# msg_sequencer

**config.mk**
```make
export PLATFORM = sky130hd
export DESIGN_NAME = msg_sequencer
export DESIGN_NICKNAME = d
export VERILOG_FILES = /design/src/rtl/msg_sequencer.sv
export SDC_FILE = /design/constraint.sdc
export NUM_CORES = 1
export LEC_CHECK = 0
export CELL_PAD_IN_SITES_DETAIL_PLACEMENT = 0
export CELL_PAD_IN_SITES_GLOBAL_PLACEMENT = 1
export CORE_MARGIN = 10
export CORE_UTILIZATION = 30
export CTS_CLUSTER_SIZE = 40
export DETAILED_ROUTE_END_ITERATION = 16
export PLACE_DENSITY_LB_ADDON = 0.1
export SYNTH_ARGS = -nofsm -noshare
export SYNTH_HDL_FRONTEND = slang
export SYNTH_SLANG_ARGS = --single-unit
```
**constraint.sdc**
```tcl
create_clock -name clk -period 1.5 [get_ports clk]
set_input_delay 0.3 -clock clk [delete_from_list [all_inputs] [get_ports clk]]
set_output_delay 0.3 -clock clk [all_outputs]
set_load 0.1 [all_outputs]
```
**src/rtl/msg_sequencer.sv**
```systemverilog
// msg_sequencer: walks the character ROM and streams its message over a valid/ready handshake.
module msg_sequencer #(
  parameter int ADDR_W  = 4,
  parameter int DATA_W  = 8,
  parameter int MSG_LEN = 10
) (
  input  logic              clk,
  input  logic              rst,
  input  logic              start,
  input  logic              abort,
  input  logic              repeat_en,
  output logic [ADDR_W-1:0] rom_addr,
  input  logic [DATA_W-1:0] rom_data,
  output logic [DATA_W-1:0] char_out,
  output logic              char_valid,
  input  logic              char_ready,
  output logic              busy,
  output logic              done,
  output logic [ADDR_W:0]   char_count
);
  typedef enum logic [1:0] {IDLE, FETCH, SEND, DONE} state_t;
  localparam logic [ADDR_W-1:0] LAST = ADDR_W'(MSG_LEN - 1);
  state_t            state, state_n;
  logic [ADDR_W-1:0] addr_n;
  logic [DATA_W-1:0] out_n;
  logic              valid_n, done_n, hs;
  logic [ADDR_W:0]   count_n, count_inc;
  assign hs        = char_valid && char_ready;
  assign count_inc = char_count + (ADDR_W+1)'(1);
  assign busy      = state != IDLE;
  always_comb begin
    state_n = state;
    addr_n  = rom_addr;
    out_n   = char_out;
    valid_n = char_valid;
    count_n = char_count;
    done_n  = 1'b0;
    case (state)
      IDLE: begin
        if (start) begin
          count_n = '0;
          state_n = FETCH;
        end
      end
      FETCH: begin
        out_n   = rom_data;
        valid_n = rom_data != '0;
        done_n  = rom_data == '0;
        state_n = rom_data == '0 ? DONE : SEND;
      end
      SEND: begin
        if (hs) begin
          valid_n = 1'b0;
          count_n = (rom_addr == LAST && repeat_en) ? '0 : count_inc;
          done_n  = rom_addr == LAST;
          addr_n  = rom_addr == LAST ? '0 : rom_addr + 1'b1;
          state_n = (rom_addr == LAST && !repeat_en) ? DONE : FETCH;
        end
      end
      DONE: begin
        addr_n  = '0;
        state_n = IDLE;
      end
    endcase
    // abort wins over everything, but a handshake in the same cycle still counts
    if (abort) begin
      state_n = IDLE;
      addr_n  = '0;
      valid_n = 1'b0;
      done_n  = 1'b0;
      count_n = hs ? count_inc : char_count;
    end
  end
  always_ff @(posedge clk) begin
    if (rst) begin
      state      <= IDLE;
      rom_addr   <= '0;
      char_out   <= '0;
      char_valid <= 1'b0;
      done       <= 1'b0;
      char_count <= '0;
    end else begin
      state      <= state_n;
      rom_addr   <= addr_n;
      char_out   <= out_n;
      char_valid <= valid_n;
      done       <= done_n;
      char_count <= count_n;
    end
  end
endmodule

```
==> msg_sequencer/metal_stack.png <==
Scale: 6 px per um.
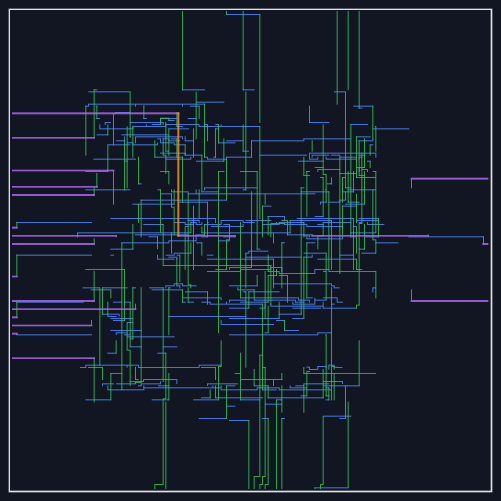
- purple: met3 (wire length 235 um)
- orange: met4 (wire length 20.4 um)
- blue: met1 (wire length 1,220 um)
- green: met2 (wire length 1,310 um)

==> results.py <==
# Generated from Yosys and OpenROAD reports
metrics = {
    "worst_setup_path": {
        "reg2reg_to": "char_count[1]$_SDFFE_PP0P_",
        "critPathRequiredTime_ps": 1200,
        "reg2regPathDepth": 6,
        "crit_cells": 4,
    },
    "layout": {
        "comb_area_um2": 689,
        "clock_cell_area_share_pct": 1.37,
        "final_cell_mix": "buf_12, nor2_1, buf_4",
        "comb_share_pct": 36.1,
    },
    "synth": {
        "ys_chip_area_um2": 1080,
        "ys_seq_share_pct": 38.8,
        "synthSimpleGateAreaFrac_pct": 21.0,
        "netlist_area_um2": 1080,
        "area_leaders": "dfxtp_1, ha_1, mux2i_1, nor2_1, xor2_1",
        "top_cells_by_count": "dfxtp_1, nor2_1, mux2i_1, ha_1, inv_1",
    },
    "min_path": {
        "min_to": "rom_addr[1]$_SDFFE_PP0P_",
    },
    "sta": {
        "hold_viol": 0,
        "tightest_slew_ps": 308,
    },
    "job": {
        "warning_count": 33,
    },
    "clock_network": {
        "cts_tree": "done",
        "h-tree-depth": 1,
        "cts.sinks": 21,
    },
    "global_routing": {
        "use_met2_pct": 13.0,
        "track_usage_pct": 8.66,
        "grt_overflow": 0,
    },
    "drt": {
        "ant_nets": 0,
        "dr.pass1.iters": 4,
    },
    "run_status": {
        "status": "finished, final reports clean",
    },
}
==> msg_sequencer/clock_map.png <==
Scale: 3 px per um.
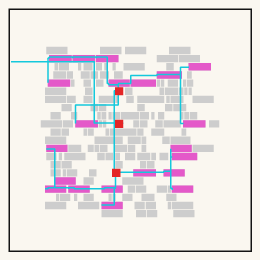
- magenta: flip-flops (count 21)
- cyan: clock wires (length 291 um)
- red: cells driving clock nets (count 3)
- routed clock nets: 4

[worst reg2reg max path: stages (launching register included)]
cell and delay [ps]:
dfxtp_4 400, inv_4 50, ha_4 170, mux2_4 320, o21ai_2 180, mux2i_1 200, nor2_1 60
[flip-flops by register name, indices dropped and copies added (netlist names)]
register    cells
char_out        8
char_count      5
rom_addr        4
state           2
char_valid      1
done            1
[report_power, final]
part	internal, mW	switching [mW]
Clock	0.103	0.163
Sequential	0.572	0.0221
Combinational	0.177	0.224
[what timing repair did]
action                                  CTS  global route
endpoints found under the setup margin   10            12
hold buffers                              0             0
setup buffers                             2             2
gates resized                             5             6
pin swaps                                 2             4

# mul_datapath

<file path="src/rtl/mul_datapath.sv">
// Shift-add multiplier datapath. It answers the multiplier controller's
// store/shift/add commands and returns the current low product bit as lsb.
// It holds the multiplicand and a carry+product register that is one bit wider
// than the product. When the controller signals ready after the last shift, it
// captures the final product.
module mul_datapath #(
  parameter int         WIDTH  = 32,
  parameter logic [5:0] ADD_FN = 6'b100000
) (
  input  logic                 i_clk,
  input  logic                 i_rst,
  input  logic                 i_run,
  input  logic [WIDTH-1:0]     i_mcand,
  input  logic [WIDTH-1:0]     i_mplier,
  input  logic                 i_strctrl,
  input  logic                 i_wrctrl,
  input  logic [5:0]           i_addctrl,
  input  logic                 i_ready,
  output logic                 o_lsb,
  output logic                 o_busy,
  output logic [2*WIDTH-1:0]   o_product,
  output logic                 o_valid
);

  localparam int                CNT_W   = $clog2(WIDTH + 1);
  localparam logic [CNT_W-1:0]  CNT_MAX = CNT_W'(WIDTH);

  typedef enum logic {S_IDLE, S_ACTIVE} state_t;

  state_t                r_state;
  logic [WIDTH-1:0]      r_mcand;
  logic [2*WIDTH:0]      r_prod;
  logic [CNT_W-1:0]      r_cnt;
  logic [2*WIDTH-1:0]    r_product;
  logic                  r_valid;

  logic [WIDTH-1:0]      w_addend;
  logic [WIDTH:0]        w_sum;
  logic [2*WIDTH:0]      w_stored;
  logic                  w_done;

  // Shift counter never wraps. Once all WIDTH shifts have happened, extra
  // controller commands must not disturb the finished product.
  function automatic logic [CNT_W-1:0] cnt_sat_inc(input logic [CNT_W-1:0] c);
    return (c == CNT_MAX) ? c : c + 1'b1;
  endfunction

  // Adder: upper product half plus either the multiplicand or zero, with carry out.
  always_comb begin
    w_addend = (i_addctrl == ADD_FN) ? r_mcand : '0;
    w_sum    = {1'b0, r_prod[2*WIDTH-1:WIDTH]} + {1'b0, w_addend};
    w_stored = {w_sum, r_prod[WIDTH-1:0]};
    w_done   = (r_cnt == CNT_MAX);
  end

  // Control state, operand load, add/shift steps and result capture.
  always_ff @(posedge i_clk) begin
    if (i_rst) begin
      r_state   <= S_IDLE;
      r_mcand   <= '0;
      r_prod    <= '0;
      r_cnt     <= '0;
      r_product <= '0;
      r_valid   <= 1'b0;
    end else begin
      r_valid <= 1'b0;
      case (r_state)
        S_IDLE: begin
          if (i_run) begin
            r_mcand <= i_mcand;
            r_prod  <= {1'b0, {WIDTH{1'b0}}, i_mplier};
            r_cnt   <= '0;
            r_state <= S_ACTIVE;
          end
        end
        S_ACTIVE: begin
          if (!w_done) begin
            if (i_strctrl && i_wrctrl) begin
              // Store the sum, then shift, in one edge. The carry moves into the top of the product.
              r_prod <= w_stored >> 1;
              r_cnt  <= cnt_sat_inc(r_cnt);
            end else if (i_wrctrl) begin
              r_prod <= r_prod >> 1;
              r_cnt  <= cnt_sat_inc(r_cnt);
            end else if (i_strctrl) begin
              r_prod[2*WIDTH:WIDTH] <= w_sum;
            end
          end
          if (i_ready && w_done) begin
            r_product <= r_prod[2*WIDTH-1:0];
            r_valid   <= 1'b1;
            r_state   <= S_IDLE;
          end
        end
        default: r_state <= S_IDLE;
      endcase
    end
  end

  assign o_lsb     = r_prod[0];
  assign o_busy    = (r_state == S_ACTIVE);
  assign o_product = r_product;
  assign o_valid   = r_valid;

endmodule

</file>
<file path="config.mk">
export PLATFORM = sky130hd
export DESIGN_NAME = mul_datapath
export DESIGN_NICKNAME = d
export VERILOG_FILES = /design/src/rtl/mul_datapath.sv
export SDC_FILE = /design/constraint.sdc
export NUM_CORES = 1
export LEC_CHECK = 0
export ABC_AREA = 1
export CORE_ASPECT_RATIO = 0.5
export CORE_MARGIN = 2
export CORE_UTILIZATION = 40
export DETAILED_ROUTE_END_ITERATION = 10
export HOLD_SLACK_MARGIN = 0.03
export PLACE_DENSITY_LB_ADDON = 0.12
export SYNTH_ARGS = -nofsm -noshare
export SYNTH_HDL_FRONTEND = slang
export SYNTH_SLANG_ARGS = --single-unit
</file>
<file path="constraint.sdc">
create_clock -name i_clk -period 8.2 [get_ports i_clk]
set_input_delay 2.05 -clock i_clk [delete_from_list [all_inputs] [get_ports i_clk]]
set_output_delay 2.05 -clock i_clk [all_outputs]
set_load 0.005 [all_outputs]
</file>
==> mul_datapath/clock_map.png <==
Scale: 1.5 px per um.
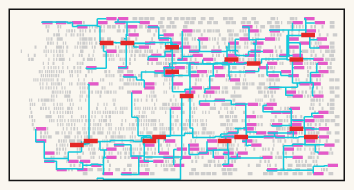
- cyan: clock wires (length 2,290 um)
- red: cells driving clock nets (count 17)
- magenta: flip-flops (count 169)
- flops lie: all over the die
- routed clock nets: 18

==> mul_datapath/metal_stack.png <==
Scale: 3 px per um.
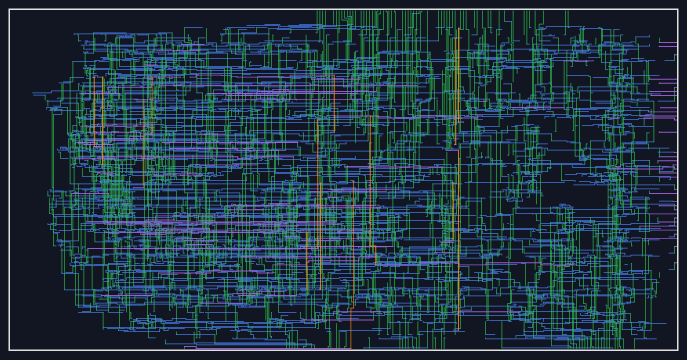
- green: met2 (wire length 12,600 um)
- orange: met4 (wire length 470 um)
- blue: met1 (wire length 15,400 um)
- purple: met3 (wire length 2,150 um)

==> results.py <==
# Generated from Yosys and OpenROAD reports
metrics = {
    "run_status": {
        "status": "finished, final reports clean",
    },
    "sta": {
        "fmax_ghz": 0.184,
        "rsz0062_at_grt": "false",
        "fin_ws_ps": 2770,
    },
    "synth": {
        "ys_chip_area_um2": 9530,
        "edf_count": 0,
    },
    "clock_network": {
        "hold_buffers": 0,
        "cts_tree": "done",
    },
    "drt": {
        "route.detailed.drc": 0,
        "vias_per_cell": 5.14,
    },
    "layout": {
        "flops": 169,
        "dominant-cell-class": "multi-input combinational cells",
        "comb_cells": 977,
        "diodes": 0,
    },
    "global_routing": {
        "use_met3_pct": 5.69,
    },
}
==> mul_datapath/gate_families.png <==
Scale: 1.5 px per um.
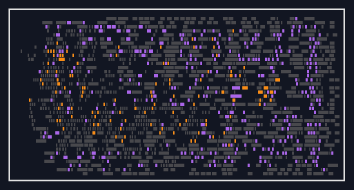
- purple: inverting AOI/OAI gates (cells 317; most used o21ai_0; where all over the die)
- orange: NOR gates (cells 106; most used nor2_1)

## cell usage in the layout (no fill, tap or decap), types with 4 or more instances in the layout
cell type,Yosys,routed
nand4_1,8,8
xnor2_1,12,12
o21ai_0,154,154
o21ai_2,10,10
buf_4,4,6
a21oi_2,19,19
nand2_1,331,330
clkdlybuf4s50_1,0,142
a21oi_1,122,122
nand3_1,156,156
bufinv_16,0,4
clkbuf_16,0,17
ha_1,34,34
inv_1,219,218
dfxtp_1,169,169
inv_2,6,6
nor2_1,88,87
nor3_1,7,7

# fifo_1ton_a1

==> fifo_1ton_a1/gate_families.png <==
Scale: 1.5 px per um.
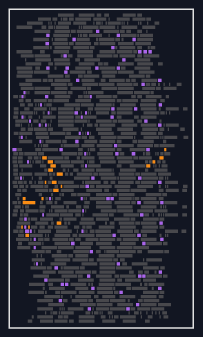
==> fifo_1ton_a1/final_clocks.png <==
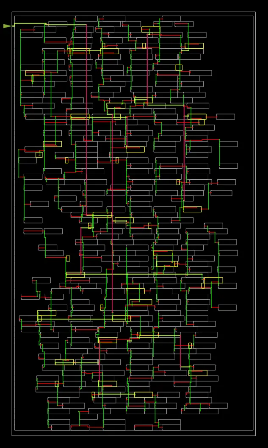
`src/rtl/fifo_1ton_a1.sv`:
```
// Width-expanding FWFT FIFO: packs NSIZE narrow writes into one wide word; wr_last flushes a partial group.
// Optional per-lane keep mask on the read side when FIFO_1TON_KEEP_EN is defined.
module fifo_1ton_a1 #(
  parameter int DSIZE  = 8,
  parameter int NSIZE  = 4,
  parameter int DEPTH  = 8,
  parameter int ALMOST = 2,
  parameter logic [DSIZE-1:0] DEF_VALUE = '0
) (
  input  logic                                   clk,
  input  logic                                   rst,
  input  logic                                   wr_en,
  input  logic [DSIZE-1:0]                       wr_data,
  input  logic                                   wr_last,
  output logic                                   wr_full,
  output logic                                   wr_almost_full,
  output logic [$clog2((DEPTH+1)*NSIZE):0]       wr_count,
  input  logic                                   rd_en,
  output logic [DSIZE*NSIZE-1:0]                 rd_data,
`ifdef FIFO_1TON_KEEP_EN
  output logic [NSIZE-1:0]                       rd_keep,
`endif
  output logic                                   rd_vld,
  output logic                                   rd_empty,
  output logic                                   rd_last,
  output logic                                   rd_almost_empty,
  output logic [$clog2(DEPTH+1):0]               rd_count
);

  localparam int DW  = DSIZE * NSIZE;
  localparam int LW  = (NSIZE > 1) ? $clog2(NSIZE) : 1;
  localparam int PW  = $clog2(DEPTH);
  localparam int MCW = $clog2(DEPTH + 1);
  localparam int RCW = $clog2(DEPTH + 1) + 1;
  localparam int WCW = $clog2((DEPTH + 1) * NSIZE) + 1;
  localparam logic [DW-1:0]  DEF_WIDE = {NSIZE{DEF_VALUE}};
  localparam logic [LW-1:0]  LANE_MAX = LW'(NSIZE - 1);
  localparam logic [PW-1:0]  PTR_MAX  = PW'(DEPTH - 1);
  localparam logic [MCW-1:0] MEM_FULL = MCW'(DEPTH);

  logic [LW-1:0]  lane_q, lane_d;
  logic [DW-1:0]  pack_q, pack_d, merged;
  logic [PW-1:0]  wr_ptr_q, rd_ptr_q;
  logic [MCW-1:0] mem_cnt_q, mem_cnt_d;
  logic [DW-1:0]  mem_data_q [DEPTH];
  logic           mem_last_q [DEPTH];
  logic [DW-1:0]  out_data_q;
  logic           out_vld_q, out_last_q;
  logic           wr_acc, commit, pop;
`ifdef FIFO_1TON_KEEP_EN
  logic [NSIZE-1:0] keep_q, keep_d, keep_merged;
  logic [NSIZE-1:0] mem_keep_q [DEPTH];
  logic [NSIZE-1:0] out_keep_q;
`endif

  always_comb begin
    wr_acc = wr_en && !wr_full;
    commit = wr_acc && (wr_last || (lane_q == LANE_MAX));
    pop    = (mem_cnt_q != '0) && (!out_vld_q || rd_en);
    merged = pack_q;
`ifdef FIFO_1TON_KEEP_EN
    keep_merged = keep_q;
`endif
    // First accepted word of a group occupies the most-significant lane.
    for (int k = 0; k < NSIZE; k++) begin
      if (lane_q == LW'(k)) begin
        merged[DSIZE*(NSIZE-1-k) +: DSIZE] = wr_data;
`ifdef FIFO_1TON_KEEP_EN
        keep_merged[NSIZE-1-k] = 1'b1;
`endif
      end
    end
    lane_d = lane_q;
    pack_d = pack_q;
`ifdef FIFO_1TON_KEEP_EN
    keep_d = keep_q;
`endif
    if (commit) begin
      lane_d = '0;
      pack_d = DEF_WIDE;
`ifdef FIFO_1TON_KEEP_EN
      keep_d = '0;
`endif
    end else if (wr_acc) begin
      lane_d = lane_q + LW'(1);
      pack_d = merged;
`ifdef FIFO_1TON_KEEP_EN
      keep_d = keep_merged;
`endif
    end
    mem_cnt_d = mem_cnt_q;
    case ({commit, pop})
      2'b10:   mem_cnt_d = mem_cnt_q + MCW'(1);
      2'b01:   mem_cnt_d = mem_cnt_q - MCW'(1);
      default: mem_cnt_d = mem_cnt_q;
    endcase
  end

  always_ff @(posedge clk or posedge rst) begin
    if (rst) begin
      lane_q     <= '0;
      pack_q     <= DEF_WIDE;
      wr_ptr_q   <= '0;
      rd_ptr_q   <= '0;
      mem_cnt_q  <= '0;
      out_vld_q  <= 1'b0;
      out_last_q <= 1'b0;
      out_data_q <= DEF_WIDE;
`ifdef FIFO_1TON_KEEP_EN
      keep_q     <= '0;
      out_keep_q <= '0;
`endif
    end else begin
      lane_q    <= lane_d;
      pack_q    <= pack_d;
      mem_cnt_q <= mem_cnt_d;
`ifdef FIFO_1TON_KEEP_EN
      keep_q    <= keep_d;
`endif
      if (commit) wr_ptr_q <= (wr_ptr_q == PTR_MAX) ? '0 : wr_ptr_q + PW'(1);
      // Output register is refilled only from memory, never bypassed from the pack stage.
      if (pop) begin
        rd_ptr_q   <= (rd_ptr_q == PTR_MAX) ? '0 : rd_ptr_q + PW'(1);
        out_vld_q  <= 1'b1;
        out_data_q <= mem_data_q[rd_ptr_q];
        out_last_q <= mem_last_q[rd_ptr_q];
`ifdef FIFO_1TON_KEEP_EN
        out_keep_q <= mem_keep_q[rd_ptr_q];
`endif
      end else if (rd_en) begin
        out_vld_q <= 1'b0;
      end
    end
  end

  always_ff @(posedge clk) begin
    if (commit) begin
      mem_data_q[wr_ptr_q] <= merged;
      mem_last_q[wr_ptr_q] <= wr_last;
`ifdef FIFO_1TON_KEEP_EN
      mem_keep_q[wr_ptr_q] <= keep_merged;
`endif
    end
  end

  assign rd_data         = out_data_q;
  assign rd_vld          = out_vld_q;
  assign rd_empty        = !out_vld_q;
  assign rd_last         = out_last_q && out_vld_q;
`ifdef FIFO_1TON_KEEP_EN
  assign rd_keep         = out_vld_q ? out_keep_q : '0;
`endif
  assign rd_count        = RCW'(mem_cnt_q) + RCW'(out_vld_q);
  assign wr_count        = WCW'(rd_count) * WCW'(NSIZE) + WCW'(lane_q);
  assign wr_full         = (mem_cnt_q == MEM_FULL);
  assign wr_almost_full  = (int'(mem_cnt_q) >= DEPTH - ALMOST);
  assign rd_almost_empty = (int'(rd_count) <= ALMOST);

endmodule
```
`config.mk`:
```
export PLATFORM = sky130hd
export DESIGN_NAME = fifo_1ton_a1
export DESIGN_NICKNAME = d
export VERILOG_FILES = /design/src/rtl/fifo_1ton_a1.sv
export SDC_FILE = /design/constraint.sdc
export NUM_CORES = 1
export LEC_CHECK = 0
export CORE_ASPECT_RATIO = 1.75
export CORE_UTILIZATION = 55
export CTS_BUF_LIST = sky130_fd_sc_hd__clkbuf_16
export DETAILED_ROUTE_END_ITERATION = 10
export HOLD_SLACK_MARGIN = 0.08
export PLACE_DENSITY = 0.74
export RECOVER_POWER = 50
export SETUP_SLACK_MARGIN = 0.3
export SKIP_CTS_REPAIR_TIMING = 1
export SYNTH_ARGS = -nofsm -noshare
export SYNTH_HDL_FRONTEND = slang
export SYNTH_SLANG_ARGS = --single-unit
```
`constraint.sdc`:
```
create_clock -name clk -period 6.4 [get_ports clk]
set_input_delay 0.64 -clock clk [delete_from_list [all_inputs] [get_ports clk]]
set_output_delay 0.64 -clock clk [all_outputs]
set_load 0.03 [all_outputs]
```
==> results.py <==
# Generated from Yosys and OpenROAD reports
metrics = {
    "synth": {
        "ys.flops": 342,
        "top_cells_by_count": "edfxtp_1, mux2i_1, nand2_1, dfrtp_1, a22oi_1",
        "netlist_area_um2": 13800,
        "ys_cells": 892,
        "top_cell_area_share_pct": 57.5,
        "ys_types": 38,
        "top_cell": "edfxtp_1",
        "largest_area_cell": "edfxtp_1",
    },
    "drt": {
        "routedWlPerCell_um": 21.5,
        "dr.first_iter.drc_count": 552,
    },
    "die": {
        "chipArea_um2": 25700,
        "core_um2": 24600,
    },
    "min_path": {
        "hold_class": "reg -> reg",
    },
    "global_routing": {
        "met1_usage_pct": 28.5,
        "antenna_found_initial": 0,
    },
    "layout": {
        "ff_latch_area_um2": 9880,
    },
    "worst_setup_path": {
        "critPathLaunchType": "register",
        "critPathRequiredTime_ps": 6610,
        "cp_slowest_cell": "nor3_2",
        "critPathCapture": "mem_data_q[2][12]$_DFFE_PP_",
        "max_stage_delay_ps": 1010,
        "crit_path_start": "lane_q[0]$_DFFE_PP0P_",
    },
    "power_and_ir_drop": {
        "comb_power_mw": 2.49,
        "peakVddDrop_mv": 0.545,
    },
    "clock_network": {
        "path_clk_slew_ps": 70,
        "cts-root-buf": "clkbuf_16",
    },
    "sta": {
        "finalClockPeriodUsage_pct": 55.8,
        "tightest_slew_ps": 1160,
    },
    "run_status": {
        "status": "finished, final reports clean",
    },
}
## Picture notes: fifo_1ton_a1/gate_families.png
- orange: NOR gates (cells 20)
- purple: inverting AOI/OAI gates (cells 98; most used a22oi_1; where all over the die)

## Picture notes: fifo_1ton_a1/final_clocks.png
Flops: 342
CTS buffer count: 27
P_clk: 1.54 mW

## cells by family (layout without fill, tap and decap cells)
group	count (synthesis)	after routing	share of synthesized area, %
DFF	342	342	71.7
and+or+nand+nor	199	199	6.58
muxes	167	167	12.4
AOI/OAI and AO/OA	101	101	4.98
buffers and inverters	63	135	2.70
adders and majority gates	13	13	1.18
xor gates and xnor gates	7	7	0.445
## sequential cells by signal (all words and copies together), names as in the netlist
name,count
lane_q,2
mem_cnt_q,4
mem_data_q,256
mem_last_q,8
out_last_q,1
pack_q,32
rd_data,32
rd_ptr_q,3
rd_vld,1
wr_ptr_q,3

# pc_sequencer

**src/rtl/pc_sequencer.sv**
```systemverilog
// Registered program counter with branch/jump/call/return target selection,
// a circular return-address stack and sticky error flags.
module pc_sequencer #(
  parameter int PC_WIDTH     = 32,
  parameter int STEP         = 4,
  parameter int ALIGN_BITS   = 2,
  parameter int RESET_VECTOR = 0,
  parameter int RAS_DEPTH    = 4
) (
  input  logic                           clk,
  input  logic                           rst_n,
  input  logic                           stall,
  input  logic                           branch_taken,
  input  logic [PC_WIDTH-1:0]            branch_offset,
  input  logic                           jump,
  input  logic                           call,
  input  logic                           ret,
  input  logic [PC_WIDTH-1:0]            jump_target,
  output logic [PC_WIDTH-1:0]            pc,
  output logic [PC_WIDTH-1:0]            pc_next,
  output logic [$clog2(RAS_DEPTH):0]     ras_count,
  output logic                           ras_empty,
  output logic                           ras_full,
  output logic                           misalign_err,
  output logic                           ras_overflow,
  output logic                           ras_underflow
);

  localparam int PTR_W = $clog2(RAS_DEPTH);
  localparam int CNT_W = PTR_W + 1;
  localparam logic [PC_WIDTH-1:0] STEP_V     = PC_WIDTH'(STEP);
  localparam logic [PC_WIDTH-1:0] RESET_V    = PC_WIDTH'(RESET_VECTOR);
  localparam logic [PC_WIDTH-1:0] ALIGN_MASK = {PC_WIDTH{1'b1}} << ALIGN_BITS;
  localparam logic [CNT_W-1:0]    DEPTH_V    = CNT_W'(RAS_DEPTH);

  logic [PC_WIDTH-1:0] pc_reg;
  logic [PC_WIDTH-1:0] ras_mem [RAS_DEPTH];
  logic [PTR_W-1:0]    wr_ptr_reg;
  logic [CNT_W-1:0]    ras_count_reg;
  logic                misalign_reg;
  logic                overflow_reg;
  logic                underflow_reg;

  logic [PC_WIDTH-1:0] seq_pc;
  logic [PC_WIDTH-1:0] ras_top;
  logic [PC_WIDTH-1:0] raw_target;
  logic                check_align;
  logic                misaligned;
  logic                do_pop;
  logic                do_push;

  assign seq_pc    = pc_reg + STEP_V;
  assign ras_top   = ras_mem[wr_ptr_reg - PTR_W'(1)];
  assign ras_empty = (ras_count_reg == '0);
  assign ras_full  = (ras_count_reg == DEPTH_V);

  // A ret on an empty stack does not pop; a ret always suppresses the push
  // of a simultaneous call, even when the target falls through to that call.
  assign do_pop  = ret && !ras_empty;
  assign do_push = call && !ret;

  // Target selection by priority; only externally supplied targets are checked
  // for alignment, since stack entries and the sequential PC are aligned.
  always_comb begin
    raw_target  = seq_pc;
    check_align = 1'b0;
    if (do_pop) begin
      raw_target = ras_top;
    end else if (call || jump) begin
      raw_target  = jump_target;
      check_align = 1'b1;
    end else if (branch_taken) begin
      raw_target  = seq_pc + branch_offset;
      check_align = 1'b1;
    end
  end

  assign misaligned = check_align && ((raw_target & ~ALIGN_MASK) != '0);
  assign pc_next    = raw_target & ALIGN_MASK;

  // PC, stack pointer, occupancy and sticky flags; all frozen by stall.
  always_ff @(posedge clk or negedge rst_n) begin
    if (!rst_n) begin
      pc_reg        <= RESET_V;
      wr_ptr_reg    <= '0;
      ras_count_reg <= '0;
      misalign_reg  <= 1'b0;
      overflow_reg  <= 1'b0;
      underflow_reg <= 1'b0;
    end else if (!stall) begin
      pc_reg <= pc_next;
      if (misaligned) misalign_reg <= 1'b1;
      if (ret) begin
        if (do_pop) begin
          wr_ptr_reg    <= wr_ptr_reg - PTR_W'(1);
          ras_count_reg <= ras_count_reg - CNT_W'(1);
        end else begin
          underflow_reg <= 1'b1;
        end
      end else if (do_push) begin
        // When full, wr_ptr already points at the oldest entry, so the
        // push overwrites it and the count saturates.
        wr_ptr_reg <= wr_ptr_reg + PTR_W'(1);
        if (ras_full) overflow_reg <= 1'b1;
        else          ras_count_reg <= ras_count_reg + CNT_W'(1);
      end
    end
  end

  // Stack storage; contents need no reset because the pointers discard them.
  always_ff @(posedge clk) begin
    if (!stall && do_push) ras_mem[wr_ptr_reg] <= seq_pc;
  end

  assign pc            = pc_reg;
  assign ras_count     = ras_count_reg;
  assign misalign_err  = misalign_reg;
  assign ras_overflow  = overflow_reg;
  assign ras_underflow = underflow_reg;

endmodule
```
**config.mk**
```make
export PLATFORM = sky130hd
export DESIGN_NAME = pc_sequencer
export DESIGN_NICKNAME = d
export VERILOG_FILES = /design/src/rtl/pc_sequencer.sv
export SDC_FILE = /design/constraint.sdc
export NUM_CORES = 1
export LEC_CHECK = 0
export ABC_AREA = 1
export CAP_MARGIN = 20
export CELL_PAD_IN_SITES_DETAIL_PLACEMENT = 0
export CELL_PAD_IN_SITES_GLOBAL_PLACEMENT = 1
export CORE_MARGIN = 2
export CORE_UTILIZATION = 44
export CTS_CLUSTER_SIZE = 12
export DETAILED_ROUTE_END_ITERATION = 6
export PLACE_DENSITY_LB_ADDON = 0.12
export SYNTH_ARGS = -nofsm -noshare
export SYNTH_HDL_FRONTEND = slang
export SYNTH_SLANG_ARGS = --single-unit
```
**constraint.sdc**
```tcl
create_clock -name clk -period 9.41 [get_ports clk]
set_input_delay 1.4115 -clock clk [delete_from_list [all_inputs] [get_ports clk]]
set_output_delay 1.4115 -clock clk [all_outputs]
set_load 0.005 [all_outputs]
```
==> pc_sequencer/clock_map.png <==
Scale: 2 px per um.
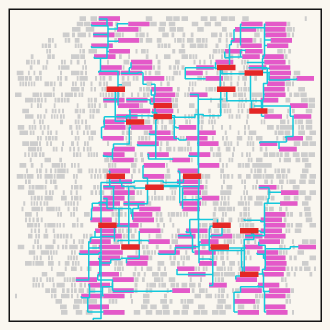
- red: cells driving clock nets (count 17)
- cyan: clock wires (length 1,960 um)
- magenta: flip-flops (count 158)
- routed clock nets: 18

==> results.py <==
# Generated from Yosys and OpenROAD reports
metrics = {
    "run_status": {
        "status": "finished, final reports clean",
    },
    "layout": {
        "fill_cells": 2173,
        "ff_latch_area_um2": 4550,
        "nets": 1523,
        "clkbuf_count": 18,
    },
    "synth": {
        "ys_seq_share_pct": 45.3,
        "area_leaders": "edfxtp_1, nand2_1, dfrtp_1, nor2_1, inv_1",
        "ys.flops": 158,
        "netlist_area_um2": 10100,
        "top_cell": "nand2_1",
        "synthTopLogicFamily": "simple AND/OR/NAND/NOR gates",
        "ff_type": "edfxtp_1",
        "xor_share_pct": 2.86,
    },
    "worst_setup_path": {
        "reg2reg_to": "pc[26]$_DFFE_PN0N_",
        "cp_slowest_cell": "xor2_1",
        "critical_path_class": "reg -> out",
    },
    "job": {
        "drv_cap": 0,
        "warning_count": 35,
    },
    "min_path": {
        "hold-path-cell-count": 1,
    },
    "global_routing": {
        "grt_pass1_vias": 8575,
        "grt_overflow": 0,
    },
    "clock_network": {
        "clock_latency_ps": 440,
        "cts.sinks": 158,
    },
    "placed_design": {
        "pre_cts_ws_ps": 3660,
    },
    "sta": {
        "slew_viol_final": 0,
    },
    "drt": {
        "ant_nets": 0,
    },
    "power_and_ir_drop": {
        "power_density_nw_per_um2": 303,
    },
}
==> metrics by stage <==
step	instances	area (um^2)
floorplan	1284	10100
global placement	1675	11700
detailed placement	1676	11800
CTS	1708	12300
global route	1708	12300
finish	1708	12300
==> power by group through the flow <==
stage	logic, mW	registers [mW]	clock network, mW
2_1_floorplan	1.18	1.03	0
3_3_place_gp	1.98	1.06	0
3_5_place_dp	2.02	1.06	0
4_1_cts	2.03	1.04	0.651
5_1_grt	2.26	1.06	0.679
6_report	2.04	1.05	0.647

# reaction_display

===== config.mk =====
export PLATFORM = sky130hd
export DESIGN_NAME = reaction_display
export DESIGN_NICKNAME = d
export VERILOG_FILES = /design/src/rtl/reaction_display.sv
export SDC_FILE = /design/constraint.sdc
export NUM_CORES = 1
export LEC_CHECK = 0
export CAP_MARGIN = 10
export CORE_MARGIN = 4
export CORE_UTILIZATION = 45
export CTS_BUF_LIST = sky130_fd_sc_hd__clkbuf_8 sky130_fd_sc_hd__clkbuf_16
export DETAILED_ROUTE_END_ITERATION = 8
export PLACE_DENSITY = 0.74
export SYNTH_ARGS = -nofsm -noshare
export SYNTH_HDL_FRONTEND = slang
export SYNTH_SLANG_ARGS = --single-unit

===== constraint.sdc =====
create_clock -name clk -period 2.9 [get_ports clk]
set_clock_uncertainty 0.15 [all_clocks]
set_input_delay 0.58 -clock clk [delete_from_list [all_inputs] [get_ports clk]]
set_output_delay 0.58 -clock clk [all_outputs]
set_load 0.01 [all_outputs]

===== src/rtl/reaction_display.sv =====
// reaction_display: double-dabble BCD conversion and multiplexed 4-digit seven-segment drive.
// Optional LEADING_ZERO_BLANK_EN unlights leading zero digits in number mode.
module reaction_display #(
  parameter int VALUE_W   = 14,
  parameter int REFRESH_W = 18
) (
  input  logic               clk,
  input  logic               rst,
  input  logic [VALUE_W-1:0] value,
  input  logic               load,
  input  logic [1:0]         mode,
  output logic               busy,
  output logic [3:0]         an,
  output logic [6:0]         sseg
);
  localparam int CW = $clog2(VALUE_W + 1);
  localparam logic [0:0] IDLE  = 1'b0;
  localparam logic [0:0] SHIFT = 1'b1;
  logic [0:0]           state;
  logic [VALUE_W-1:0]   bin, clamped;
  logic [15:0]          bcd, adj, bcd_n, shown;
  logic [CW-1:0]        bits;
  logic [REFRESH_W-1:0] scan;
  logic [1:0]           idx;
  logic [3:0]           dig, an_n;
  logic [6:0]           code, pat, sseg_n;
  logic                 lz_lit, lit;
  assign busy    = state == SHIFT;
  assign clamped = (32'(value) > 32'd9999) ? VALUE_W'(9999) : value;
  for (genvar n = 0; n < 4; n++) begin : g_adj
    assign adj[4*n+:4] = (bcd[4*n+:4] >= 4'd5) ? bcd[4*n+:4] + 4'd3 : bcd[4*n+:4];
  end
  assign bcd_n = {adj[14:0], bin[VALUE_W-1]};
  assign idx   = scan[REFRESH_W-1:REFRESH_W-2];
  assign dig   = shown[4*idx+:4];
`ifdef LEADING_ZERO_BLANK_EN
  // Blanking looks only at committed digits, never at the in-flight shift register.
  assign lz_lit = (idx == 2'd3) ? |shown[15:12] :
                  (idx == 2'd2) ? |shown[15:8]  :
                  (idx == 2'd1) ? |shown[15:4]  : 1'b1;
`else
  assign lz_lit = 1'b1;
`endif
  always_comb begin
    code = 7'b1111111;
    case (dig)
      4'd0: code = 7'b1000000;
      4'd1: code = 7'b1111001;
      4'd2: code = 7'b0100100;
      4'd3: code = 7'b0110000;
      4'd4: code = 7'b0011001;
      4'd5: code = 7'b0010010;
      4'd6: code = 7'b0000010;
      4'd7: code = 7'b1111000;
      4'd8: code = 7'b0000000;
      4'd9: code = 7'b0010000;
      default: code = 7'b1111111;
    endcase
  end
  always_comb begin
    lit    = (mode == 2'b11) ? 1'b1 : (mode == 2'b10) ? lz_lit : (mode == 2'b01) ? (idx < 2'd2) : 1'b0;
    pat    = (mode == 2'b11) ? 7'b0000000 : (mode == 2'b01) ? (idx[0] ? 7'b0001001 : 7'b1111001) : code;
    an_n   = lit ? ~(4'b0001 << idx) : 4'b1111;
    sseg_n = lit ? pat : 7'b1111111;
  end
  always_ff @(posedge clk or posedge rst) begin
    if (rst) begin
      state <= IDLE;
      bin   <= '0;
      bcd   <= '0;
      bits  <= '0;
      shown <= '0;
      scan  <= '0;
      an    <= 4'b1111;
      sseg  <= 7'b1111111;
    end else begin
      scan <= scan + 1'b1;
      an   <= an_n;
      sseg <= sseg_n;
      // A new load always wins, restarting any conversion in flight.
      if (load) begin
        state <= SHIFT;
        bin   <= clamped;
        bcd   <= '0;
        bits  <= CW'(VALUE_W);
      end else if (state == SHIFT) begin
        bcd  <= bcd_n;
        bin  <= bin << 1;
        bits <= bits - 1'b1;
        if (bits == CW'(1)) begin
          state <= IDLE;
          shown <= bcd_n;
        end
      end
    end
  end
endmodule

==> reaction_display/final_clocks.png <==
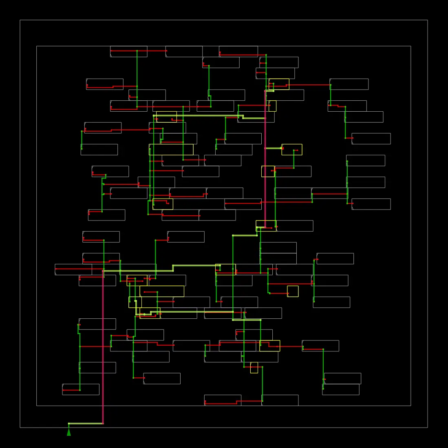
P_clk: 0.904 mW
clk latency of the worst-skew pair: 350 ps
CTS buffer count: 9

==> results.py <==
# Generated from Yosys and OpenROAD reports
metrics = {
    "synth": {
        "largest_area_cell": "dfrtp_1",
        "synthSimpleGateAreaFrac_pct": 12.3,
        "ys_sh_aoi_pct": 10.4,
        "synthTopLogicFamily": "simple AND/OR/NAND/NOR gates",
        "top_cell_area_share_pct": 43.7,
        "netlist_area_um2": 3950,
        "synth_cells": 358,
    },
    "layout": {
        "non_clock_inverter_count": 20,
        "design_area_um2": 4580,
        "lay_top_count": "dfrtp_1",
        "n_all_buffers": 36,
        "final_cells": 499,
    },
    "global_routing": {
        "use_met2_pct": 23.0,
        "grt_max_degree": 47,
        "antenna_found_initial": 0,
    },
    "drt": {
        "ant_nets": 0,
        "met3WireLength_um": 260,
    },
    "run_status": {
        "status": "finished, final reports clean",
    },
    "clock_network": {
        "post_cts_buffers": 0,
    },
    "die": {
        "die_w_um": 102,
        "die_h_um": 102,
    },
    "job": {
        "warning_count": 35,
    },
}
[critical path, delay by kind of cell, from the launching register on]
family / cells / cell delay, ps
flops: 1 / 660
fa+ha+maj: 1 / 260
buf+inv: 1 / 150
mux: 1 / 690
simple gates: 2 / 410
[power by group through the flow]
stage          sequential, mW  clock [mW]  combinational, mW
2_1_floorplan            1.20           0              0.114
3_3_place_gp             1.20           0              0.180
3_5_place_dp             1.20           0              0.185
4_1_cts                  1.18       0.923              0.186
5_1_grt                  1.19       0.977              0.208
6_report                 1.18       0.904              0.183

# fifo_wr_arbiter

### src/rtl/fifo_wr_arbiter.sv
// fifo_wr_arbiter
// Shares the write side of one strobe-interface FIFO (d_in, d_in_strobe, full)
// among N producers. Arbitration is round-robin starting after the last winner.
// Each grant produces a registered one-cycle strobe and ack, then one gap cycle
// so the FIFO's full flag reflects the write before the next arbitration:
//   IDLE -> WRITE -> GAP -> IDLE
// Build option: define FIFO_ARB_PRIORITY_EN to give producer 0 absolute
// priority; producers 1..N-1 then round-robin among themselves.
// Handshake: req[i] is a level; producer i holds req[i] and its data word
// stable until ack[i] pulses. ack[i] and d_in_strobe are coincident one-cycle
// pulses. A req[i] still high in the cycle after ack[i] is a new request.
// The FSM state is exported on dbg_state_o for observation.
module fifo_wr_arbiter #(
    parameter int WIDTH = 8,
    parameter int N     = 4,
    parameter int IDW   = $clog2(N)
) (
    input  logic                 clk,
    input  logic                 rst_n,
    input  logic [N-1:0]         req,
    input  logic [N*WIDTH-1:0]   data,
    output logic [N-1:0]         ack,
    input  logic                 full,
    output logic [WIDTH-1:0]     d_in,
    output logic                 d_in_strobe,
    output logic [IDW-1:0]       grant_id,
    output logic                 busy,
    output logic [1:0]           dbg_state_o
);

    typedef enum logic [1:0] {
        IDLE  = 2'd0,
        WRITE = 2'd1,
        GAP   = 2'd2
    } state_e;

    state_e           state_q, state_d;
    logic [WIDTH-1:0] d_in_q, d_in_d;
    logic             strobe_q, strobe_d;
    logic [N-1:0]     ack_q, ack_d;
    logic [IDW-1:0]   grant_q, grant_d;
    logic [IDW-1:0]   last_q, last_d;

    logic [WIDTH-1:0] data_arr [N];
    logic             sel_found;
    logic [IDW-1:0]   sel_idx;
    logic [IDW-1:0]   cand;

    for (genvar g = 0; g < N; g++) begin : g_unpack
        assign data_arr[g] = data[g*WIDTH +: WIDTH];
    end

    // Find the first requester in rotation order after the last winner.
    always_comb begin
        sel_found = 1'b0;
        sel_idx   = '0;
        cand      = '0;
`ifdef FIFO_ARB_PRIORITY_EN
        if (req[0]) begin
            sel_found = 1'b1;
        end else begin
            // last_q only ever holds 1..N-1 here, so the walk covers 1..N-1.
            for (int k = 1; k < N; k++) begin
                cand = IDW'(((32'(last_q) - 32'd1 + 32'(k)) % 32'(N - 1)) + 32'd1);
                if (!sel_found && req[cand]) begin
                    sel_found = 1'b1;
                    sel_idx   = cand;
                end
            end
        end
`else
        for (int k = 1; k <= N; k++) begin
            cand = IDW'((32'(last_q) + 32'(k)) % 32'(N));
            if (!sel_found && req[cand]) begin
                sel_found = 1'b1;
                sel_idx   = cand;
            end
        end
`endif
    end

    // Next-state and registered-output logic for IDLE -> WRITE -> GAP.
    always_comb begin
        state_d  = state_q;
        d_in_d   = d_in_q;
        strobe_d = 1'b0;
        ack_d    = '0;
        grant_d  = grant_q;
        last_d   = last_q;
        case (state_q)
            IDLE: begin
                // An X/Z full does not compare equal to 0, so no grant is made.
                if (sel_found && (full == 1'b0)) begin
                    d_in_d   = data_arr[sel_idx];
                    strobe_d = 1'b1;
                    ack_d    = N'(1) << sel_idx;
                    grant_d  = sel_idx;
`ifdef FIFO_ARB_PRIORITY_EN
                    // Producer 0 wins outside the rotation and leaves it untouched.
                    if (sel_idx != '0) begin
                        last_d = sel_idx;
                    end
`else
                    last_d   = sel_idx;
`endif
                    state_d  = WRITE;
                end
            end
            WRITE:   state_d = GAP;
            GAP:     state_d = IDLE;
            default: state_d = IDLE;
        endcase
    end

    // State and output registers; reset clears them without waiting for a clock.
    always_ff @(posedge clk or negedge rst_n) begin
        if (!rst_n) begin
            state_q  <= IDLE;
            d_in_q   <= '0;
            strobe_q <= 1'b0;
            ack_q    <= '0;
            grant_q  <= '0;
            last_q   <= IDW'(N - 1);
        end else begin
            state_q  <= state_d;
            d_in_q   <= d_in_d;
            strobe_q <= strobe_d;
            ack_q    <= ack_d;
            grant_q  <= grant_d;
            last_q   <= last_d;
        end
    end

    assign d_in        = d_in_q;
    assign d_in_strobe = strobe_q;
    assign ack         = ack_q;
    assign grant_id    = grant_q;
    assign busy        = (state_q != IDLE);
    assign dbg_state_o = state_q;

endmodule

### config.mk
export PLATFORM = sky130hd
export DESIGN_NAME = fifo_wr_arbiter
export DESIGN_NICKNAME = d
export VERILOG_FILES = /design/src/rtl/fifo_wr_arbiter.sv
export SDC_FILE = /design/constraint.sdc
export NUM_CORES = 1
export LEC_CHECK = 0
export CAP_MARGIN = 20
export CORE_ASPECT_RATIO = 1.25
export CORE_MARGIN = 10
export CORE_UTILIZATION = 36
export CTS_CLUSTER_SIZE = 30
export DETAILED_ROUTE_END_ITERATION = 7
export GPL_TIMING_DRIVEN = 0
export PLACE_DENSITY = 0.71
export RECOVER_POWER = 50
export SYNTH_ARGS = -nofsm -noshare
export SYNTH_HDL_FRONTEND = slang
export SYNTH_SLANG_ARGS = --single-unit
### constraint.sdc
create_clock -name clk -period 1.7 [get_ports clk]
set_input_delay 0.34 -clock clk [delete_from_list [all_inputs] [get_ports clk]]
set_output_delay 0.34 -clock clk [all_outputs]
set_load 0.02 [all_outputs]
==> fifo_wr_arbiter/pdn.png <==
Scale: 4 px per um. Pins as bars on the die edge.
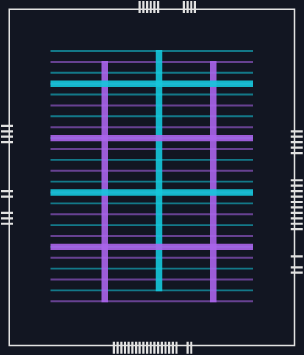
- cyan: VDD
- purple: VSS
- met4 straps: 3
- signal pins: 57
- met1 rails: 24
- rows: 23
- met5 straps: 4

==> fifo_wr_arbiter/metal_stack.png <==
Scale: 6 px per um.
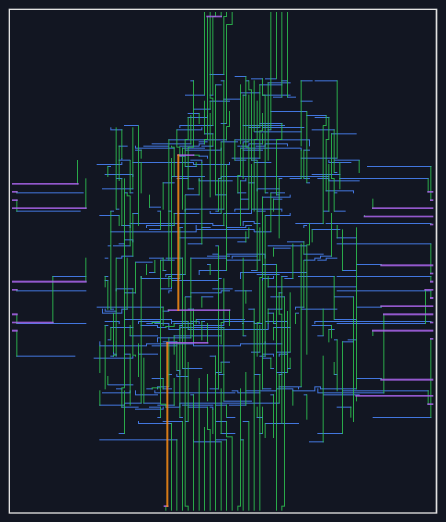
- blue: met1 (wire length 1,320 um)
- green: met2 (wire length 2,080 um)
- purple: met3 (wire length 149 um)
- orange: met4 (wire length 53.0 um)

[worst register-to-register path, cell delays in order, from the launching register on]
cell and delay (ps):
dfstp_2 550, mux2i_2 250, o22ai_4 130, or2_1 240, buf_6 160, a211oi_4 240, a211oi_2 50
[logic make-up (layout without fill, tap and decap cells)]
kind of cell / after synthesis / after routing / synth area share [%]
multiplexers: 9 / 9 / 7.71
AND-OR/OR-AND: 27 / 27 / 26.8
buffers and inverters: 6 / 79 / 3.96
flip-flops: 19 / 19 / 40.9
AND/OR/NAND/NOR: 35 / 35 / 20.7
==> results.py <==
# Generated from Yosys and OpenROAD reports
metrics = {
    "layout": {
        "drive_above_1_share_pct": 36.7,
        "comb_area_um2": 727,
        "flops": 19,
        "synthToLayoutAreaGrowth_pct": 73.1,
        "fin_util_pct": 63.9,
        "design_area_um2": 2020,
        "clkbuf_count": 3,
    },
    "drt": {
        "vias": 1039,
        "dr.pass1.iters": 3,
        "routed_wl_mm": 3.59,
    },
    "sta": {
        "fin_ws_ps": -28.4,
        "fmax_ghz": 0.579,
        "setup_viol": 5,
        "slew_headroom_pct": 41.1,
    },
    "power_and_ir_drop": {
        "p_seq_share_pct": 28.0,
        "comb_power_share_pct": 59.6,
        "powerSeq_mw": 0.715,
    },
    "global_routing": {
        "busiest_layer": "met2",
    },
    "clock_network": {
        "cts_buffers": 3,
        "cts.sinks": 19,
    },
    "run_status": {
        "status": "finished with violations",
        "violations": "setup timing",
    },
    "min_path": {
        "hold_start": "dbg_state_o[1]$_DFFE_PN0P_",
    },
    "synth": {
        "largest_area_cell": "dfrtp_1",
    },
    "die": {
        "io_pins": 57,
    },
}

# song_recorder

==> song_recorder/clock_map.png <==
Scale: 2 px per um.
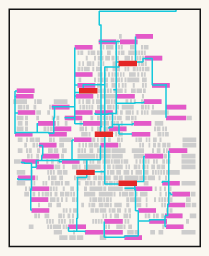
==> song_recorder/pdn.png <==
Scale: 3 px per um. Pins as bars on the die edge.
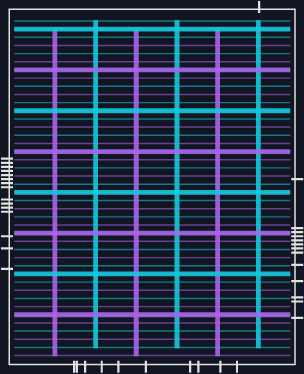
--- config.mk ---
export PLATFORM = sky130hd
export DESIGN_NAME = song_recorder
export DESIGN_NICKNAME = d
export VERILOG_FILES = /design/src/rtl/song_recorder.sv
export SDC_FILE = /design/constraint.sdc
export NUM_CORES = 1
export LEC_CHECK = 0
export ABC_AREA = 1
export CAP_MARGIN = 20
export CORE_ASPECT_RATIO = 1.25
export CORE_UTILIZATION = 31
export DETAILED_ROUTE_END_ITERATION = 16
export PLACE_DENSITY_LB_ADDON = 0.3
export SLEW_MARGIN = 20
export SYNTH_ARGS = -nofsm -noshare
export SYNTH_HDL_FRONTEND = slang
export SYNTH_SLANG_ARGS = --single-unit
--- constraint.sdc ---
create_clock -name i_clk -period 1.7 [get_ports i_clk]
set_input_delay 0.17 -clock i_clk [delete_from_list [all_inputs] [get_ports i_clk]]
set_output_delay 0.17 -clock i_clk [all_outputs]
set_load 0.1 [all_outputs]
--- src/rtl/song_recorder.sv ---
// song_recorder
//   Record-mode front end for the song memory. Debounces presses on the eight
//   note buttons, turns each accepted one-hot press into a 10-bit note word
//   {buts[0],...,buts[7],octave} and writes it at consecutive addresses. A
//   recording is closed with the terminator word 10'h000, written either on
//   rec_stop or automatically once DEPTH-1 notes are stored.
// Ports
//   i_clk, i_rst_n           clock, asynchronous active-low reset
//   i_buts[7:0]              note buttons, active high, bit0 = lowest note
//   i_octave[1:0]            octave, sampled when a press is accepted
//   i_rec_start, i_rec_stop  begin a recording / end it with a terminator
//   o_wr_en                  one-cycle write strobe per memory word
//   o_wr_addr, o_wr_data     write address and word (held while o_wr_en=0)
//   o_busy                   recording in progress (until terminator written)
//   o_full                   DEPTH-1 notes stored, sticky until next start
//   o_song_len               notes in current/last recording, terminator excluded
module song_recorder #(
  parameter int ADDR_W     = 6,
  parameter int DEPTH      = 64,
  parameter int DEB_CYCLES = 200000,
  parameter int DEB_W      = 18
) (
  input  logic              i_clk,
  input  logic              i_rst_n,
  input  logic [7:0]        i_buts,
  input  logic [1:0]        i_octave,
  input  logic              i_rec_start,
  input  logic              i_rec_stop,
  output logic              o_wr_en,
  output logic [ADDR_W-1:0] o_wr_addr,
  output logic [9:0]        o_wr_data,
  output logic              o_busy,
  output logic              o_full,
  output logic [ADDR_W-1:0] o_song_len
);

  typedef enum logic [2:0] {
    S_IDLE, S_WAIT_REL, S_WAIT_PRESS, S_DEBOUNCE, S_WRITE, S_TERM, S_DONE
  } state_t;

  localparam logic [ADDR_W-1:0] LAST_LEN = ADDR_W'(DEPTH - 1);
  localparam logic [DEB_W-1:0]  DEB_LAST = DEB_W'(DEB_CYCLES - 1);

  state_t              r_state;
  logic [7:0]          r_cand;
  logic [DEB_W-1:0]    r_cnt;
  logic                r_wr_en;
  logic [ADDR_W-1:0]   r_wr_addr;
  logic [9:0]          r_wr_data;
  logic                r_busy;
  logic                r_full;
  logic [ADDR_W-1:0]   r_song_len;

  logic                w_onehot;
  logic [9:0]          w_note;
  logic [ADDR_W-1:0]   w_len_next;

  // x & (x-1) clears the lowest set bit; zero result means at most one bit set
  assign w_onehot   = (i_buts != 8'd0) && ((i_buts & (i_buts - 8'd1)) == 8'd0);
  // Button order is reversed in the word: lowest note lands in the MSB
  assign w_note     = {r_cand[0], r_cand[1], r_cand[2], r_cand[3],
                       r_cand[4], r_cand[5], r_cand[6], r_cand[7], i_octave};
  assign w_len_next = r_song_len + 1'b1;

  always_ff @(posedge i_clk or negedge i_rst_n) begin
    if (!i_rst_n) begin
      r_state    <= S_IDLE;
      r_cand     <= '0;
      r_cnt      <= '0;
      r_wr_en    <= 1'b0;
      r_wr_addr  <= '0;
      r_wr_data  <= '0;
      r_busy     <= 1'b0;
      r_full     <= 1'b0;
      r_song_len <= '0;
    end else begin
      r_wr_en <= 1'b0;
      case (r_state)
        S_IDLE, S_DONE: begin
          // stop wins over a simultaneous start
          if (i_rec_start && !i_rec_stop) begin
            r_state    <= S_WAIT_REL;
            r_song_len <= '0;
            r_wr_addr  <= '0;
            r_full     <= 1'b0;
            r_busy     <= 1'b1;
          end
        end
        S_WAIT_REL: begin
          if (i_rec_stop) begin
            r_state   <= S_TERM;
            r_wr_en   <= 1'b1;
            r_wr_addr <= r_song_len;
            r_wr_data <= '0;
          end else if (i_buts == 8'd0) begin
            r_state <= S_WAIT_PRESS;
          end
        end
        S_WAIT_PRESS: begin
          if (i_rec_stop) begin
            r_state   <= S_TERM;
            r_wr_en   <= 1'b1;
            r_wr_addr <= r_song_len;
            r_wr_data <= '0;
          end else if (w_onehot) begin
            r_cand  <= i_buts;
            r_cnt   <= '0;
            r_state <= S_DEBOUNCE;
          end
        end
        S_DEBOUNCE: begin
          if (i_buts != r_cand) begin
            r_state <= S_WAIT_PRESS;
          end else if (i_rec_stop) begin
            r_state   <= S_TERM;
            r_wr_en   <= 1'b1;
            r_wr_addr <= r_song_len;
            r_wr_data <= '0;
          end else if (r_cnt == DEB_LAST) begin
            // Write is issued on entry to WRITE so the strobe is registered
            r_state    <= S_WRITE;
            r_wr_en    <= 1'b1;
            r_wr_addr  <= r_song_len;
            r_wr_data  <= w_note;
            r_song_len <= w_len_next;
            if (w_len_next == LAST_LEN) r_full <= 1'b1;
          end else begin
            r_cnt <= r_cnt + 1'b1;
          end
        end
        S_WRITE: begin
          if (r_full) begin
            // back-to-back terminator into the reserved last word
            r_state   <= S_TERM;
            r_wr_en   <= 1'b1;
            r_wr_addr <= r_song_len;
            r_wr_data <= '0;
          end else begin
            r_state <= S_WAIT_REL;
          end
        end
        S_TERM: begin
          r_state <= S_DONE;
          r_busy  <= 1'b0;
        end
        default: r_state <= S_IDLE;
      endcase
    end
  end

  assign o_wr_en    = r_wr_en;
  assign o_wr_addr  = r_wr_addr;
  assign o_wr_data  = r_wr_data;
  assign o_busy     = r_busy;
  assign o_full     = r_full;
  assign o_song_len = r_song_len;

endmodule

==> results.py <==
# Generated from Yosys and OpenROAD reports
metrics = {
    "sta": {
        "setup_viol": 0,
        "finalClockPeriodUsage_pct": 99.1,
        "slew_viol_final": 0,
    },
    "worst_setup_path": {
        "crit_chain": "xnor2_1 > nand2_1 > nor2_2 > nand2_2 > o21bai_4 > buf_12 > buf_8 > nand3_2 > nand2_1 > nand2_1",
        "critPathCapture": "o_full$_DFFE_PN0P_",
        "crit_cells": 10,
    },
    "layout": {
        "synthToLayoutAreaGrowth_pct": 46.2,
        "fin_util_pct": 47.5,
    },
    "die": {
        "core_um2": 10300,
        "die_h_um": 118,
    },
    "power_and_ir_drop": {
        "powerSeq_mw": 1.62,
        "power_density_nw_per_um2": 1230,
        "p_seq_share_pct": 27.1,
    },
    "drt": {
        "routed_wl_mm": 9.31,
        "dr.pass1.iters": 4,
    },
    "run_status": {
        "status": "finished, final reports clean",
    },
    "clock_network": {
        "cts_buffers": 5,
        "cts.sinks": 54,
        "clock_latency_ps": 300,
    },
    "placed_design": {
        "placed_cells": 696,
    },
    "global_routing": {
        "track_usage_pct": 16.7,
    },
    "synth": {
        "avgSynthCellArea_um2": 6.87,
    },
}
Notes on song_recorder/clock_map.png above:
- cyan: clock wires (length 818 um)
- red: cells driving clock nets (count 5)
- magenta: flip-flops (count 54)
- flops lie: all over the die
- routed clock nets: 6

Notes on song_recorder/pdn.png above:
- cyan: VDD
- purple: VSS
- rows: 41
- met5 straps: 8

worst min-delay path by stage:
stage | from | to | slack [ps] | cells after the start
floorplan | i_rst_n | o_busy$_DFFE_PN0P_ | -130 | 0
global route | i_buts[1] | r_cand[1]$_DFFE_PN0P_ | 260 | 3
finish | i_buts[4] | r_cand[4]$_DFFE_PN0P_ | 240 | 3
global placement | i_rst_n | o_wr_addr[2]$_DFFE_PN0P_ | 190 | 2
detailed placement | i_rst_n | o_wr_addr[2]$_DFFE_PN0P_ | 200 | 2
CTS | i_rst_n | o_wr_addr[2]$_DFFE_PN0P_ | 430 | 3

# spi_target_regs

[config.mk]
export PLATFORM = sky130hd
export DESIGN_NAME = spi_target_regs
export DESIGN_NICKNAME = d
export VERILOG_FILES = /design/src/rtl/spi_target_regs.sv
export SDC_FILE = /design/constraint.sdc
export NUM_CORES = 1
export LEC_CHECK = 0
export ABC_CLOCK_PERIOD_IN_PS = 2550
export CAP_MARGIN = 20
export CELL_PAD_IN_SITES_DETAIL_PLACEMENT = 0
export CELL_PAD_IN_SITES_GLOBAL_PLACEMENT = 2
export CORE_ASPECT_RATIO = 0.6
export CORE_MARGIN = 2
export CORE_UTILIZATION = 36
export DETAILED_ROUTE_END_ITERATION = 10
export PLACE_DENSITY = 0.89
export SYNTH_ARGS = -nofsm -noshare
export SYNTH_HDL_FRONTEND = slang
export SYNTH_SLANG_ARGS = --single-unit
[constraint.sdc]
create_clock -name clk -period 2.55 [get_ports clk]
set_clock_uncertainty 0.05 [all_clocks]
set_input_delay 0.51 -clock clk [delete_from_list [all_inputs] [get_ports clk]]
set_output_delay 0.51 -clock clk [all_outputs]
set_load 0.005 [all_outputs]
[src/rtl/spi_target_regs.sv]
`default_nettype none
// ============================================================================
// Module   : spi_target_regs
// Purpose  : SPI mode-3 target with a small byte-addressed register file,
//            pins oversampled in clk. Optional macro: SPI_TARGET_WHOAMI_EN
//            (address 0x0F becomes a read-only WHOAMI_VAL constant).
// Revision : 1.0 - initial release
// ============================================================================
module spi_target_regs #(
    parameter int          NUM_REGS   = 16,
    parameter logic [7:0]  WHOAMI_VAL = 8'h33
) (
    input  logic        clk,
    input  logic        rst_n,
    input  logic        SCLK,
    input  logic        SS,
    input  logic        MOSI,
    output logic        MISO,
    output logic        MISO_oe,
    input  logic        loc_we,
    input  logic [5:0]  loc_addr,
    input  logic [7:0]  loc_wdata,
    output logic        wr_valid,
    output logic [5:0]  wr_addr,
    output logic [7:0]  wr_data,
    output logic        busy
);

`ifdef SPI_TARGET_WHOAMI_EN
    localparam logic c_WHOAMI_EN = 1'b1;
`else
    localparam logic c_WHOAMI_EN = 1'b0;
`endif
    localparam logic [5:0] c_WHOAMI_ADDR = 6'h0F;

    typedef enum logic [1:0] {
        S_IDLE      = 2'd0,
        S_ADDR      = 2'd1,
        S_DATA      = 2'd2,
        S_WAIT_HIGH = 2'd3
    } state_t;

    state_t      r_state;
    state_t      w_state_next;

    logic [2:0]  r_sclk_sync;
    logic [2:0]  r_ss_sync;
    logic [1:0]  r_mosi_sync;
    logic [2:0]  r_sync_vld;

    logic [2:0]  r_bit_cnt;
    logic [6:0]  r_rx;
    logic [7:0]  r_tx;
    logic        r_rw;
    logic        r_ms;
    logic [5:0]  r_addr;
    logic        r_miso;
    logic        r_wr_valid;
    logic [5:0]  r_wr_addr;
    logic [7:0]  r_wr_data;
    logic [7:0]  r_regs [NUM_REGS];

    logic        w_sclk_rise;
    logic        w_sclk_fall;
    logic        w_ss_fall;
    logic        w_ss_rise;
    logic        w_ss_low;
    logic        w_mosi;
    logic        w_in_frame;
    logic        w_byte_done;
    logic [7:0]  w_rx_next;
    logic [5:0]  w_addr_next;
    logic [5:0]  w_rd_addr;
    logic [7:0]  w_rd_data;
    logic        w_spi_we;
    logic        w_loc_we;

    function automatic logic addr_ok(input logic [5:0] a);
        return (int'(a) < NUM_REGS) && !(c_WHOAMI_EN && (a == c_WHOAMI_ADDR));
    endfunction

    always_ff @(posedge clk or negedge rst_n) begin
        if (!rst_n) begin
            r_sclk_sync <= 3'b111;
            r_ss_sync   <= 3'b111;
            r_mosi_sync <= 2'b00;
            r_sync_vld  <= 3'b000;
        end else begin
            r_sclk_sync <= {r_sclk_sync[1:0], SCLK};
            r_ss_sync   <= {r_ss_sync[1:0], SS};
            r_mosi_sync <= {r_mosi_sync[0], MOSI};
            r_sync_vld  <= {r_sync_vld[1:0], 1'b1};
        end
    end

    // SS-fall is only trusted once the chain holds real pin samples, so an SS
    // already low at reset release lands in WAIT_HIGH instead of ADDR.
    assign w_sclk_rise = r_sclk_sync[1] & ~r_sclk_sync[2];
    assign w_sclk_fall = ~r_sclk_sync[1] & r_sclk_sync[2];
    assign w_ss_fall   = r_sync_vld[2] & ~r_ss_sync[1] & r_ss_sync[2];
    assign w_ss_rise   = r_ss_sync[1] & ~r_ss_sync[2];
    assign w_ss_low    = ~r_ss_sync[1];
    assign w_mosi      = r_mosi_sync[1];

    assign w_in_frame  = ((r_state == S_ADDR) || (r_state == S_DATA)) && !w_ss_rise;
    assign w_byte_done = w_in_frame && w_sclk_rise && (r_bit_cnt == 3'd7);
    assign w_rx_next   = {r_rx, w_mosi};
    assign w_addr_next = r_ms ? (r_addr + 6'd1) : r_addr;
    assign w_rd_addr   = (r_state == S_ADDR) ? w_rx_next[5:0] : w_addr_next;
    assign w_spi_we    = w_byte_done && (r_state == S_DATA) && !r_rw && addr_ok(r_addr);
    assign w_loc_we    = loc_we && addr_ok(loc_addr);

    always_comb begin
        w_rd_data = 8'h00;
        for (int i = 0; i < NUM_REGS; i++) begin
            if (w_rd_addr == 6'(i)) begin
                w_rd_data = r_regs[i];
            end
        end
        if (c_WHOAMI_EN && (w_rd_addr == c_WHOAMI_ADDR)) begin
            w_rd_data = WHOAMI_VAL;
        end
    end

    always_ff @(posedge clk or negedge rst_n) begin
        if (!rst_n) begin
            r_state <= S_IDLE;
        end else begin
            r_state <= w_state_next;
        end
    end

    always_comb begin
        w_state_next = r_state;
        case (r_state)
            S_IDLE: begin
                if (w_ss_fall) begin
                    w_state_next = S_ADDR;
                end else if (w_ss_low) begin
                    w_state_next = S_WAIT_HIGH;
                end
            end
            S_ADDR: begin
                if (w_byte_done) begin
                    w_state_next = S_DATA;
                end
            end
            S_DATA: begin
                w_state_next = S_DATA;
            end
            S_WAIT_HIGH: begin
                if (!w_ss_low) begin
                    w_state_next = S_IDLE;
                end
            end
            default: begin
                w_state_next = S_IDLE;
            end
        endcase
        if (w_ss_rise) begin
            w_state_next = S_IDLE;
        end
    end

    always_ff @(posedge clk or negedge rst_n) begin
        if (!rst_n) begin
            r_bit_cnt  <= 3'd0;
            r_rx       <= 7'd0;
            r_tx       <= 8'h00;
            r_rw       <= 1'b0;
            r_ms       <= 1'b0;
            r_addr     <= 6'd0;
            r_miso     <= 1'b0;
            r_wr_valid <= 1'b0;
            r_wr_addr  <= 6'd0;
            r_wr_data  <= 8'h00;
        end else begin
            r_wr_valid <= 1'b0;
            if (!w_in_frame) begin
                r_bit_cnt <= 3'd0;
                r_miso    <= 1'b0;
            end else begin
                if (w_sclk_rise) begin
                    r_rx      <= w_rx_next[6:0];
                    r_bit_cnt <= r_bit_cnt + 3'd1;
                    if (w_byte_done) begin
                        if (r_state == S_ADDR) begin
                            r_rw   <= w_rx_next[7];
                            r_ms   <= w_rx_next[6];
                            r_addr <= w_rx_next[5:0];
                            if (w_rx_next[7]) begin
                                r_tx <= w_rd_data;
                            end
                        end else begin
                            r_addr <= w_addr_next;
                            if (r_rw) begin
                                r_tx <= w_rd_data;
                            end
                        end
                    end
                end
                if (w_sclk_fall) begin
                    if ((r_state == S_DATA) && r_rw) begin
                        r_miso <= r_tx[7];
                        r_tx   <= {r_tx[6:0], 1'b0};
                    end else begin
                        r_miso <= 1'b0;
                    end
                end
            end
            if (w_spi_we) begin
                r_wr_valid <= 1'b1;
                r_wr_addr  <= r_addr;
                r_wr_data  <= w_rx_next;
            end
        end
    end

    // SPI commit is assigned last so it wins a same-cycle local write.
    always_ff @(posedge clk or negedge rst_n) begin
        if (!rst_n) begin
            for (int i = 0; i < NUM_REGS; i++) begin
                r_regs[i] <= 8'h00;
            end
        end else begin
            for (int i = 0; i < NUM_REGS; i++) begin
                if (w_loc_we && (loc_addr == 6'(i))) begin
                    r_regs[i] <= loc_wdata;
                end
                if (w_spi_we && (r_addr == 6'(i))) begin
                    r_regs[i] <= w_rx_next;
                end
            end
        end
    end

    assign MISO     = r_miso;
    assign MISO_oe  = w_ss_low;
    assign busy     = w_ss_low;
    assign wr_valid = r_wr_valid;
    assign wr_addr  = r_wr_addr;
    assign wr_data  = r_wr_data;

endmodule
`default_nettype wire

==> spi_target_regs/pdn.png <==
Scale: 2 px per um. Pins as bars on the die edge.
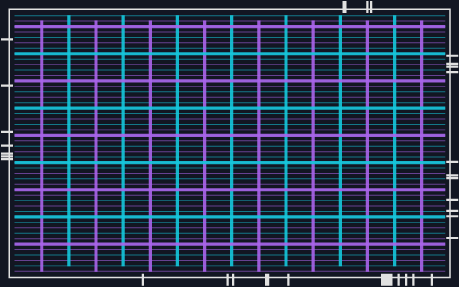
- purple: VSS
- cyan: VDD
- rows: 47
- met4 straps: 15

==> spi_target_regs/metal_stack.png <==
Scale: 3 px per um.
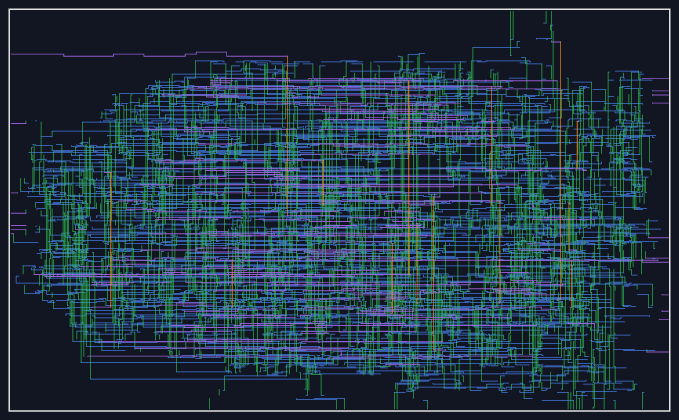
- orange: met4 (wire length 500 um)
- blue: met1 (wire length 18,400 um)
- green: met2 (wire length 14,600 um)
- purple: met3 (wire length 4,690 um)

==> results.py <==
# Generated from Yosys and OpenROAD reports
metrics = {
    "sta": {
        "hold_viol": 0,
        "slew_viol_final": 0,
        "fin_ws_ps": -223,
        "setup_viol": 8,
    },
    "run_status": {
        "status": "finished with violations",
        "violations": "setup timing",
    },
    "synth": {
        "ys_warn_count": 0,
    },
    "layout": {
        "diodes": 0,
    },
    "worst_setup_path": {
        "reg2regPathDepth": 14,
    },
    "global_routing": {
        "antenna_found_initial": 0,
        "grt_max_degree": 54,
        "grt_overflow": 0,
    },
    "die": {
        "chipArea_um2": 29300,
        "io_pins": 38,
    },
    "power_and_ir_drop": {
        "clkPwrFrac_pct": 28.0,
        "leakagePower_nw": 5.92,
    },
}
## area by class of cell
class,count,area [um^2]
clock buffers,18,439
clock inverters,14,174
fillers,2594,14500
inverters,12,45.0
multi-input cells,784,5430
flip-flops and latches,183,4590
well taps,367,459
repair buffers,215,1880
## stage by stage
step	util (%)	setup TNS [ps]	setup slack (ps)
final	47.3	-1320	-223
after global routing	47.3	-2160	-285
after CTS	46.2	-1460	-238
after detailed placement	43.0	-4240	-344
after global placement	43.0	-2760	-297
after floorplan	-	-4.84	-4.84

# col_t2b_enc

==> col_t2b_enc/clock_map.png <==
Scale: 2 px per um.
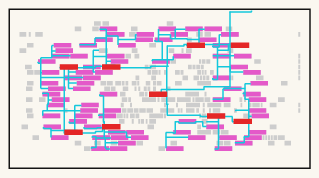
==> col_t2b_enc/final_clocks.png <==
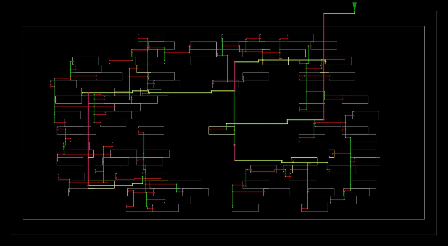
File: src/rtl/col_t2b_pkg.sv
// Shared types and encode helpers for the column thermometer-to-binary encoder.
package col_t2b_pkg;

    localparam int unsigned N = 16;
    localparam int unsigned W = 4;

    typedef logic [N-1:0] therm_t;
    typedef logic [W-1:0] bin_t;

    function automatic logic maj3(input logic a, input logic b, input logic c);
        return (a & b) | (a & c) | (b & c);
    endfunction

    // Majority vote over each bit and its neighbours; bit 0 is forced high and bit N reads as 0.
    function automatic therm_t bubble_fix(input therm_t r);
        logic [N:0] re;
        therm_t     c;
        re   = {1'b0, r};
        c    = '0;
        c[0] = 1'b1;
        for (int unsigned k = 1; k < N; k++) begin
            c[k] = maj3(re[k-1], re[k], re[k+1]);
        end
        return c;
    endfunction

    // Counts bits 1..N-1 only, so the result fits in W bits.
    function automatic bin_t therm_popcount(input therm_t c);
        bin_t cnt;
        cnt = '0;
        for (int unsigned k = 1; k < N; k++) begin
            cnt = cnt + bin_t'(c[k]);
        end
        return cnt;
    endfunction

    function automatic therm_t fall_expected(input therm_t r);
        return {1'b1, ~r[N-1:1]};
    endfunction

endpackage

File: src/rtl/col_t2b_enc_sync.sv
// Free-running flop chain with asynchronous clear, used once per synchronised bus.
module col_t2b_enc_sync #(
    parameter int unsigned WIDTH  = 1,
    parameter int unsigned STAGES = 2
) (
    input  logic             clk,
    input  logic             rst,
    input  logic [WIDTH-1:0] d,
    output logic [WIDTH-1:0] q
);

    logic [WIDTH-1:0] stage [STAGES];

    always_ff @(posedge clk or posedge rst) begin
        if (rst) begin
            for (int unsigned i = 0; i < STAGES; i++) begin
                stage[i] <= '0;
            end
        end else begin
            stage[0] <= d;
            for (int unsigned i = 1; i < STAGES; i++) begin
                stage[i] <= stage[i-1];
            end
        end
    end

    assign q = stage[STAGES-1];

endmodule

File: src/rtl/col_t2b_enc.sv
// Column thermometer-to-binary encoder: sync, bubble-fix/encode, one-entry valid/ready output.
// Optional saturating error counter enabled by defining COL_T2B_ERRCNT_EN.
module col_t2b_enc
    import col_t2b_pkg::*;
#(
    parameter int unsigned SYNC_STAGES = 2
) (
    input  logic         clk,
    input  logic         rst,
    input  logic         sample_i,
    input  logic [N-1:0] rise_i,
    input  logic [N-1:0] fall_i,
    input  logic         ready_i,
    output logic [W-1:0] bin_o,
    output logic         valid_o,
    output logic         err_o,
    output logic         drop_o,
    output logic [7:0]   err_cnt_o
);

    therm_t rise_s;
    therm_t fall_s;
    logic   sample_s;

    col_t2b_enc_sync #(.WIDTH(N), .STAGES(SYNC_STAGES)) u_sync_rise (
        .clk (clk),
        .rst (rst),
        .d   (rise_i),
        .q   (rise_s)
    );

    col_t2b_enc_sync #(.WIDTH(N), .STAGES(SYNC_STAGES)) u_sync_fall (
        .clk (clk),
        .rst (rst),
        .d   (fall_i),
        .q   (fall_s)
    );

    col_t2b_enc_sync #(.WIDTH(1), .STAGES(SYNC_STAGES)) u_sync_sample (
        .clk (clk),
        .rst (rst),
        .d   (sample_i),
        .q   (sample_s)
    );

    therm_t fixed;
    logic   enc_err;

    assign fixed   = bubble_fix(rise_s);
    assign enc_err = (rise_s != fixed) | ~rise_s[0] | (fall_s != fall_expected(rise_s));

    logic s1_valid;
    bin_t s1_bin;
    logic s1_err;

    always_ff @(posedge clk or posedge rst) begin
        if (rst) begin
            s1_valid <= 1'b0;
            s1_bin   <= '0;
            s1_err   <= 1'b0;
        end else begin
            s1_valid <= sample_s;
            if (sample_s) begin
                s1_bin <= therm_popcount(fixed);
                s1_err <= enc_err;
            end
        end
    end

    logic out_valid;
    bin_t out_bin;
    logic out_err;
    logic load;

    // Loading while the held entry is accepted keeps full throughput.
    assign load = s1_valid & (~out_valid | ready_i);

    always_ff @(posedge clk or posedge rst) begin
        if (rst) begin
            out_valid <= 1'b0;
            out_bin   <= '0;
            out_err   <= 1'b0;
        end else begin
            out_valid <= load | (out_valid & ~ready_i);
            if (load) begin
                out_bin <= s1_bin;
                out_err <= s1_err;
            end
        end
    end

    assign valid_o = out_valid;
    assign bin_o   = out_bin;
    assign err_o   = out_err;
    assign drop_o  = s1_valid & out_valid & ~ready_i;

`ifdef COL_T2B_ERRCNT_EN
    logic [7:0] err_cnt;

    // Counts every erroneous S1 result, including ones dropped at the output.
    always_ff @(posedge clk or posedge rst) begin
        if (rst) begin
            err_cnt <= 8'd0;
        end else if (s1_valid && s1_err && (err_cnt != 8'hFF)) begin
            err_cnt <= err_cnt + 8'd1;
        end
    end

    assign err_cnt_o = err_cnt;
`else
    assign err_cnt_o = 8'd0;
`endif

endmodule

File: config.mk
export PLATFORM = sky130hd
export DESIGN_NAME = col_t2b_enc
export DESIGN_NICKNAME = d
export VERILOG_FILES = /design/src/rtl/col_t2b_pkg.sv /design/src/rtl/col_t2b_enc_sync.sv /design/src/rtl/col_t2b_enc.sv
export SDC_FILE = /design/constraint.sdc
export NUM_CORES = 1
export LEC_CHECK = 0
export CORE_ASPECT_RATIO = 0.5
export CORE_MARGIN = 4
export CORE_UTILIZATION = 30
export DETAILED_ROUTE_END_ITERATION = 16
export PLACE_DENSITY_LB_ADDON = 0.12
export SLEW_MARGIN = 25
export SYNTH_ARGS = -nofsm -noshare
export SYNTH_HDL_FRONTEND = slang
export SYNTH_SLANG_ARGS = --single-unit
File: constraint.sdc
create_clock -name clk -period 6.6 [get_ports clk]
set_input_delay 0.66 -clock clk [delete_from_list [all_inputs] [get_ports clk]]
set_output_delay 0.66 -clock clk [all_outputs]
set_load 0.01 [all_outputs]
==> results.py <==
# Generated from Yosys and OpenROAD reports
metrics = {
    "run_status": {
        "status": "finished, final reports clean",
    },
    "layout": {
        "seq_share_pct": 51.5,
        "comb_share_pct": 23.2,
        "lay_top_count": "dfrtp_1",
        "dominant-cell-class": "flip-flops and latches",
        "non_clock_inverter_count": 21,
        "final_cells": 404,
        "comb_cells": 111,
    },
    "power_and_ir_drop": {
        "internal_power_mw": 0.921,
        "powerSeq_mw": 0.553,
    },
    "min_path": {
        "hold_class": "reg -> reg",
        "hold-path-cell-count": 0,
    },
    "sta": {
        "setup_tns_ps": 0,
        "fmax_ghz": 0.240,
        "tightest_slew_ps": 679,
    },
    "synth": {
        "edf_count": 0,
        "area_leaders": "dfrtp_1, fa_1, xnor2_1, buf_4, inv_1",
        "netlist_area_um2": 3010,
    },
    "placed_design": {
        "pre_cts_ws_ps": 2430,
    },
    "worst_setup_path": {
        "cp_slowest_cell": "fa_1",
    },
    "drt": {
        "dr.first_iter.drc_count": 102,
        "route.detailed.drc": 0,
        "vias": 1637,
    },
    "die": {
        "chipArea_um2": 11800,
        "die_w_um": 150,
    },
    "global_routing": {
        "grt_pass1_vias": 1700,
        "grt_max_degree": 79,
    },
    "job": {
        "warning_count": 26,
    },
}
## Picture notes: col_t2b_enc/clock_map.png
- red: cells driving clock nets (count 9)
- cyan: clock wires (length 960 um)
- magenta: flip-flops (count 78)
- flops lie: all over the die

## Picture notes: col_t2b_enc/final_clocks.png
clock sink count: 78
clk latency of the worst-skew pair: 330 ps

-- logic make-up after synthesis --
| kind of cell | Yosys count | share of synthesized area (%) |
|---|---|---|
| adders and majority gates | 17 | 9.15 |
| xor gates and xnor gates | 14 | 4.08 |
| buffers and inverters | 39 | 6.70 |
| and+or+nand+nor | 32 | 5.37 |
| muxes | 7 | 2.58 |
| AOI/OAI and AO/OA | 33 | 7.11 |
| DFF | 78 | 64.9 |
| other | 1 | 0.125 |
-- metal layers --
layer	part of all wire, %	global-route usage (%)	wire [um]
met5	0	0	0
met4	1.7	4.11	85
met3	8.4	5.13	423
met2	40	11.8	2000
met1	50	13.8	2520

# atm_core_multi

### config.mk
export PLATFORM = sky130hd
export DESIGN_NAME = atm_core_multi
export DESIGN_NICKNAME = d
export VERILOG_FILES = /design/src/rtl/atm_pkg.sv /design/src/rtl/atm_account_bank.sv /design/src/rtl/atm_core_multi.sv
export SDC_FILE = /design/constraint.sdc
export NUM_CORES = 1
export LEC_CHECK = 0
export CAP_MARGIN = 20
export CORE_ASPECT_RATIO = 0.8
export CORE_MARGIN = 4
export CORE_UTILIZATION = 61
export DETAILED_ROUTE_END_ITERATION = 10
export PLACE_DENSITY = 0.8
export SYNTH_ARGS = -nofsm -noshare
export SYNTH_HDL_FRONTEND = slang
export SYNTH_SLANG_ARGS = --single-unit
### constraint.sdc
create_clock -name clk -period 6.7 [get_ports clk]
set_input_delay 1.34 -clock clk [delete_from_list [all_inputs] [get_ports clk]]
set_output_delay 1.34 -clock clk [all_outputs]
set_load 0.01 [all_outputs]
### src/rtl/atm_pkg.sv
// Shared types for the multi-account ATM core:
// FSM states, operation codes, error codes and data typedefs.
package atm_pkg;

  localparam int AMT_W_DEF = 32;
  localparam int PIN_W_DEF = 16;

  typedef logic [AMT_W_DEF-1:0] amt_t;
  typedef logic [PIN_W_DEF-1:0] pin_t;

  typedef enum logic [2:0] {
    S_RESP  = 3'd0,
    S_AUTH  = 3'd1,
    S_BAL   = 3'd3,
    S_WDR   = 3'd4,
    S_DEP   = 3'd5,
    S_CHPIN = 3'd6,
    S_IDLE  = 3'd7
  } state_t;

  localparam logic [2:0] OP_BAL   = 3'd3;
  localparam logic [2:0] OP_WDR   = 3'd4;
  localparam logic [2:0] OP_DEP   = 3'd5;
  localparam logic [2:0] OP_CHPIN = 3'd6;

  typedef enum logic [2:0] {
    E_OK      = 3'd0,
    E_BADACC  = 3'd1,
    E_LOCKED  = 3'd2,
    E_BADPIN  = 3'd3,
    E_FUNDS   = 3'd4,
    E_OVF     = 3'd5,
    E_BADOP   = 3'd6,
    E_ZEROAMT = 3'd7
  } err_t;

  function automatic logic op_valid(logic [2:0] op);
    return (op == OP_BAL) || (op == OP_WDR) ||
           (op == OP_DEP) || (op == OP_CHPIN);
  endfunction

endpackage

### src/rtl/atm_account_bank.sv
// Per-account balance/PIN/fail-count/lock registers.
// Ports: comb read at idx; sync write (we) at idx; async low reset.
module atm_account_bank
  import atm_pkg::*;
#(
  parameter int NUM_ACCOUNTS = 8,
  parameter int ACC_W        = 3,
  parameter int PIN_W        = 16,
  parameter int AMT_W        = 32,
  parameter int FAIL_W       = 2,
  parameter int INIT_BAL     = 1000,
  parameter int INIT_PIN     = 1234,
  parameter int PIN_STEP     = 1111
) (
  input  logic              clk,
  input  logic              rst_n,
  input  logic [ACC_W-1:0]  idx,
  output logic [AMT_W-1:0]  rd_bal,
  output logic [PIN_W-1:0]  rd_pin,
  output logic [FAIL_W-1:0] rd_fail,
  output logic              rd_lock,
  input  logic              we,
  input  logic [AMT_W-1:0]  bal_d,
  input  logic [PIN_W-1:0]  pin_d,
  input  logic [FAIL_W-1:0] fail_d,
  input  logic              lock_d
);

  logic [AMT_W-1:0]  bal_q  [NUM_ACCOUNTS];
  logic [PIN_W-1:0]  pin_q  [NUM_ACCOUNTS];
  logic [FAIL_W-1:0] fail_q [NUM_ACCOUNTS];
  logic              lock_q [NUM_ACCOUNTS];
  logic              in_range;

  assign in_range = {1'b0, idx} < (ACC_W+1)'(NUM_ACCOUNTS);

  // Out-of-range indices read as an empty, unlocked account.
  always_comb begin
    rd_bal  = '0;
    rd_pin  = '0;
    rd_fail = '0;
    rd_lock = 1'b0;
    if (in_range) begin
      rd_bal  = bal_q[idx];
      rd_pin  = pin_q[idx];
      rd_fail = fail_q[idx];
      rd_lock = lock_q[idx];
    end
  end

  always_ff @(posedge clk or negedge rst_n) begin
    if (!rst_n) begin
      for (int i = 0; i < NUM_ACCOUNTS; i++) begin
        bal_q[i]  <= AMT_W'(INIT_BAL);
        pin_q[i]  <= PIN_W'(INIT_PIN + i * PIN_STEP);
        fail_q[i] <= '0;
        lock_q[i] <= 1'b0;
      end
    end else if (we && in_range) begin
      bal_q[idx]  <= bal_d;
      pin_q[idx]  <= pin_d;
      fail_q[idx] <= fail_d;
      lock_q[idx] <= lock_d;
    end
  end

endmodule

### src/rtl/atm_core_multi.sv
// Multi-account ATM controller: req/done handshake, PIN auth,
// lockout, overdraft/overflow checks; bank held in atm_account_bank.
module atm_core_multi
  import atm_pkg::*;
#(
  parameter int NUM_ACCOUNTS = 8,
  parameter int ACC_W        = 3,
  parameter int PIN_W        = 16,
  parameter int AMT_W        = 32,
  parameter int INIT_BAL     = 1000,
  parameter int INIT_PIN     = 1234,
  parameter int PIN_STEP     = 1111,
  parameter int MAX_TRIES    = 3
) (
  input  logic             clk,
  input  logic             rst,
  input  logic             req,
  output logic             ready,
  input  logic [2:0]       operation,
  input  logic [ACC_W-1:0] acc_num,
  input  logic [PIN_W-1:0] pin,
  input  logic [PIN_W-1:0] newPin,
  input  logic [AMT_W-1:0] amount,
  input  logic             language,
  output logic             lang_sel,
  output logic             done,
  output logic             success,
  output logic [2:0]       err_code,
  output logic [AMT_W-1:0] balance,
  output logic             locked,
  output logic [2:0]       state
);

  localparam int FAIL_W = $clog2(MAX_TRIES + 1);

  state_t           st_q;
  logic [2:0]       op_q;
  logic [ACC_W-1:0] acc_q;
  logic [PIN_W-1:0] pin_q;
  logic [PIN_W-1:0] npin_q;
  logic [AMT_W-1:0] amt_q;

  logic [AMT_W-1:0]  rd_bal;
  logic [PIN_W-1:0]  rd_pin;
  logic [FAIL_W-1:0] rd_fail;
  logic              rd_lock;
  logic              we;
  logic [AMT_W-1:0]  bal_d;
  logic [PIN_W-1:0]  pin_d;
  logic [FAIL_W-1:0] fail_d;
  logic              lock_d;

  logic              acc_ok;
  err_t              auth_err;
  err_t              op_err;
  logic [FAIL_W-1:0] fail_inc;
  logic              hit_max;
  logic [AMT_W:0]    sum;

  assign ready  = (st_q == S_IDLE);
  assign state  = st_q;
  assign acc_ok = {1'b0, acc_q} < (ACC_W+1)'(NUM_ACCOUNTS);
  assign sum    = {1'b0, rd_bal} + {1'b0, amt_q};
  assign fail_inc = rd_fail + 1'b1;
  assign hit_max  = (fail_inc == FAIL_W'(MAX_TRIES));

  always_comb begin
    auth_err = E_OK;
    if (!acc_ok)               auth_err = E_BADACC;
    else if (rd_lock)          auth_err = E_LOCKED;
    else if (pin_q != rd_pin)  auth_err = E_BADPIN;
    else if (!op_valid(op_q))  auth_err = E_BADOP;
  end

  always_comb begin
    op_err = E_OK;
    bal_d  = rd_bal;
    pin_d  = rd_pin;
    unique case (st_q)
      S_WDR: begin
        if (amt_q == '0)         op_err = E_ZEROAMT;
        else if (amt_q > rd_bal) op_err = E_FUNDS;
        else                     bal_d  = rd_bal - amt_q;
      end
      S_DEP: begin
        if (amt_q == '0)   op_err = E_ZEROAMT;
        else if (sum[AMT_W]) op_err = E_OVF;
        else               bal_d  = sum[AMT_W-1:0];
      end
      S_CHPIN: pin_d = npin_q;
      default: ;
    endcase
  end

  // One write per transaction: a wrong PIN bumps the fail count in
  // AUTH; otherwise the op state writes back with the count cleared.
  always_comb begin
    we     = 1'b0;
    fail_d = rd_fail;
    lock_d = rd_lock;
    unique case (st_q)
      S_AUTH: begin
        if (auth_err == E_BADPIN) begin
          we     = 1'b1;
          fail_d = fail_inc;
          lock_d = hit_max;
        end
      end
      S_BAL, S_WDR, S_DEP, S_CHPIN: begin
        we     = 1'b1;
        fail_d = '0;
        lock_d = 1'b0;
      end
      default: ;
    endcase
  end

  atm_account_bank #(
    .NUM_ACCOUNTS(NUM_ACCOUNTS), .ACC_W(ACC_W),
    .PIN_W(PIN_W), .AMT_W(AMT_W), .FAIL_W(FAIL_W),
    .INIT_BAL(INIT_BAL), .INIT_PIN(INIT_PIN),
    .PIN_STEP(PIN_STEP)
  ) u_bank (
    .clk(clk), .rst_n(rst), .idx(acc_q),
    .rd_bal(rd_bal), .rd_pin(rd_pin),
    .rd_fail(rd_fail), .rd_lock(rd_lock),
    .we(we), .bal_d(bal_d), .pin_d(pin_d),
    .fail_d(fail_d), .lock_d(lock_d)
  );

  always_ff @(posedge clk or negedge rst) begin
    if (!rst) begin
      st_q     <= S_IDLE;
      op_q     <= '0;
      acc_q    <= '0;
      pin_q    <= '0;
      npin_q   <= '0;
      amt_q    <= '0;
      lang_sel <= 1'b0;
      done     <= 1'b0;
      success  <= 1'b0;
      err_code <= '0;
      balance  <= '0;
      locked   <= 1'b0;
    end else begin
      done <= 1'b0;
      unique case (st_q)
        S_IDLE: begin
          if (req) begin
            op_q     <= operation;
            acc_q    <= acc_num;
            pin_q    <= pin;
            npin_q   <= newPin;
            amt_q    <= amount;
            lang_sel <= language;
            st_q     <= S_AUTH;
          end
        end
        S_AUTH: begin
          if (auth_err != E_OK) begin
            st_q     <= S_RESP;
            done     <= 1'b1;
            success  <= 1'b0;
            err_code <= auth_err;
            balance  <= '0;
            locked   <= (auth_err == E_LOCKED) ||
                        ((auth_err == E_BADPIN) && hit_max);
          end else begin
            st_q <= state_t'(op_q);
          end
        end
        S_BAL, S_WDR, S_DEP, S_CHPIN: begin
          st_q     <= S_RESP;
          done     <= 1'b1;
          success  <= (op_err == E_OK);
          err_code <= op_err;
          balance  <= (op_err == E_OK) ? bal_d : '0;
          locked   <= 1'b0;
        end
        default: st_q <= S_IDLE;
      endcase
    end
  end

endmodule

==> atm_core_multi/metal_stack.png <==
Scale: 2 px per um.
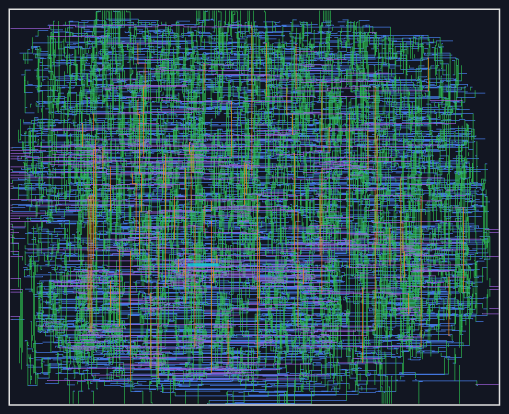
- blue: met1 (wire length 35.5 mm)
- purple: met3 (wire length 8,420 um)
- orange: met4 (wire length 2,340 um)
- green: met2 (wire length 34.5 mm)
- cyan: met5 (wire length 13.8 um)

==> results.py <==
# Generated from Yosys and OpenROAD reports
metrics = {
    "run_status": {
        "status": "finished, final reports clean",
    },
    "sta": {
        "tightest_slew_ps": 1190,
        "setup_viol": 0,
        "finalClockPeriodUsage_pct": 96.8,
    },
    "die": {
        "io_pins": 117,
    },
    "drt": {
        "routed_wl_mm": 80.8,
        "ant_nets": 0,
    },
    "placed_design": {
        "pre_cts_ws_ps": 611,
    },
    "global_routing": {
        "track_usage_pct": 33.2,
    },
    "synth": {
        "edf_count": 0,
        "ys_warn_count": 0,
        "ys_sh_adder_pct": 3.22,
        "largest_area_cell": "dfrtp_1",
    },
    "worst_setup_path": {
        "cp.arrival_ps": 6950,
        "critPathRequiredTime_ps": 7170,
    },
    "clock_network": {
        "cts.sinks": 520,
    },
    "layout": {
        "synthToLayoutAreaGrowth_pct": 13.0,
    },
    "min_path": {
        "hold_start": "locked$_DFFE_PN0P_",
    },
}
==> atm_core_multi/pdn.png <==
Scale: 1.5 px per um. Pins as bars on the die edge.
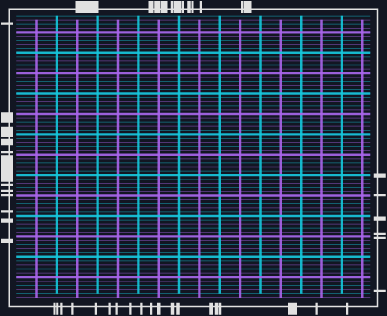
- cyan: VDD
- purple: VSS
- met5 straps: 13
- met1 rails: 70
- met4 straps: 17
- signal pins: 117

==> synth_stat cells (15+ instances only) <==
cell / n
a22o_1: 50
inv_1: 77
ha_1: 67
clkbuf_1: 77
mux2_2: 459
nor3_1: 16
a21oi_1: 116
nand2b_1: 15
nand3_1: 24
a31oi_1: 16
o21ai_0: 39
a211oi_1: 17
nor2_1: 96
buf_6: 43
dfrtp_1: 418
a221o_1: 18
nand2_1: 97
o31ai_1: 21
nor4_1: 19
mux2_1: 16
a22oi_1: 73
a221oi_1: 28
dfstp_2: 102
mux4_2: 20
o21ai_1: 17
mux2i_1: 56
nand4_1: 18

# uart_tx_ctrl

==> uart_tx_ctrl/gate_families.png <==
Scale: 2 px per um.
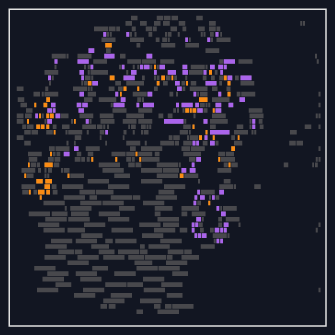
File: config.mk
export PLATFORM = sky130hd
export DESIGN_NAME = uart_tx_ctrl
export DESIGN_NICKNAME = d
export VERILOG_FILES = /design/src/rtl/uart_tx_ctrl_pkg.sv /design/src/rtl/uart_tx_ctrl_fifo.sv /design/src/rtl/uart_tx_ctrl.sv
export SDC_FILE = /design/constraint.sdc
export NUM_CORES = 1
export LEC_CHECK = 0
export CAP_MARGIN = 20
export CORE_MARGIN = 2
export CORE_UTILIZATION = 25
export DETAILED_ROUTE_END_ITERATION = 7
export PLACE_DENSITY = 0.43
export SKIP_LAST_GASP = 1
export SLEW_MARGIN = 20
export SYNTH_ARGS = -nofsm -noshare
export SYNTH_HDL_FRONTEND = slang
export SYNTH_SLANG_ARGS = --single-unit
File: constraint.sdc
create_clock -name clk -period 8.11 [get_ports clk]
set_input_delay 1.2165 -clock clk [delete_from_list [all_inputs] [get_ports clk]]
set_output_delay 1.2165 -clock clk [all_outputs]
set_load 0.05 [all_outputs]
File: src/rtl/uart_tx_ctrl_pkg.sv
// Shared definitions for the memory-mapped UART transmitter: register offsets
// and the transmit FSM state type.
package uart_tx_ctrl_pkg;

   localparam logic [3:0] UART_TXDATA  = 4'h0;
   localparam logic [3:0] UART_STATUS  = 4'h4;
   localparam logic [3:0] UART_BAUDDIV = 4'h8;
   localparam logic [3:0] UART_CTRL    = 4'hC;

   typedef enum logic [1:0] {
      TX_IDLE,
      TX_START,
      TX_DATA,
      TX_STOP
   } uart_tx_state_t;

endpackage

File: src/rtl/uart_tx_ctrl_fifo.sv
// First-word-fall-through synchronous FIFO; pointers carry one extra wrap bit
// so full and empty are told apart without a separate counter.
module sync_fifo #(
   parameter int WIDTH = 8,
   parameter int DEPTH = 8
) (
   input  logic             clk,
   input  logic             rst,
   input  logic             push,
   input  logic             pop,
   input  logic [WIDTH-1:0] wdata,
   output logic [WIDTH-1:0] rdata,
   output logic             full,
   output logic             empty
);

   localparam int AW = $clog2(DEPTH);

   logic [AW:0]      wr_ptr_q, wr_ptr_d;
   logic [AW:0]      rd_ptr_q, rd_ptr_d;
   logic [WIDTH-1:0] mem_q [DEPTH];
   logic [WIDTH-1:0] mem_d [DEPTH];
   logic             do_push;
   logic             do_pop;

   assign empty   = (wr_ptr_q == rd_ptr_q);
   assign full    = (wr_ptr_q[AW] != rd_ptr_q[AW]) &&
                    (wr_ptr_q[AW-1:0] == rd_ptr_q[AW-1:0]);
   assign do_push = push & ~full;
   assign do_pop  = pop & ~empty;
   assign rdata   = mem_q[rd_ptr_q[AW-1:0]];

   always_comb begin
      mem_d    = mem_q;
      wr_ptr_d = wr_ptr_q;
      rd_ptr_d = rd_ptr_q;
      if (do_push) begin
         mem_d[wr_ptr_q[AW-1:0]] = wdata;
         wr_ptr_d                = wr_ptr_q + (AW+1)'(1);
      end
      if (do_pop) begin
         rd_ptr_d = rd_ptr_q + (AW+1)'(1);
      end
   end

   always_ff @(posedge clk) begin
      if (rst) begin
         wr_ptr_q <= '0;
         rd_ptr_q <= '0;
      end else begin
         wr_ptr_q <= wr_ptr_d;
         rd_ptr_q <= rd_ptr_d;
      end
      mem_q <= mem_d;
   end

endmodule

File: src/rtl/uart_tx_ctrl.sv
// Memory-mapped UART transmit controller: register decode, TX FIFO, baud
// down-counter and an 8N1 serialiser FSM.
module uart_tx_ctrl
   import uart_tx_ctrl_pkg::*;
#(
   parameter int          FIFO_DEPTH  = 8,
   parameter logic [15:0] DEFAULT_DIV = 16'd433
) (
   input  logic        clk,
   input  logic        rst,
   input  logic        uart_sel,
   input  logic        uart_wr_enable,
   input  logic [3:0]  uart_addr,
   input  logic [31:0] uart_wdata,
   output logic [31:0] uart_rdata,
   output logic        tx,
   output logic        tx_irq
);

   uart_tx_state_t state_q, state_d;
   logic [15:0]    cnt_q, cnt_d;
   logic [2:0]     bit_idx_q, bit_idx_d;
   logic [7:0]     shift_q, shift_d;
   logic [15:0]    baud_div_q, baud_div_d;
   logic           overflow_q, overflow_d;
   logic           tx_en_q, tx_en_d;
   logic           irq_en_q, irq_en_d;

   logic           wr_en;
   logic           push;
   logic           pop;
   logic [7:0]     fifo_rdata;
   logic           fifo_full;
   logic           fifo_empty;
   logic           busy;
   logic           unused_wdata;

   assign wr_en        = uart_sel & uart_wr_enable;
   // A push against a full FIFO is rejected even if the FSM pops this cycle.
   assign push         = wr_en & (uart_addr == UART_TXDATA) & ~fifo_full;
   assign busy         = (state_q != TX_IDLE);
   assign tx_irq       = irq_en_q & fifo_empty & ~busy;
   assign unused_wdata = ^uart_wdata[31:16];

   sync_fifo #(
      .WIDTH (8),
      .DEPTH (FIFO_DEPTH)
   ) u_fifo (
      .clk   (clk),
      .rst   (rst),
      .push  (push),
      .pop   (pop),
      .wdata (uart_wdata[7:0]),
      .rdata (fifo_rdata),
      .full  (fifo_full),
      .empty (fifo_empty)
   );

   always_comb begin
      overflow_d = overflow_q;
      baud_div_d = baud_div_q;
      tx_en_d    = tx_en_q;
      irq_en_d   = irq_en_q;
      if (wr_en) begin
         case (uart_addr)
            UART_TXDATA:  if (fifo_full) overflow_d = 1'b1;
            UART_STATUS:  overflow_d = 1'b0;
            UART_BAUDDIV: baud_div_d = uart_wdata[15:0];
            UART_CTRL: begin
               tx_en_d  = uart_wdata[0];
               irq_en_d = uart_wdata[1];
            end
            default: ;
         endcase
      end
   end

   // Each bit lasts cnt = DIV..0; the reload at every bit boundary picks up
   // the current divisor, so a mid-frame change never shortens the live bit.
   always_comb begin
      state_d   = state_q;
      cnt_d     = cnt_q;
      bit_idx_d = bit_idx_q;
      shift_d   = shift_q;
      pop       = 1'b0;
      case (state_q)
         TX_IDLE: begin
            if (tx_en_q && !fifo_empty) begin
               pop     = 1'b1;
               shift_d = fifo_rdata;
               cnt_d   = baud_div_q;
               state_d = TX_START;
            end
         end
         TX_START: begin
            if (cnt_q == 16'd0) begin
               cnt_d     = baud_div_q;
               bit_idx_d = 3'd0;
               state_d   = TX_DATA;
            end else begin
               cnt_d = cnt_q - 16'd1;
            end
         end
         TX_DATA: begin
            if (cnt_q == 16'd0) begin
               cnt_d   = baud_div_q;
               shift_d = {1'b0, shift_q[7:1]};
               if (bit_idx_q == 3'd7) begin
                  state_d = TX_STOP;
               end else begin
                  bit_idx_d = bit_idx_q + 3'd1;
               end
            end else begin
               cnt_d = cnt_q - 16'd1;
            end
         end
         TX_STOP: begin
            if (cnt_q == 16'd0) begin
               state_d = TX_IDLE;
            end else begin
               cnt_d = cnt_q - 16'd1;
            end
         end
         default: state_d = TX_IDLE;
      endcase
   end

   always_comb begin
      tx = 1'b1;
      case (state_q)
         TX_START: tx = 1'b0;
         TX_DATA:  tx = shift_q[0];
         default:  tx = 1'b1;
      endcase
   end

   always_comb begin
      uart_rdata = 32'd0;
      case (uart_addr)
         UART_STATUS:  uart_rdata = {28'd0, overflow_q, fifo_empty, fifo_full, busy};
         UART_BAUDDIV: uart_rdata = {16'd0, baud_div_q};
         UART_CTRL:    uart_rdata = {30'd0, irq_en_q, tx_en_q};
         default:      uart_rdata = 32'd0;
      endcase
   end

   always_ff @(posedge clk) begin
      if (rst) begin
         state_q    <= TX_IDLE;
         cnt_q      <= 16'd0;
         bit_idx_q  <= 3'd0;
         shift_q    <= 8'd0;
         baud_div_q <= DEFAULT_DIV;
         overflow_q <= 1'b0;
         tx_en_q    <= 1'b1;
         irq_en_q   <= 1'b0;
      end else begin
         state_q    <= state_d;
         cnt_q      <= cnt_d;
         bit_idx_q  <= bit_idx_d;
         shift_q    <= shift_d;
         baud_div_q <= baud_div_d;
         overflow_q <= overflow_d;
         tx_en_q    <= tx_en_d;
         irq_en_q   <= irq_en_d;
      end
   end

endmodule

==> results.py <==
# Generated from Yosys and OpenROAD reports
metrics = {
    "worst_setup_path": {
        "critPathBufInv": 2,
        "worst_setup_path_end_kind": "output port",
        "critPathLaunchType": "input pin",
    },
    "sta": {
        "rsz0062_at_grt": "false",
        "hold_ws_ps": 469,
    },
    "global_routing": {
        "track_usage_pct": 12.2,
    },
    "run_status": {
        "status": "finished, final reports clean",
    },
    "clock_network": {
        "clock_latency_ps": 420,
    },
    "drt": {
        "routed_wl_mm": 14.5,
        "route.detailed.drc": 0,
    },
    "placed_design": {
        "numPortBuffers": 41,
    },
    "layout": {
        "fill_cells": 2403,
    },
    "synth": {
        "synthSimpleGateAreaFrac_pct": 15.6,
    },
    "min_path": {
        "hold-path-cell-count": 2,
    },
    "die": {
        "chipArea_um2": 24900,
        "core_um2": 23300,
    },
}
Notes on uart_tx_ctrl/gate_families.png above:
- orange: NOR gates (cells 58; most used nor2_1)
- purple: inverting AOI/OAI gates (cells 100; most used a21oi_1)

## final cells by class
class / count / share of cell area, %
well taps: 319 / 5.57
inverters: 25 / 1.31
multi-input cells: 353 / 35.7
clock buffers: 17 / 5.93
flip-flops and latches: 120 / 42.4
repair buffers: 51 / 6.70
clock inverters: 15 / 2.32
## metrics by stage
stage | setup WS [ps] | area (um^2) | std cells
6_report | 2990 | 7170 | 900
5_1_grt | 2740 | 7170 | 900
4_1_cts | 2890 | 7170 | 900
3_5_place_dp | 2900 | 6580 | 868
3_3_place_gp | 2970 | 6580 | 868
2_1_floorplan | 4430 | 5960 | 547

# prio_arbiter

<file path="src/rtl/prio_pkg.sv">
// rtl/prio_pkg.sv - shared FSM states and mode constants for the priority arbiter
package prio_pkg;

    typedef enum logic {
        IDLE = 1'b0,
        HOLD = 1'b1
    } state_t;

    localparam int MODE_FIXED = 0;
    localparam int MODE_RR    = 1;

endpackage

</file>
<file path="src/rtl/prio_pick.sv">
// rtl/prio_pick.sv - combinational rotating downward search over the request lines
module prio_pick #(
    parameter int N = 4,
    parameter int W = $clog2(N)
) (
    input  logic [N-1:0] req,
    input  logic [W-1:0] start,
    input  logic         rr,
    output logic [W-1:0] idx,
    output logic         found
);

    always_comb begin
        int s;
        int c;
        idx   = '0;
        found = 1'b0;
        // Out-of-range start (non-power-of-two N) falls back to the top index.
        s = (rr && (int'(start) < N)) ? int'(start) : N - 1;
        // Walk farthest-first so the candidate nearest to start is written last and wins.
        for (int k = N - 1; k >= 0; k--) begin
            c = (s - k + N) % N;
            if (req[c]) begin
                idx   = W'(c);
                found = 1'b1;
            end
        end
    end

endmodule

</file>
<file path="src/rtl/prio_arbiter.sv">
// rtl/prio_arbiter.sv - N-way fixed/round-robin arbiter with registered grant held under valid/ready
module prio_arbiter
    import prio_pkg::*;
#(
    parameter int N  = 4,
    parameter int W  = $clog2(N),
    parameter int RR = 0
) (
    input  logic         clk,
    input  logic         rst,
    input  logic [N-1:0] req,
    input  logic         ready,
    output logic [W-1:0] out_idx,
    output logic [N-1:0] out_onehot,
    output logic         valid
);

    localparam logic [W-1:0] PTR_LAST = W'(N - 1);
    localparam logic         RR_EN    = (RR == MODE_RR);

    state_t         state;
    state_t         state_nxt;
    logic [W-1:0]   ptr;
    logic [W-1:0]   next_ptr;
    logic [W-1:0]   pick_idx;
    logic           pick_found;
    logic           xfer;
    logic           load;

    assign valid = (state == HOLD);
    assign xfer  = valid && ready;

    // The search for a back-to-back load starts from the pointer as it will be after this transfer.
    always_comb begin
        next_ptr = ptr;
        if (xfer) begin
            next_ptr = (out_idx == '0) ? PTR_LAST : out_idx - W'(1);
        end
    end

    prio_pick #(
        .N (N),
        .W (W)
    ) u_pick (
        .req   (req),
        .start (next_ptr),
        .rr    (RR_EN),
        .idx   (pick_idx),
        .found (pick_found)
    );

    always_comb begin
        state_nxt = state;
        load      = 1'b0;
        case (state)
            IDLE: begin
                if (pick_found) begin
                    load      = 1'b1;
                    state_nxt = HOLD;
                end
            end
            HOLD: begin
                if (ready) begin
                    if (pick_found) begin
                        load = 1'b1;
                    end else begin
                        state_nxt = IDLE;
                    end
                end
            end
            default: state_nxt = IDLE;
        endcase
    end

    always_ff @(posedge clk or posedge rst) begin
        if (rst) begin
            state      <= IDLE;
            out_idx    <= '0;
            out_onehot <= '0;
            ptr        <= PTR_LAST;
        end else begin
            state <= state_nxt;
            ptr   <= next_ptr;
            if (load) begin
                out_idx    <= pick_idx;
                out_onehot <= N'(1) << pick_idx;
            end else if (state_nxt == IDLE) begin
                out_onehot <= '0;
            end
        end
    end

endmodule

</file>
<file path="config.mk">
export PLATFORM = sky130hd
export DESIGN_NAME = prio_arbiter
export DESIGN_NICKNAME = d
export VERILOG_FILES = /design/src/rtl/prio_pkg.sv /design/src/rtl/prio_pick.sv /design/src/rtl/prio_arbiter.sv
export SDC_FILE = /design/constraint.sdc
export NUM_CORES = 1
export LEC_CHECK = 0
export ABC_AREA = 1
export CORE_AREA = 2 2 39 41
export CTS_CLUSTER_SIZE = 20
export DETAILED_ROUTE_END_ITERATION = 7
export DIE_AREA = 0 0 41 43
export GPL_TIMING_DRIVEN = 1
export PLACE_DENSITY_LB_ADDON = 0.12
export SYNTH_ARGS = -nofsm -noshare
export SYNTH_HDL_FRONTEND = slang
export SYNTH_SLANG_ARGS = --single-unit
</file>
<file path="constraint.sdc">
create_clock -name clk -period 0.9 [get_ports clk]
set_input_delay 0.135 -clock clk [delete_from_list [all_inputs] [get_ports clk]]
set_output_delay 0.135 -clock clk [all_outputs]
set_load 0.1 [all_outputs]
</file>
==> prio_arbiter/metal_stack.png <==
Scale: 12 px per um.
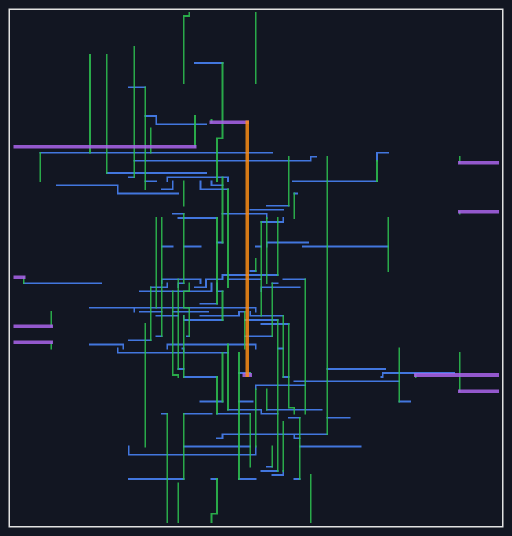
- blue: met1 (wire length 310 um)
- green: met2 (wire length 336 um)
- orange: met4 (wire length 21.1 um)
- purple: met3 (wire length 41.0 um)

==> prio_arbiter/clock_map.png <==
Scale: 6 px per um.
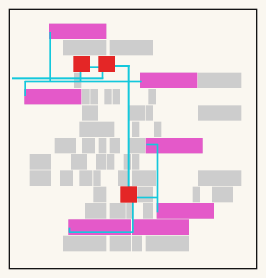
- red: cells driving clock nets (count 3)
- cyan: clock wires (length 115 um)
- magenta: flip-flops (count 7)
- routed clock nets: 4

==> results.py <==
# Generated from Yosys and OpenROAD reports
metrics = {
    "run_status": {
        "status": "finished with violations",
        "violations": "setup timing",
    },
    "power_and_ir_drop": {
        "p_sw_share_pct": 37.1,
        "peakVddDrop_mv": 0.773,
        "top_power_group": "combinational logic",
        "comb_power_share_pct": 36.8,
    },
    "drt": {
        "routedWlPerCell_um": 9.82,
        "dr.pass1.iters": 3,
        "top_layer_used": "met4",
    },
    "global_routing": {
        "antenna_found_initial": 0,
    },
    "clock_network": {
        "post_cts_buffers": 1,
        "cts-resized-gates": 1,
        "clockBufferDepth": 2,
    },
    "synth": {
        "top_cells_by_count": "dfrtp_1, inv_1, nand2_1",
        "synth_cells": 38,
        "ff_type": "dfrtp_1",
        "netlist_area_um2": 332,
        "top_cell_area_share_pct": 52.8,
    },
    "layout": {
        "non_clock_inverter_count": 8,
        "dominant-cell-class": "non-clock buffers",
        "flops": 7,
    },
    "worst_setup_path": {
        "critPathLaunchType": "register",
        "cp_slowest_cell": "dfrtp_4",
        "regToRegSetupSlack_ps": -130,
    },
    "die": {
        "tapCellCount": 16,
    },
    "placed_design": {
        "placed_area_um2": 563,
    },
    "job": {
        "drv_cap": 0,
    },
    "sta": {
        "fin_ws_ps": -147,
        "setup_tns_ps": -1300,
        "setup_viol": 14,
    },
}
-- kinds of logic (layout without fill, tap and decap cells) --
| family | after synthesis | after routing | synth area share [%] |
|---|---|---|---|
| flops | 7 | 7 | 52.8 |
| compound gates | 9 | 9 | 18.5 |
| simple gates | 14 | 14 | 19.6 |
| buf+inv | 8 | 26 | 9.06 |
-- layout by cell type, fill, tap and decap left out, drive strengths merged --
cell / instances
nand2: 8
o21bai: 2
clkdlybuf4s50: 6
inv: 8
nand3: 2
nor2: 4
clkbuf: 4
o211ai: 2
o21a: 1
dfrtp: 7
o21ai: 4
buf: 8

# imem_access_arbiter

==> imem_access_arbiter/pdn.png <==
Scale: 4 px per um. Pins as bars on the die edge.
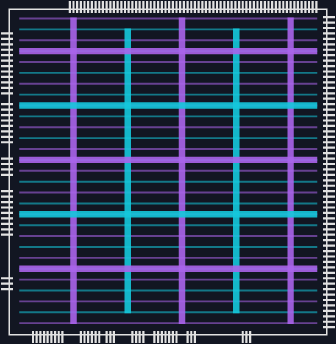
==> imem_access_arbiter/gate_families.png <==
Scale: 3 px per um.
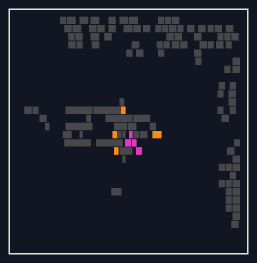
### src/rtl/imem_access_arbiter.sv
`default_nettype none
// ============================================================================
// Module      : imem_access_arbiter
// Description : Shares a single-port, word-addressed instruction memory
//               between the fetch stage (read-only) and the program loader
//               (read/write). Fetch has priority, a starvation counter
//               guarantees the loader a slot, and a lock mode gives the
//               loader exclusive back-to-back access while stalling the CPU.
// Revision    : 1.0 - initial release
// ============================================================================
module imem_access_arbiter #(
    parameter int ADDR_W   = 8,
    parameter int DATA_W   = 32,
    parameter int MAX_WAIT = 4
) (
    input  logic              clk,
    input  logic              rst_n,
    // fetch port
    input  logic              fetch_req,
    input  logic [ADDR_W-1:0] fetch_addr,
    output logic              fetch_gnt,
    output logic              fetch_valid,
    output logic [DATA_W-1:0] fetch_data,
    // loader port
    input  logic              ld_req,
    input  logic              ld_we,
    input  logic              ld_lock,
    input  logic [ADDR_W-1:0] ld_addr,
    input  logic [DATA_W-1:0] ld_wdata,
    output logic              ld_gnt,
    output logic              ld_rvalid,
    output logic [DATA_W-1:0] ld_rdata,
    // pipeline stall
    output logic              cpu_hold,
    // memory port
    output logic              mem_en,
    output logic              mem_we,
    output logic [ADDR_W-1:0] mem_addr,
    output logic [DATA_W-1:0] mem_wdata,
    input  logic [DATA_W-1:0] mem_rdata
);

    localparam int                 c_cnt_w    = $clog2(MAX_WAIT + 1);
    localparam logic [c_cnt_w-1:0] c_max_wait = c_cnt_w'(MAX_WAIT);

    localparam logic [0:0] c_st_arb  = 1'b0;
    localparam logic [0:0] c_st_lock = 1'b1;

    logic [0:0]         r_state;
    logic [0:0]         w_state_nxt;
    logic [c_cnt_w-1:0] r_wait_cnt;
    logic [c_cnt_w-1:0] w_wait_cnt_nxt;
    logic               w_fetch_gnt;
    logic               w_ld_gnt;
    logic               w_cpu_hold;
    logic               r_fetch_valid;
    logic               r_ld_rvalid;

    // Grant decision, starvation counter update and lock entry/exit.
    // Grants are suppressed while reset is asserted so every output idles.
    always_comb begin
        w_fetch_gnt    = 1'b0;
        w_ld_gnt       = 1'b0;
        w_cpu_hold     = 1'b0;
        w_state_nxt    = r_state;
        w_wait_cnt_nxt = '0;
        if (rst_n) begin
            case (r_state)
                c_st_arb: begin
                    w_ld_gnt    = ld_req & (~fetch_req | (r_wait_cnt == c_max_wait));
                    w_fetch_gnt = fetch_req & ~w_ld_gnt;
                    // A refused loader ages toward a forced grant.
                    if (ld_req && !w_ld_gnt) begin
                        w_wait_cnt_nxt = (r_wait_cnt == c_max_wait) ? r_wait_cnt
                                                                    : r_wait_cnt + c_cnt_w'(1);
                    end
                    if (w_ld_gnt && ld_lock) begin
                        w_state_nxt = c_st_lock;
                    end
                end
                c_st_lock: begin
                    // Loader owns the memory; the final unlocked request is still served.
                    w_cpu_hold = 1'b1;
                    w_ld_gnt   = ld_req;
                    if (!ld_req || !ld_lock) begin
                        w_state_nxt = c_st_arb;
                    end
                end
                default: begin
                    w_state_nxt = c_st_arb;
                end
            endcase
        end
    end

    // Route the granted requester onto the memory port; idle drives zeros.
    always_comb begin
        mem_addr  = '0;
        mem_wdata = '0;
        if (w_fetch_gnt) begin
            mem_addr = fetch_addr;
        end else if (w_ld_gnt) begin
            mem_addr  = ld_addr;
            mem_wdata = ld_wdata;
        end
    end

    assign fetch_gnt  = w_fetch_gnt;
    assign ld_gnt     = w_ld_gnt;
    assign cpu_hold   = w_cpu_hold;
    assign mem_en     = w_fetch_gnt | w_ld_gnt;
    assign mem_we     = w_ld_gnt & ld_we;
    assign fetch_data = mem_rdata;
    assign ld_rdata   = mem_rdata;
    assign fetch_valid = r_fetch_valid;
    assign ld_rvalid   = r_ld_rvalid;

    // State, starvation counter and read-return flags (1-cycle memory latency).
    always_ff @(posedge clk or negedge rst_n) begin
        if (!rst_n) begin
            r_state       <= c_st_arb;
            r_wait_cnt    <= '0;
            r_fetch_valid <= 1'b0;
            r_ld_rvalid   <= 1'b0;
        end else begin
            r_state       <= w_state_nxt;
            r_wait_cnt    <= w_wait_cnt_nxt;
            r_fetch_valid <= w_fetch_gnt;
            r_ld_rvalid   <= w_ld_gnt & ~ld_we;
        end
    end

endmodule
`default_nettype wire

### config.mk
export PLATFORM = sky130hd
export DESIGN_NAME = imem_access_arbiter
export DESIGN_NICKNAME = d
export VERILOG_FILES = /design/src/rtl/imem_access_arbiter.sv
export SDC_FILE = /design/constraint.sdc
export NUM_CORES = 1
export LEC_CHECK = 0
export CORE_AREA = 2 2 77 79
export CTS_BUF_LIST = sky130_fd_sc_hd__clkbuf_2
export CTS_CLUSTER_DIAMETER = 60
export DETAILED_ROUTE_END_ITERATION = 8
export DIE_AREA = 0 0 79 81
export DONT_BUFFER_PORTS = 1
export PLACE_DENSITY = 0.37
export SLEW_MARGIN = 20
export SYNTH_ARGS = -nofsm -noshare
export SYNTH_HDL_FRONTEND = slang
export SYNTH_SLANG_ARGS = --single-unit
### constraint.sdc
create_clock -name clk -period 2.78 [get_ports clk]
set_input_delay 0.417 -clock clk [delete_from_list [all_inputs] [get_ports clk]]
set_output_delay 0.417 -clock clk [all_outputs]
set_load 0.05 [all_outputs]
==> results.py <==
# Generated from Yosys and OpenROAD reports
metrics = {
    "synth": {
        "top_cells_by_count": "buf_4, and2_1, a22o_1, dfrtp_1",
        "xor_share_pct": 0.793,
        "edf_count": 0,
        "ys.flops": 6,
        "synth_cells": 137,
        "ys_types": 17,
    },
    "layout": {
        "comb_share_pct": 39.8,
    },
    "sta": {
        "clock_skew_ps": 11.6,
        "slew_headroom_pct": 64.8,
    },
    "worst_setup_path": {
        "worst_setup_path_end_kind": "output port",
        "critPathCapture": "mem_wdata[20]",
    },
    "min_path": {
        "hold_start": "ld_lock",
    },
    "global_routing": {
        "busiest_layer": "met2",
        "grt_max_degree": 46,
    },
    "power_and_ir_drop": {
        "power_mw": 0.338,
    },
    "run_status": {
        "status": "finished, final reports clean",
    },
    "drt": {
        "dr.pass1.iters": 4,
    },
    "die": {
        "io_pins": 197,
    },
}
## Picture notes: imem_access_arbiter/pdn.png
- purple: VSS
- cyan: VDD
- met1 rails: 29
- signal pins: 197

## Picture notes: imem_access_arbiter/gate_families.png
- orange: NOR gates (cells 4; most used nor3_1; where centre)
- magenta: NAND gates (cells 4; most used nand2_2; where centre)

cell usage in the layout, fill, tap and decap left out:
cell / n
ha_1: 2
nand3_1: 1
dlygate4sd3_1: 1
and2b_1: 1
inv_1: 4
xnor2_1: 1
or2_1: 1
a21oi_4: 1
nor2b_2: 1
nor3_1: 3
nand2_1: 1
nand2_2: 2
dfrtp_1: 6
a22o_1: 9
and2_1: 34
buf_4: 44
and3_1: 1
clkbuf_2: 3
report_power, final:
part	internal [mW]	switching [mW]
clock network	0.0292	0.0317
registers	0.0903	0.00736
logic	0.0521	0.128

# gray_seq_encoder

==> gray_seq_encoder/metal_stack.png <==
Scale: 6 px per um.
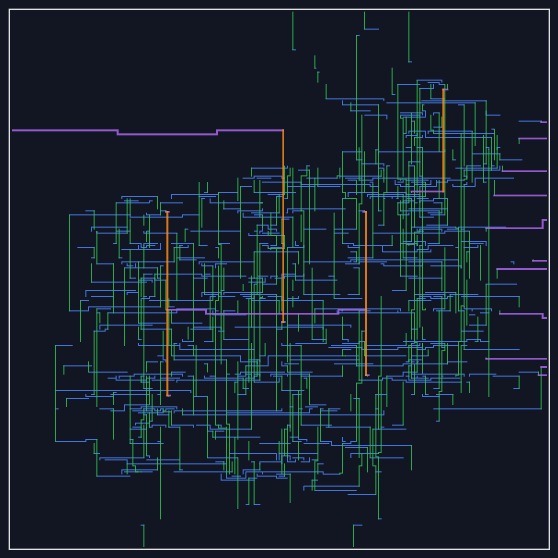
==> gray_seq_encoder/clock_map.png <==
Scale: 3 px per um.
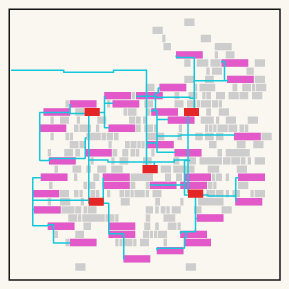
`config.mk`:
```
export PLATFORM = sky130hd
export DESIGN_NAME = gray_seq_encoder
export DESIGN_NICKNAME = d
export VERILOG_FILES = /design/src/rtl/gray_pkg.sv /design/src/rtl/gray_seq_encoder_tick_gen.sv /design/src/rtl/gray_seq_encoder.sv
export SDC_FILE = /design/constraint.sdc
export NUM_CORES = 1
export LEC_CHECK = 0
export CAP_MARGIN = 40
export CORE_MARGIN = 2
export CORE_UTILIZATION = 30
export CTS_BUF_LIST = sky130_fd_sc_hd__clkbuf_4 sky130_fd_sc_hd__clkbuf_8
export DETAILED_ROUTE_END_ITERATION = 8
export SLEW_MARGIN = 20
export SYNTH_ARGS = -nofsm -noshare
export SYNTH_HDL_FRONTEND = slang
export SYNTH_SLANG_ARGS = --single-unit
```
`constraint.sdc`:
```
create_clock -name clk -period 3.1 [get_ports clk]
set_input_delay 0.93 -clock clk [delete_from_list [all_inputs] [get_ports clk]]
set_output_delay 0.93 -clock clk [all_outputs]
set_load 0.01 [all_outputs]
```
`src/rtl/gray_pkg.sv`:
```
// Shared types and helpers for the Gray-code sequence encoder: state enum,
// binary-to-Gray conversion and the single-bit-change test used by the self-check.
package gray_pkg;

  localparam int GRAY_W     = 4;
  // Helpers work on a wide word; callers zero-extend and truncate to their width.
  localparam int GRAY_MAX_W = 32;

  typedef enum logic {
    RUN_IDLE = 1'b0,
    WAIT_ACK = 1'b1
  } gray_state_e;

  function automatic logic [GRAY_MAX_W-1:0] bin2gray(input logic [GRAY_MAX_W-1:0] bin);
    return bin ^ (bin >> 1);
  endfunction

  function automatic logic is_one_hot(input logic [GRAY_MAX_W-1:0] v);
    return (v != '0) && ((v & (v - GRAY_MAX_W'(1))) == '0);
  endfunction

endpackage

```
`src/rtl/gray_seq_encoder_tick_gen.sv`:
```
// Step prescaler: counts 0..DIV-1 while en=1 and emits tick on the last count.
// clr restarts the count so a load re-times the following step.
module tick_gen #(
  parameter int DIV = 4
) (
  input  logic clk,
  input  logic rst,
  input  logic en,
  input  logic clr,
  output logic tick
);

  localparam int            CW   = (DIV > 1) ? $clog2(DIV) : 1;
  localparam logic [CW-1:0] LAST = CW'(DIV - 1);

  logic [CW-1:0] cnt_q, cnt_d;

  assign tick = en && (cnt_q == LAST);

  always_comb begin
    // NOTE: default first so every path assigns cnt_d and no latch is inferred.
    cnt_d = cnt_q;
    if (clr || tick) begin
      cnt_d = '0;
    end else if (en) begin
      cnt_d = cnt_q + CW'(1);
    end
  end

  // NOTE: sequential state uses non-blocking assignments to avoid ordering races.
  always_ff @(posedge clk or posedge rst) begin
    if (rst) begin
      cnt_q <= '0;
    end else begin
      cnt_q <= cnt_d;
    end
  end

endmodule

```
`src/rtl/gray_seq_encoder.sv`:
```
// Prescaled up/down counter presented as a registered Gray word with valid/ready.
// Optional GRAY_SELF_CHECK_EN adds a sticky err output flagging multi-bit Gray steps.
module gray_seq_encoder
  import gray_pkg::*;
#(
  parameter int WIDTH       = GRAY_W,
  parameter int CLK_FREQ_HZ = 27_000_000,
  parameter int STEP_HZ     = 1
) (
  input  logic             clk,
  input  logic             rst,
  input  logic             en,
  input  logic             up_down,
  input  logic             load,
  input  logic [WIDTH-1:0] load_bin,
  output logic [WIDTH-1:0] gray_code,
  output logic             gray_valid,
  input  logic             gray_ready,
  output logic             wrap,
  output logic             overrun
`ifdef GRAY_SELF_CHECK_EN
  ,
  output logic             err
`endif
);

  localparam int             DIV     = CLK_FREQ_HZ / STEP_HZ;
  localparam logic [WIDTH-1:0] BIN_MAX = '1;

  if (DIV < 1) begin : g_bad_div
    $error("gray_seq_encoder: CLK_FREQ_HZ/STEP_HZ must be >= 1");
  end
  if (WIDTH < 2 || WIDTH > GRAY_MAX_W) begin : g_bad_width
    $error("gray_seq_encoder: WIDTH out of range");
  end

  gray_state_e      state_q, state_d;
  logic [WIDTH-1:0] bin_q, bin_d, gray_q, gray_d;
  logic             wrap_q, wrap_d;
  logic             overrun_q, overrun_d;
  logic             pending_q, pending_d;
  logic             pend_up_q, pend_up_d;
  logic             tick, step_en, step_up;

  tick_gen #(.DIV(DIV)) u_tick_gen (
    .clk  (clk),
    .rst  (rst),
    .en   (en),
    .clr  (load),
    .tick (tick)
  );

  always_comb begin
    state_d   = state_q;
    bin_d     = bin_q;
    wrap_d    = 1'b0;
    overrun_d = overrun_q;
    pending_d = pending_q;
    pend_up_d = pend_up_q;
    step_en   = 1'b0;
    step_up   = up_down;

    if (load) begin
      bin_d     = load_bin;
      pending_d = 1'b0;
      state_d   = WAIT_ACK;
    end else begin
      case (state_q)
        RUN_IDLE: begin
          if (tick) begin
            step_en = 1'b1;
            state_d = WAIT_ACK;
          end
        end
        WAIT_ACK: begin
          if (gray_ready && pending_q) begin
            // Deferred step uses the direction sampled on its own tick.
            step_en   = 1'b1;
            step_up   = pend_up_q;
            pending_d = 1'b0;
            if (tick) overrun_d = 1'b1;
          end else if (gray_ready) begin
            if (tick) step_en = 1'b1;
            else      state_d = RUN_IDLE;
          end else if (tick) begin
            if (pending_q) begin
              overrun_d = 1'b1;
            end else begin
              pending_d = 1'b1;
              pend_up_d = up_down;
            end
          end
        end
        default: state_d = RUN_IDLE;
      endcase
    end

    if (step_en) begin
      bin_d  = step_up ? bin_q + WIDTH'(1) : bin_q - WIDTH'(1);
      wrap_d = step_up ? (bin_q == BIN_MAX) : (bin_q == '0);
    end
    gray_d = WIDTH'(bin2gray(GRAY_MAX_W'(bin_d)));
  end

  always_ff @(posedge clk or posedge rst) begin
    if (rst) begin
      state_q   <= RUN_IDLE;
      bin_q     <= '0;
      gray_q    <= '0;
      wrap_q    <= 1'b0;
      overrun_q <= 1'b0;
      pending_q <= 1'b0;
      pend_up_q <= 1'b0;
    end else begin
      state_q   <= state_d;
      bin_q     <= bin_d;
      gray_q    <= gray_d;
      wrap_q    <= wrap_d;
      overrun_q <= overrun_d;
      pending_q <= pending_d;
      pend_up_q <= pend_up_d;
    end
  end

  assign gray_code  = gray_q;
  assign gray_valid = (state_q == WAIT_ACK);
  assign wrap       = wrap_q;
  assign overrun    = overrun_q;

`ifdef GRAY_SELF_CHECK_EN
  // shadow_q keeps the word before the last update; chk_q marks counting updates.
  logic [WIDTH-1:0] shadow_q, shadow_d;
  logic             chk_q, chk_d, err_q, err_d;

  always_comb begin
    shadow_d = shadow_q;
    chk_d    = step_en && !load;
    err_d    = err_q;
    if (step_en || load) shadow_d = gray_q;
    if (chk_q && !is_one_hot(GRAY_MAX_W'(shadow_q ^ gray_q))) err_d = 1'b1;
  end

  always_ff @(posedge clk or posedge rst) begin
    if (rst) begin
      shadow_q <= '0;
      chk_q    <= 1'b0;
      err_q    <= 1'b0;
    end else begin
      shadow_q <= shadow_d;
      chk_q    <= chk_d;
      err_q    <= err_d;
    end
  end

  assign err = err_q;
`endif

endmodule

```
==> results.py <==
# Generated from Yosys and OpenROAD reports
metrics = {
    "synth": {
        "area_leaders": "dfrtp_1, xor2_1, nor2_1, xnor2_1, mux2i_1",
        "synthTopLogicFamily": "simple AND/OR/NAND/NOR gates",
        "netlist_area_um2": 2210,
        "synth_cells": 225,
    },
    "power_and_ir_drop": {
        "comb_power_share_pct": 14.9,
        "comb_power_mw": 0.152,
        "top_power_group": "sequential cells",
    },
    "run_status": {
        "status": "finished, final reports clean",
    },
    "layout": {
        "fill_cells": 747,
        "ff_latch_area_um2": 926,
    },
    "die": {
        "io_pins": 17,
        "core_um2": 7180,
        "chipArea_um2": 8060,
    },
    "sta": {
        "clock_skew_ps": 10.2,
        "tightest_slew_ps": 490,
        "hold_ws_ps": 466,
    },
    "worst_setup_path": {
        "cp.arrival_ps": 3150,
        "max_stage_delay_ps": 520,
        "worst_setup_path_end_kind": "register",
    },
    "drt": {
        "top_layer_used": "met4",
    },
    "clock_network": {
        "cts_buffers": 5,
        "h-tree-depth": 2,
        "clock_latency_ps": 290,
    },
    "global_routing": {
        "use_met3_pct": 3.27,
        "busiest_layer": "met2",
        "met1_usage_pct": 14.7,
    },
    "placed_design": {
        "pre_cts_ws_ps": -170,
    },
}
Notes on gray_seq_encoder/metal_stack.png above:
- purple: met3 (wire length 151 um)
- green: met2 (wire length 2,000 um)
- blue: met1 (wire length 2,040 um)
- orange: met4 (wire length 107 um)

Notes on gray_seq_encoder/clock_map.png above:
- magenta: flip-flops (count 37)
- cyan: clock wires (length 569 um)
- red: cells driving clock nets (count 5)
- routed clock nets: 6

cell usage after synthesis, types with 2 or more instances:
cell,n
nor3_1,4
nand4_1,7
dfrtp_1,37
mux2i_1,7
buf_6,5
nor4_1,2
nand2_1,18
xor2_1,18
a221o_1,2
inv_1,10
a21oi_1,7
nor2_1,41
ha_1,2
nand3_1,13
buf_2,3
xnor2_1,15
o21ai_1,2
state kept, by name (all words and copies together), names as in the netlist:
register and count:
bin_q 4, pend_up_q 1, overrun 1, wrap 1, pending_q 1, u_tick_gen.cnt_q 25, gray_code 3, gray_valid 1


==> notes/layouts.md <==
Pictures saved along the way, in no particular order.

Power grid.
shot_01.png
Scale: 2 px per um. Pins as bars on the die edge.
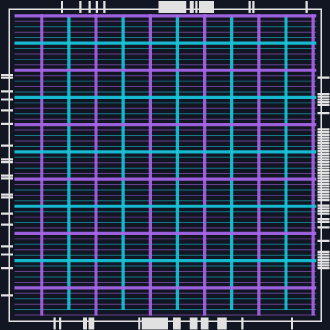
shot_02.png
Scale: 3 px per um. Pins as bars on the die edge.
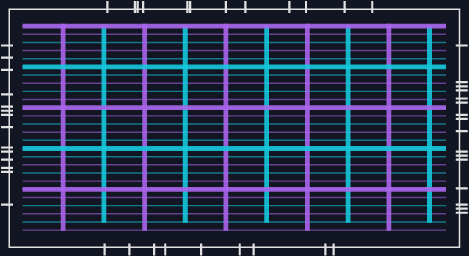
shot_03.png
Scale: 4 px per um. Pins as bars on the die edge.
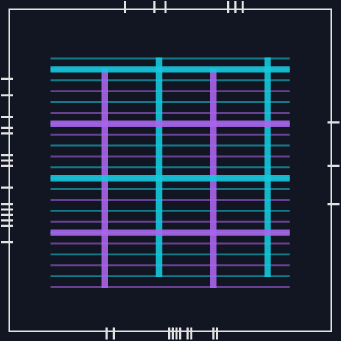
shot_04.png
Scale: 4 px per um. Pins as bars on the die edge.
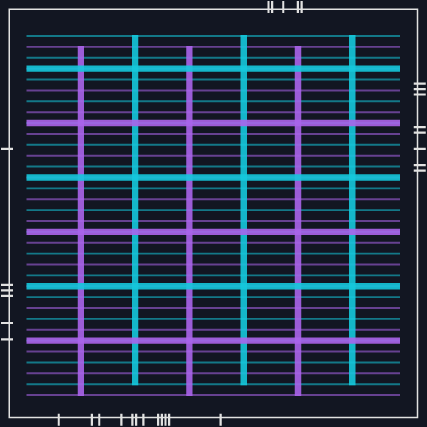
shot_05.png
Scale: 8 px per um. Pins as bars on the die edge.
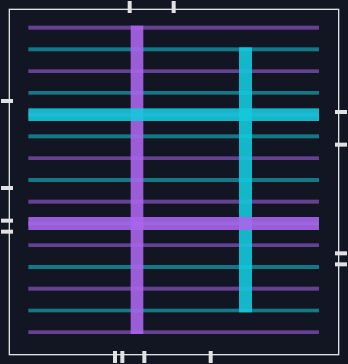
shot_06.png
Scale: 4 px per um. Pins as bars on the die edge.
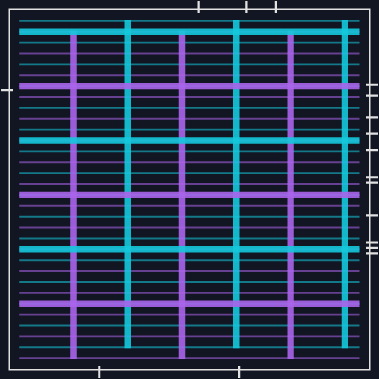
- prio_arbiter = shot_05.png
- col_t2b_enc = shot_02.png
- pc_sequencer = shot_01.png
- msg_sequencer = shot_03.png
- reaction_display = shot_04.png
- gray_seq_encoder = shot_06.png
The one with the most pins is shot_01.png.
The one with the smallest die is shot_05.png.


==> gallery <==
Clock nets.
picture 1
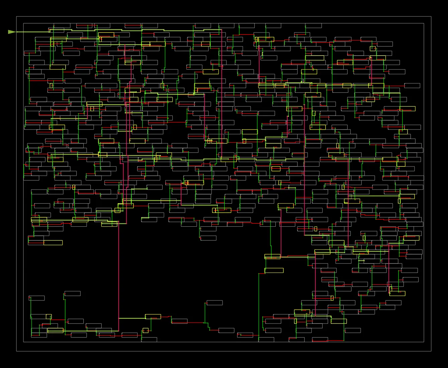
picture 2
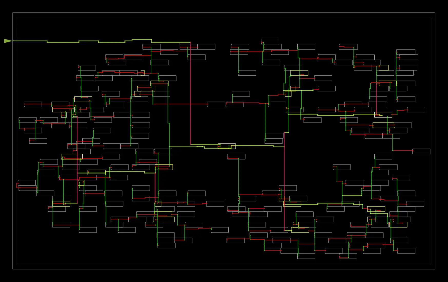
picture 3
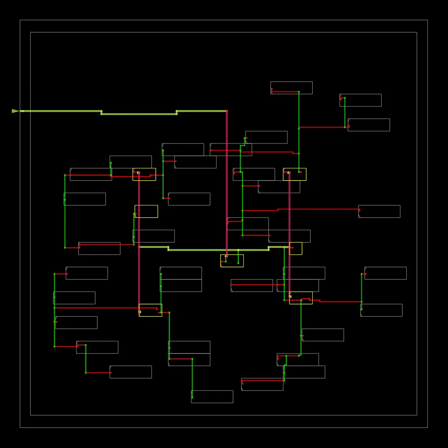
picture 4
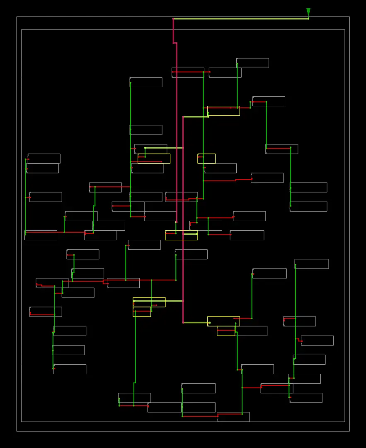
picture 5
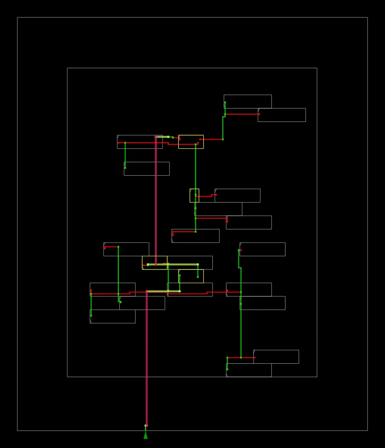
picture 6
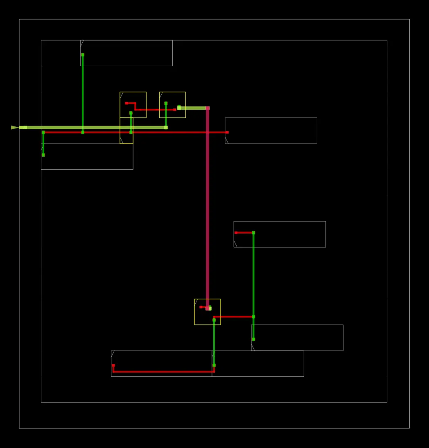
Picture 2 is spi_target_regs.
Picture 1 is atm_core_multi.
Picture 4 is song_recorder.
Picture 3 is gray_seq_encoder.
Picture 5 is fifo_wr_arbiter.
Picture 6 is prio_arbiter.

No activity file was given, so power comes from the tool's default toggle rates.
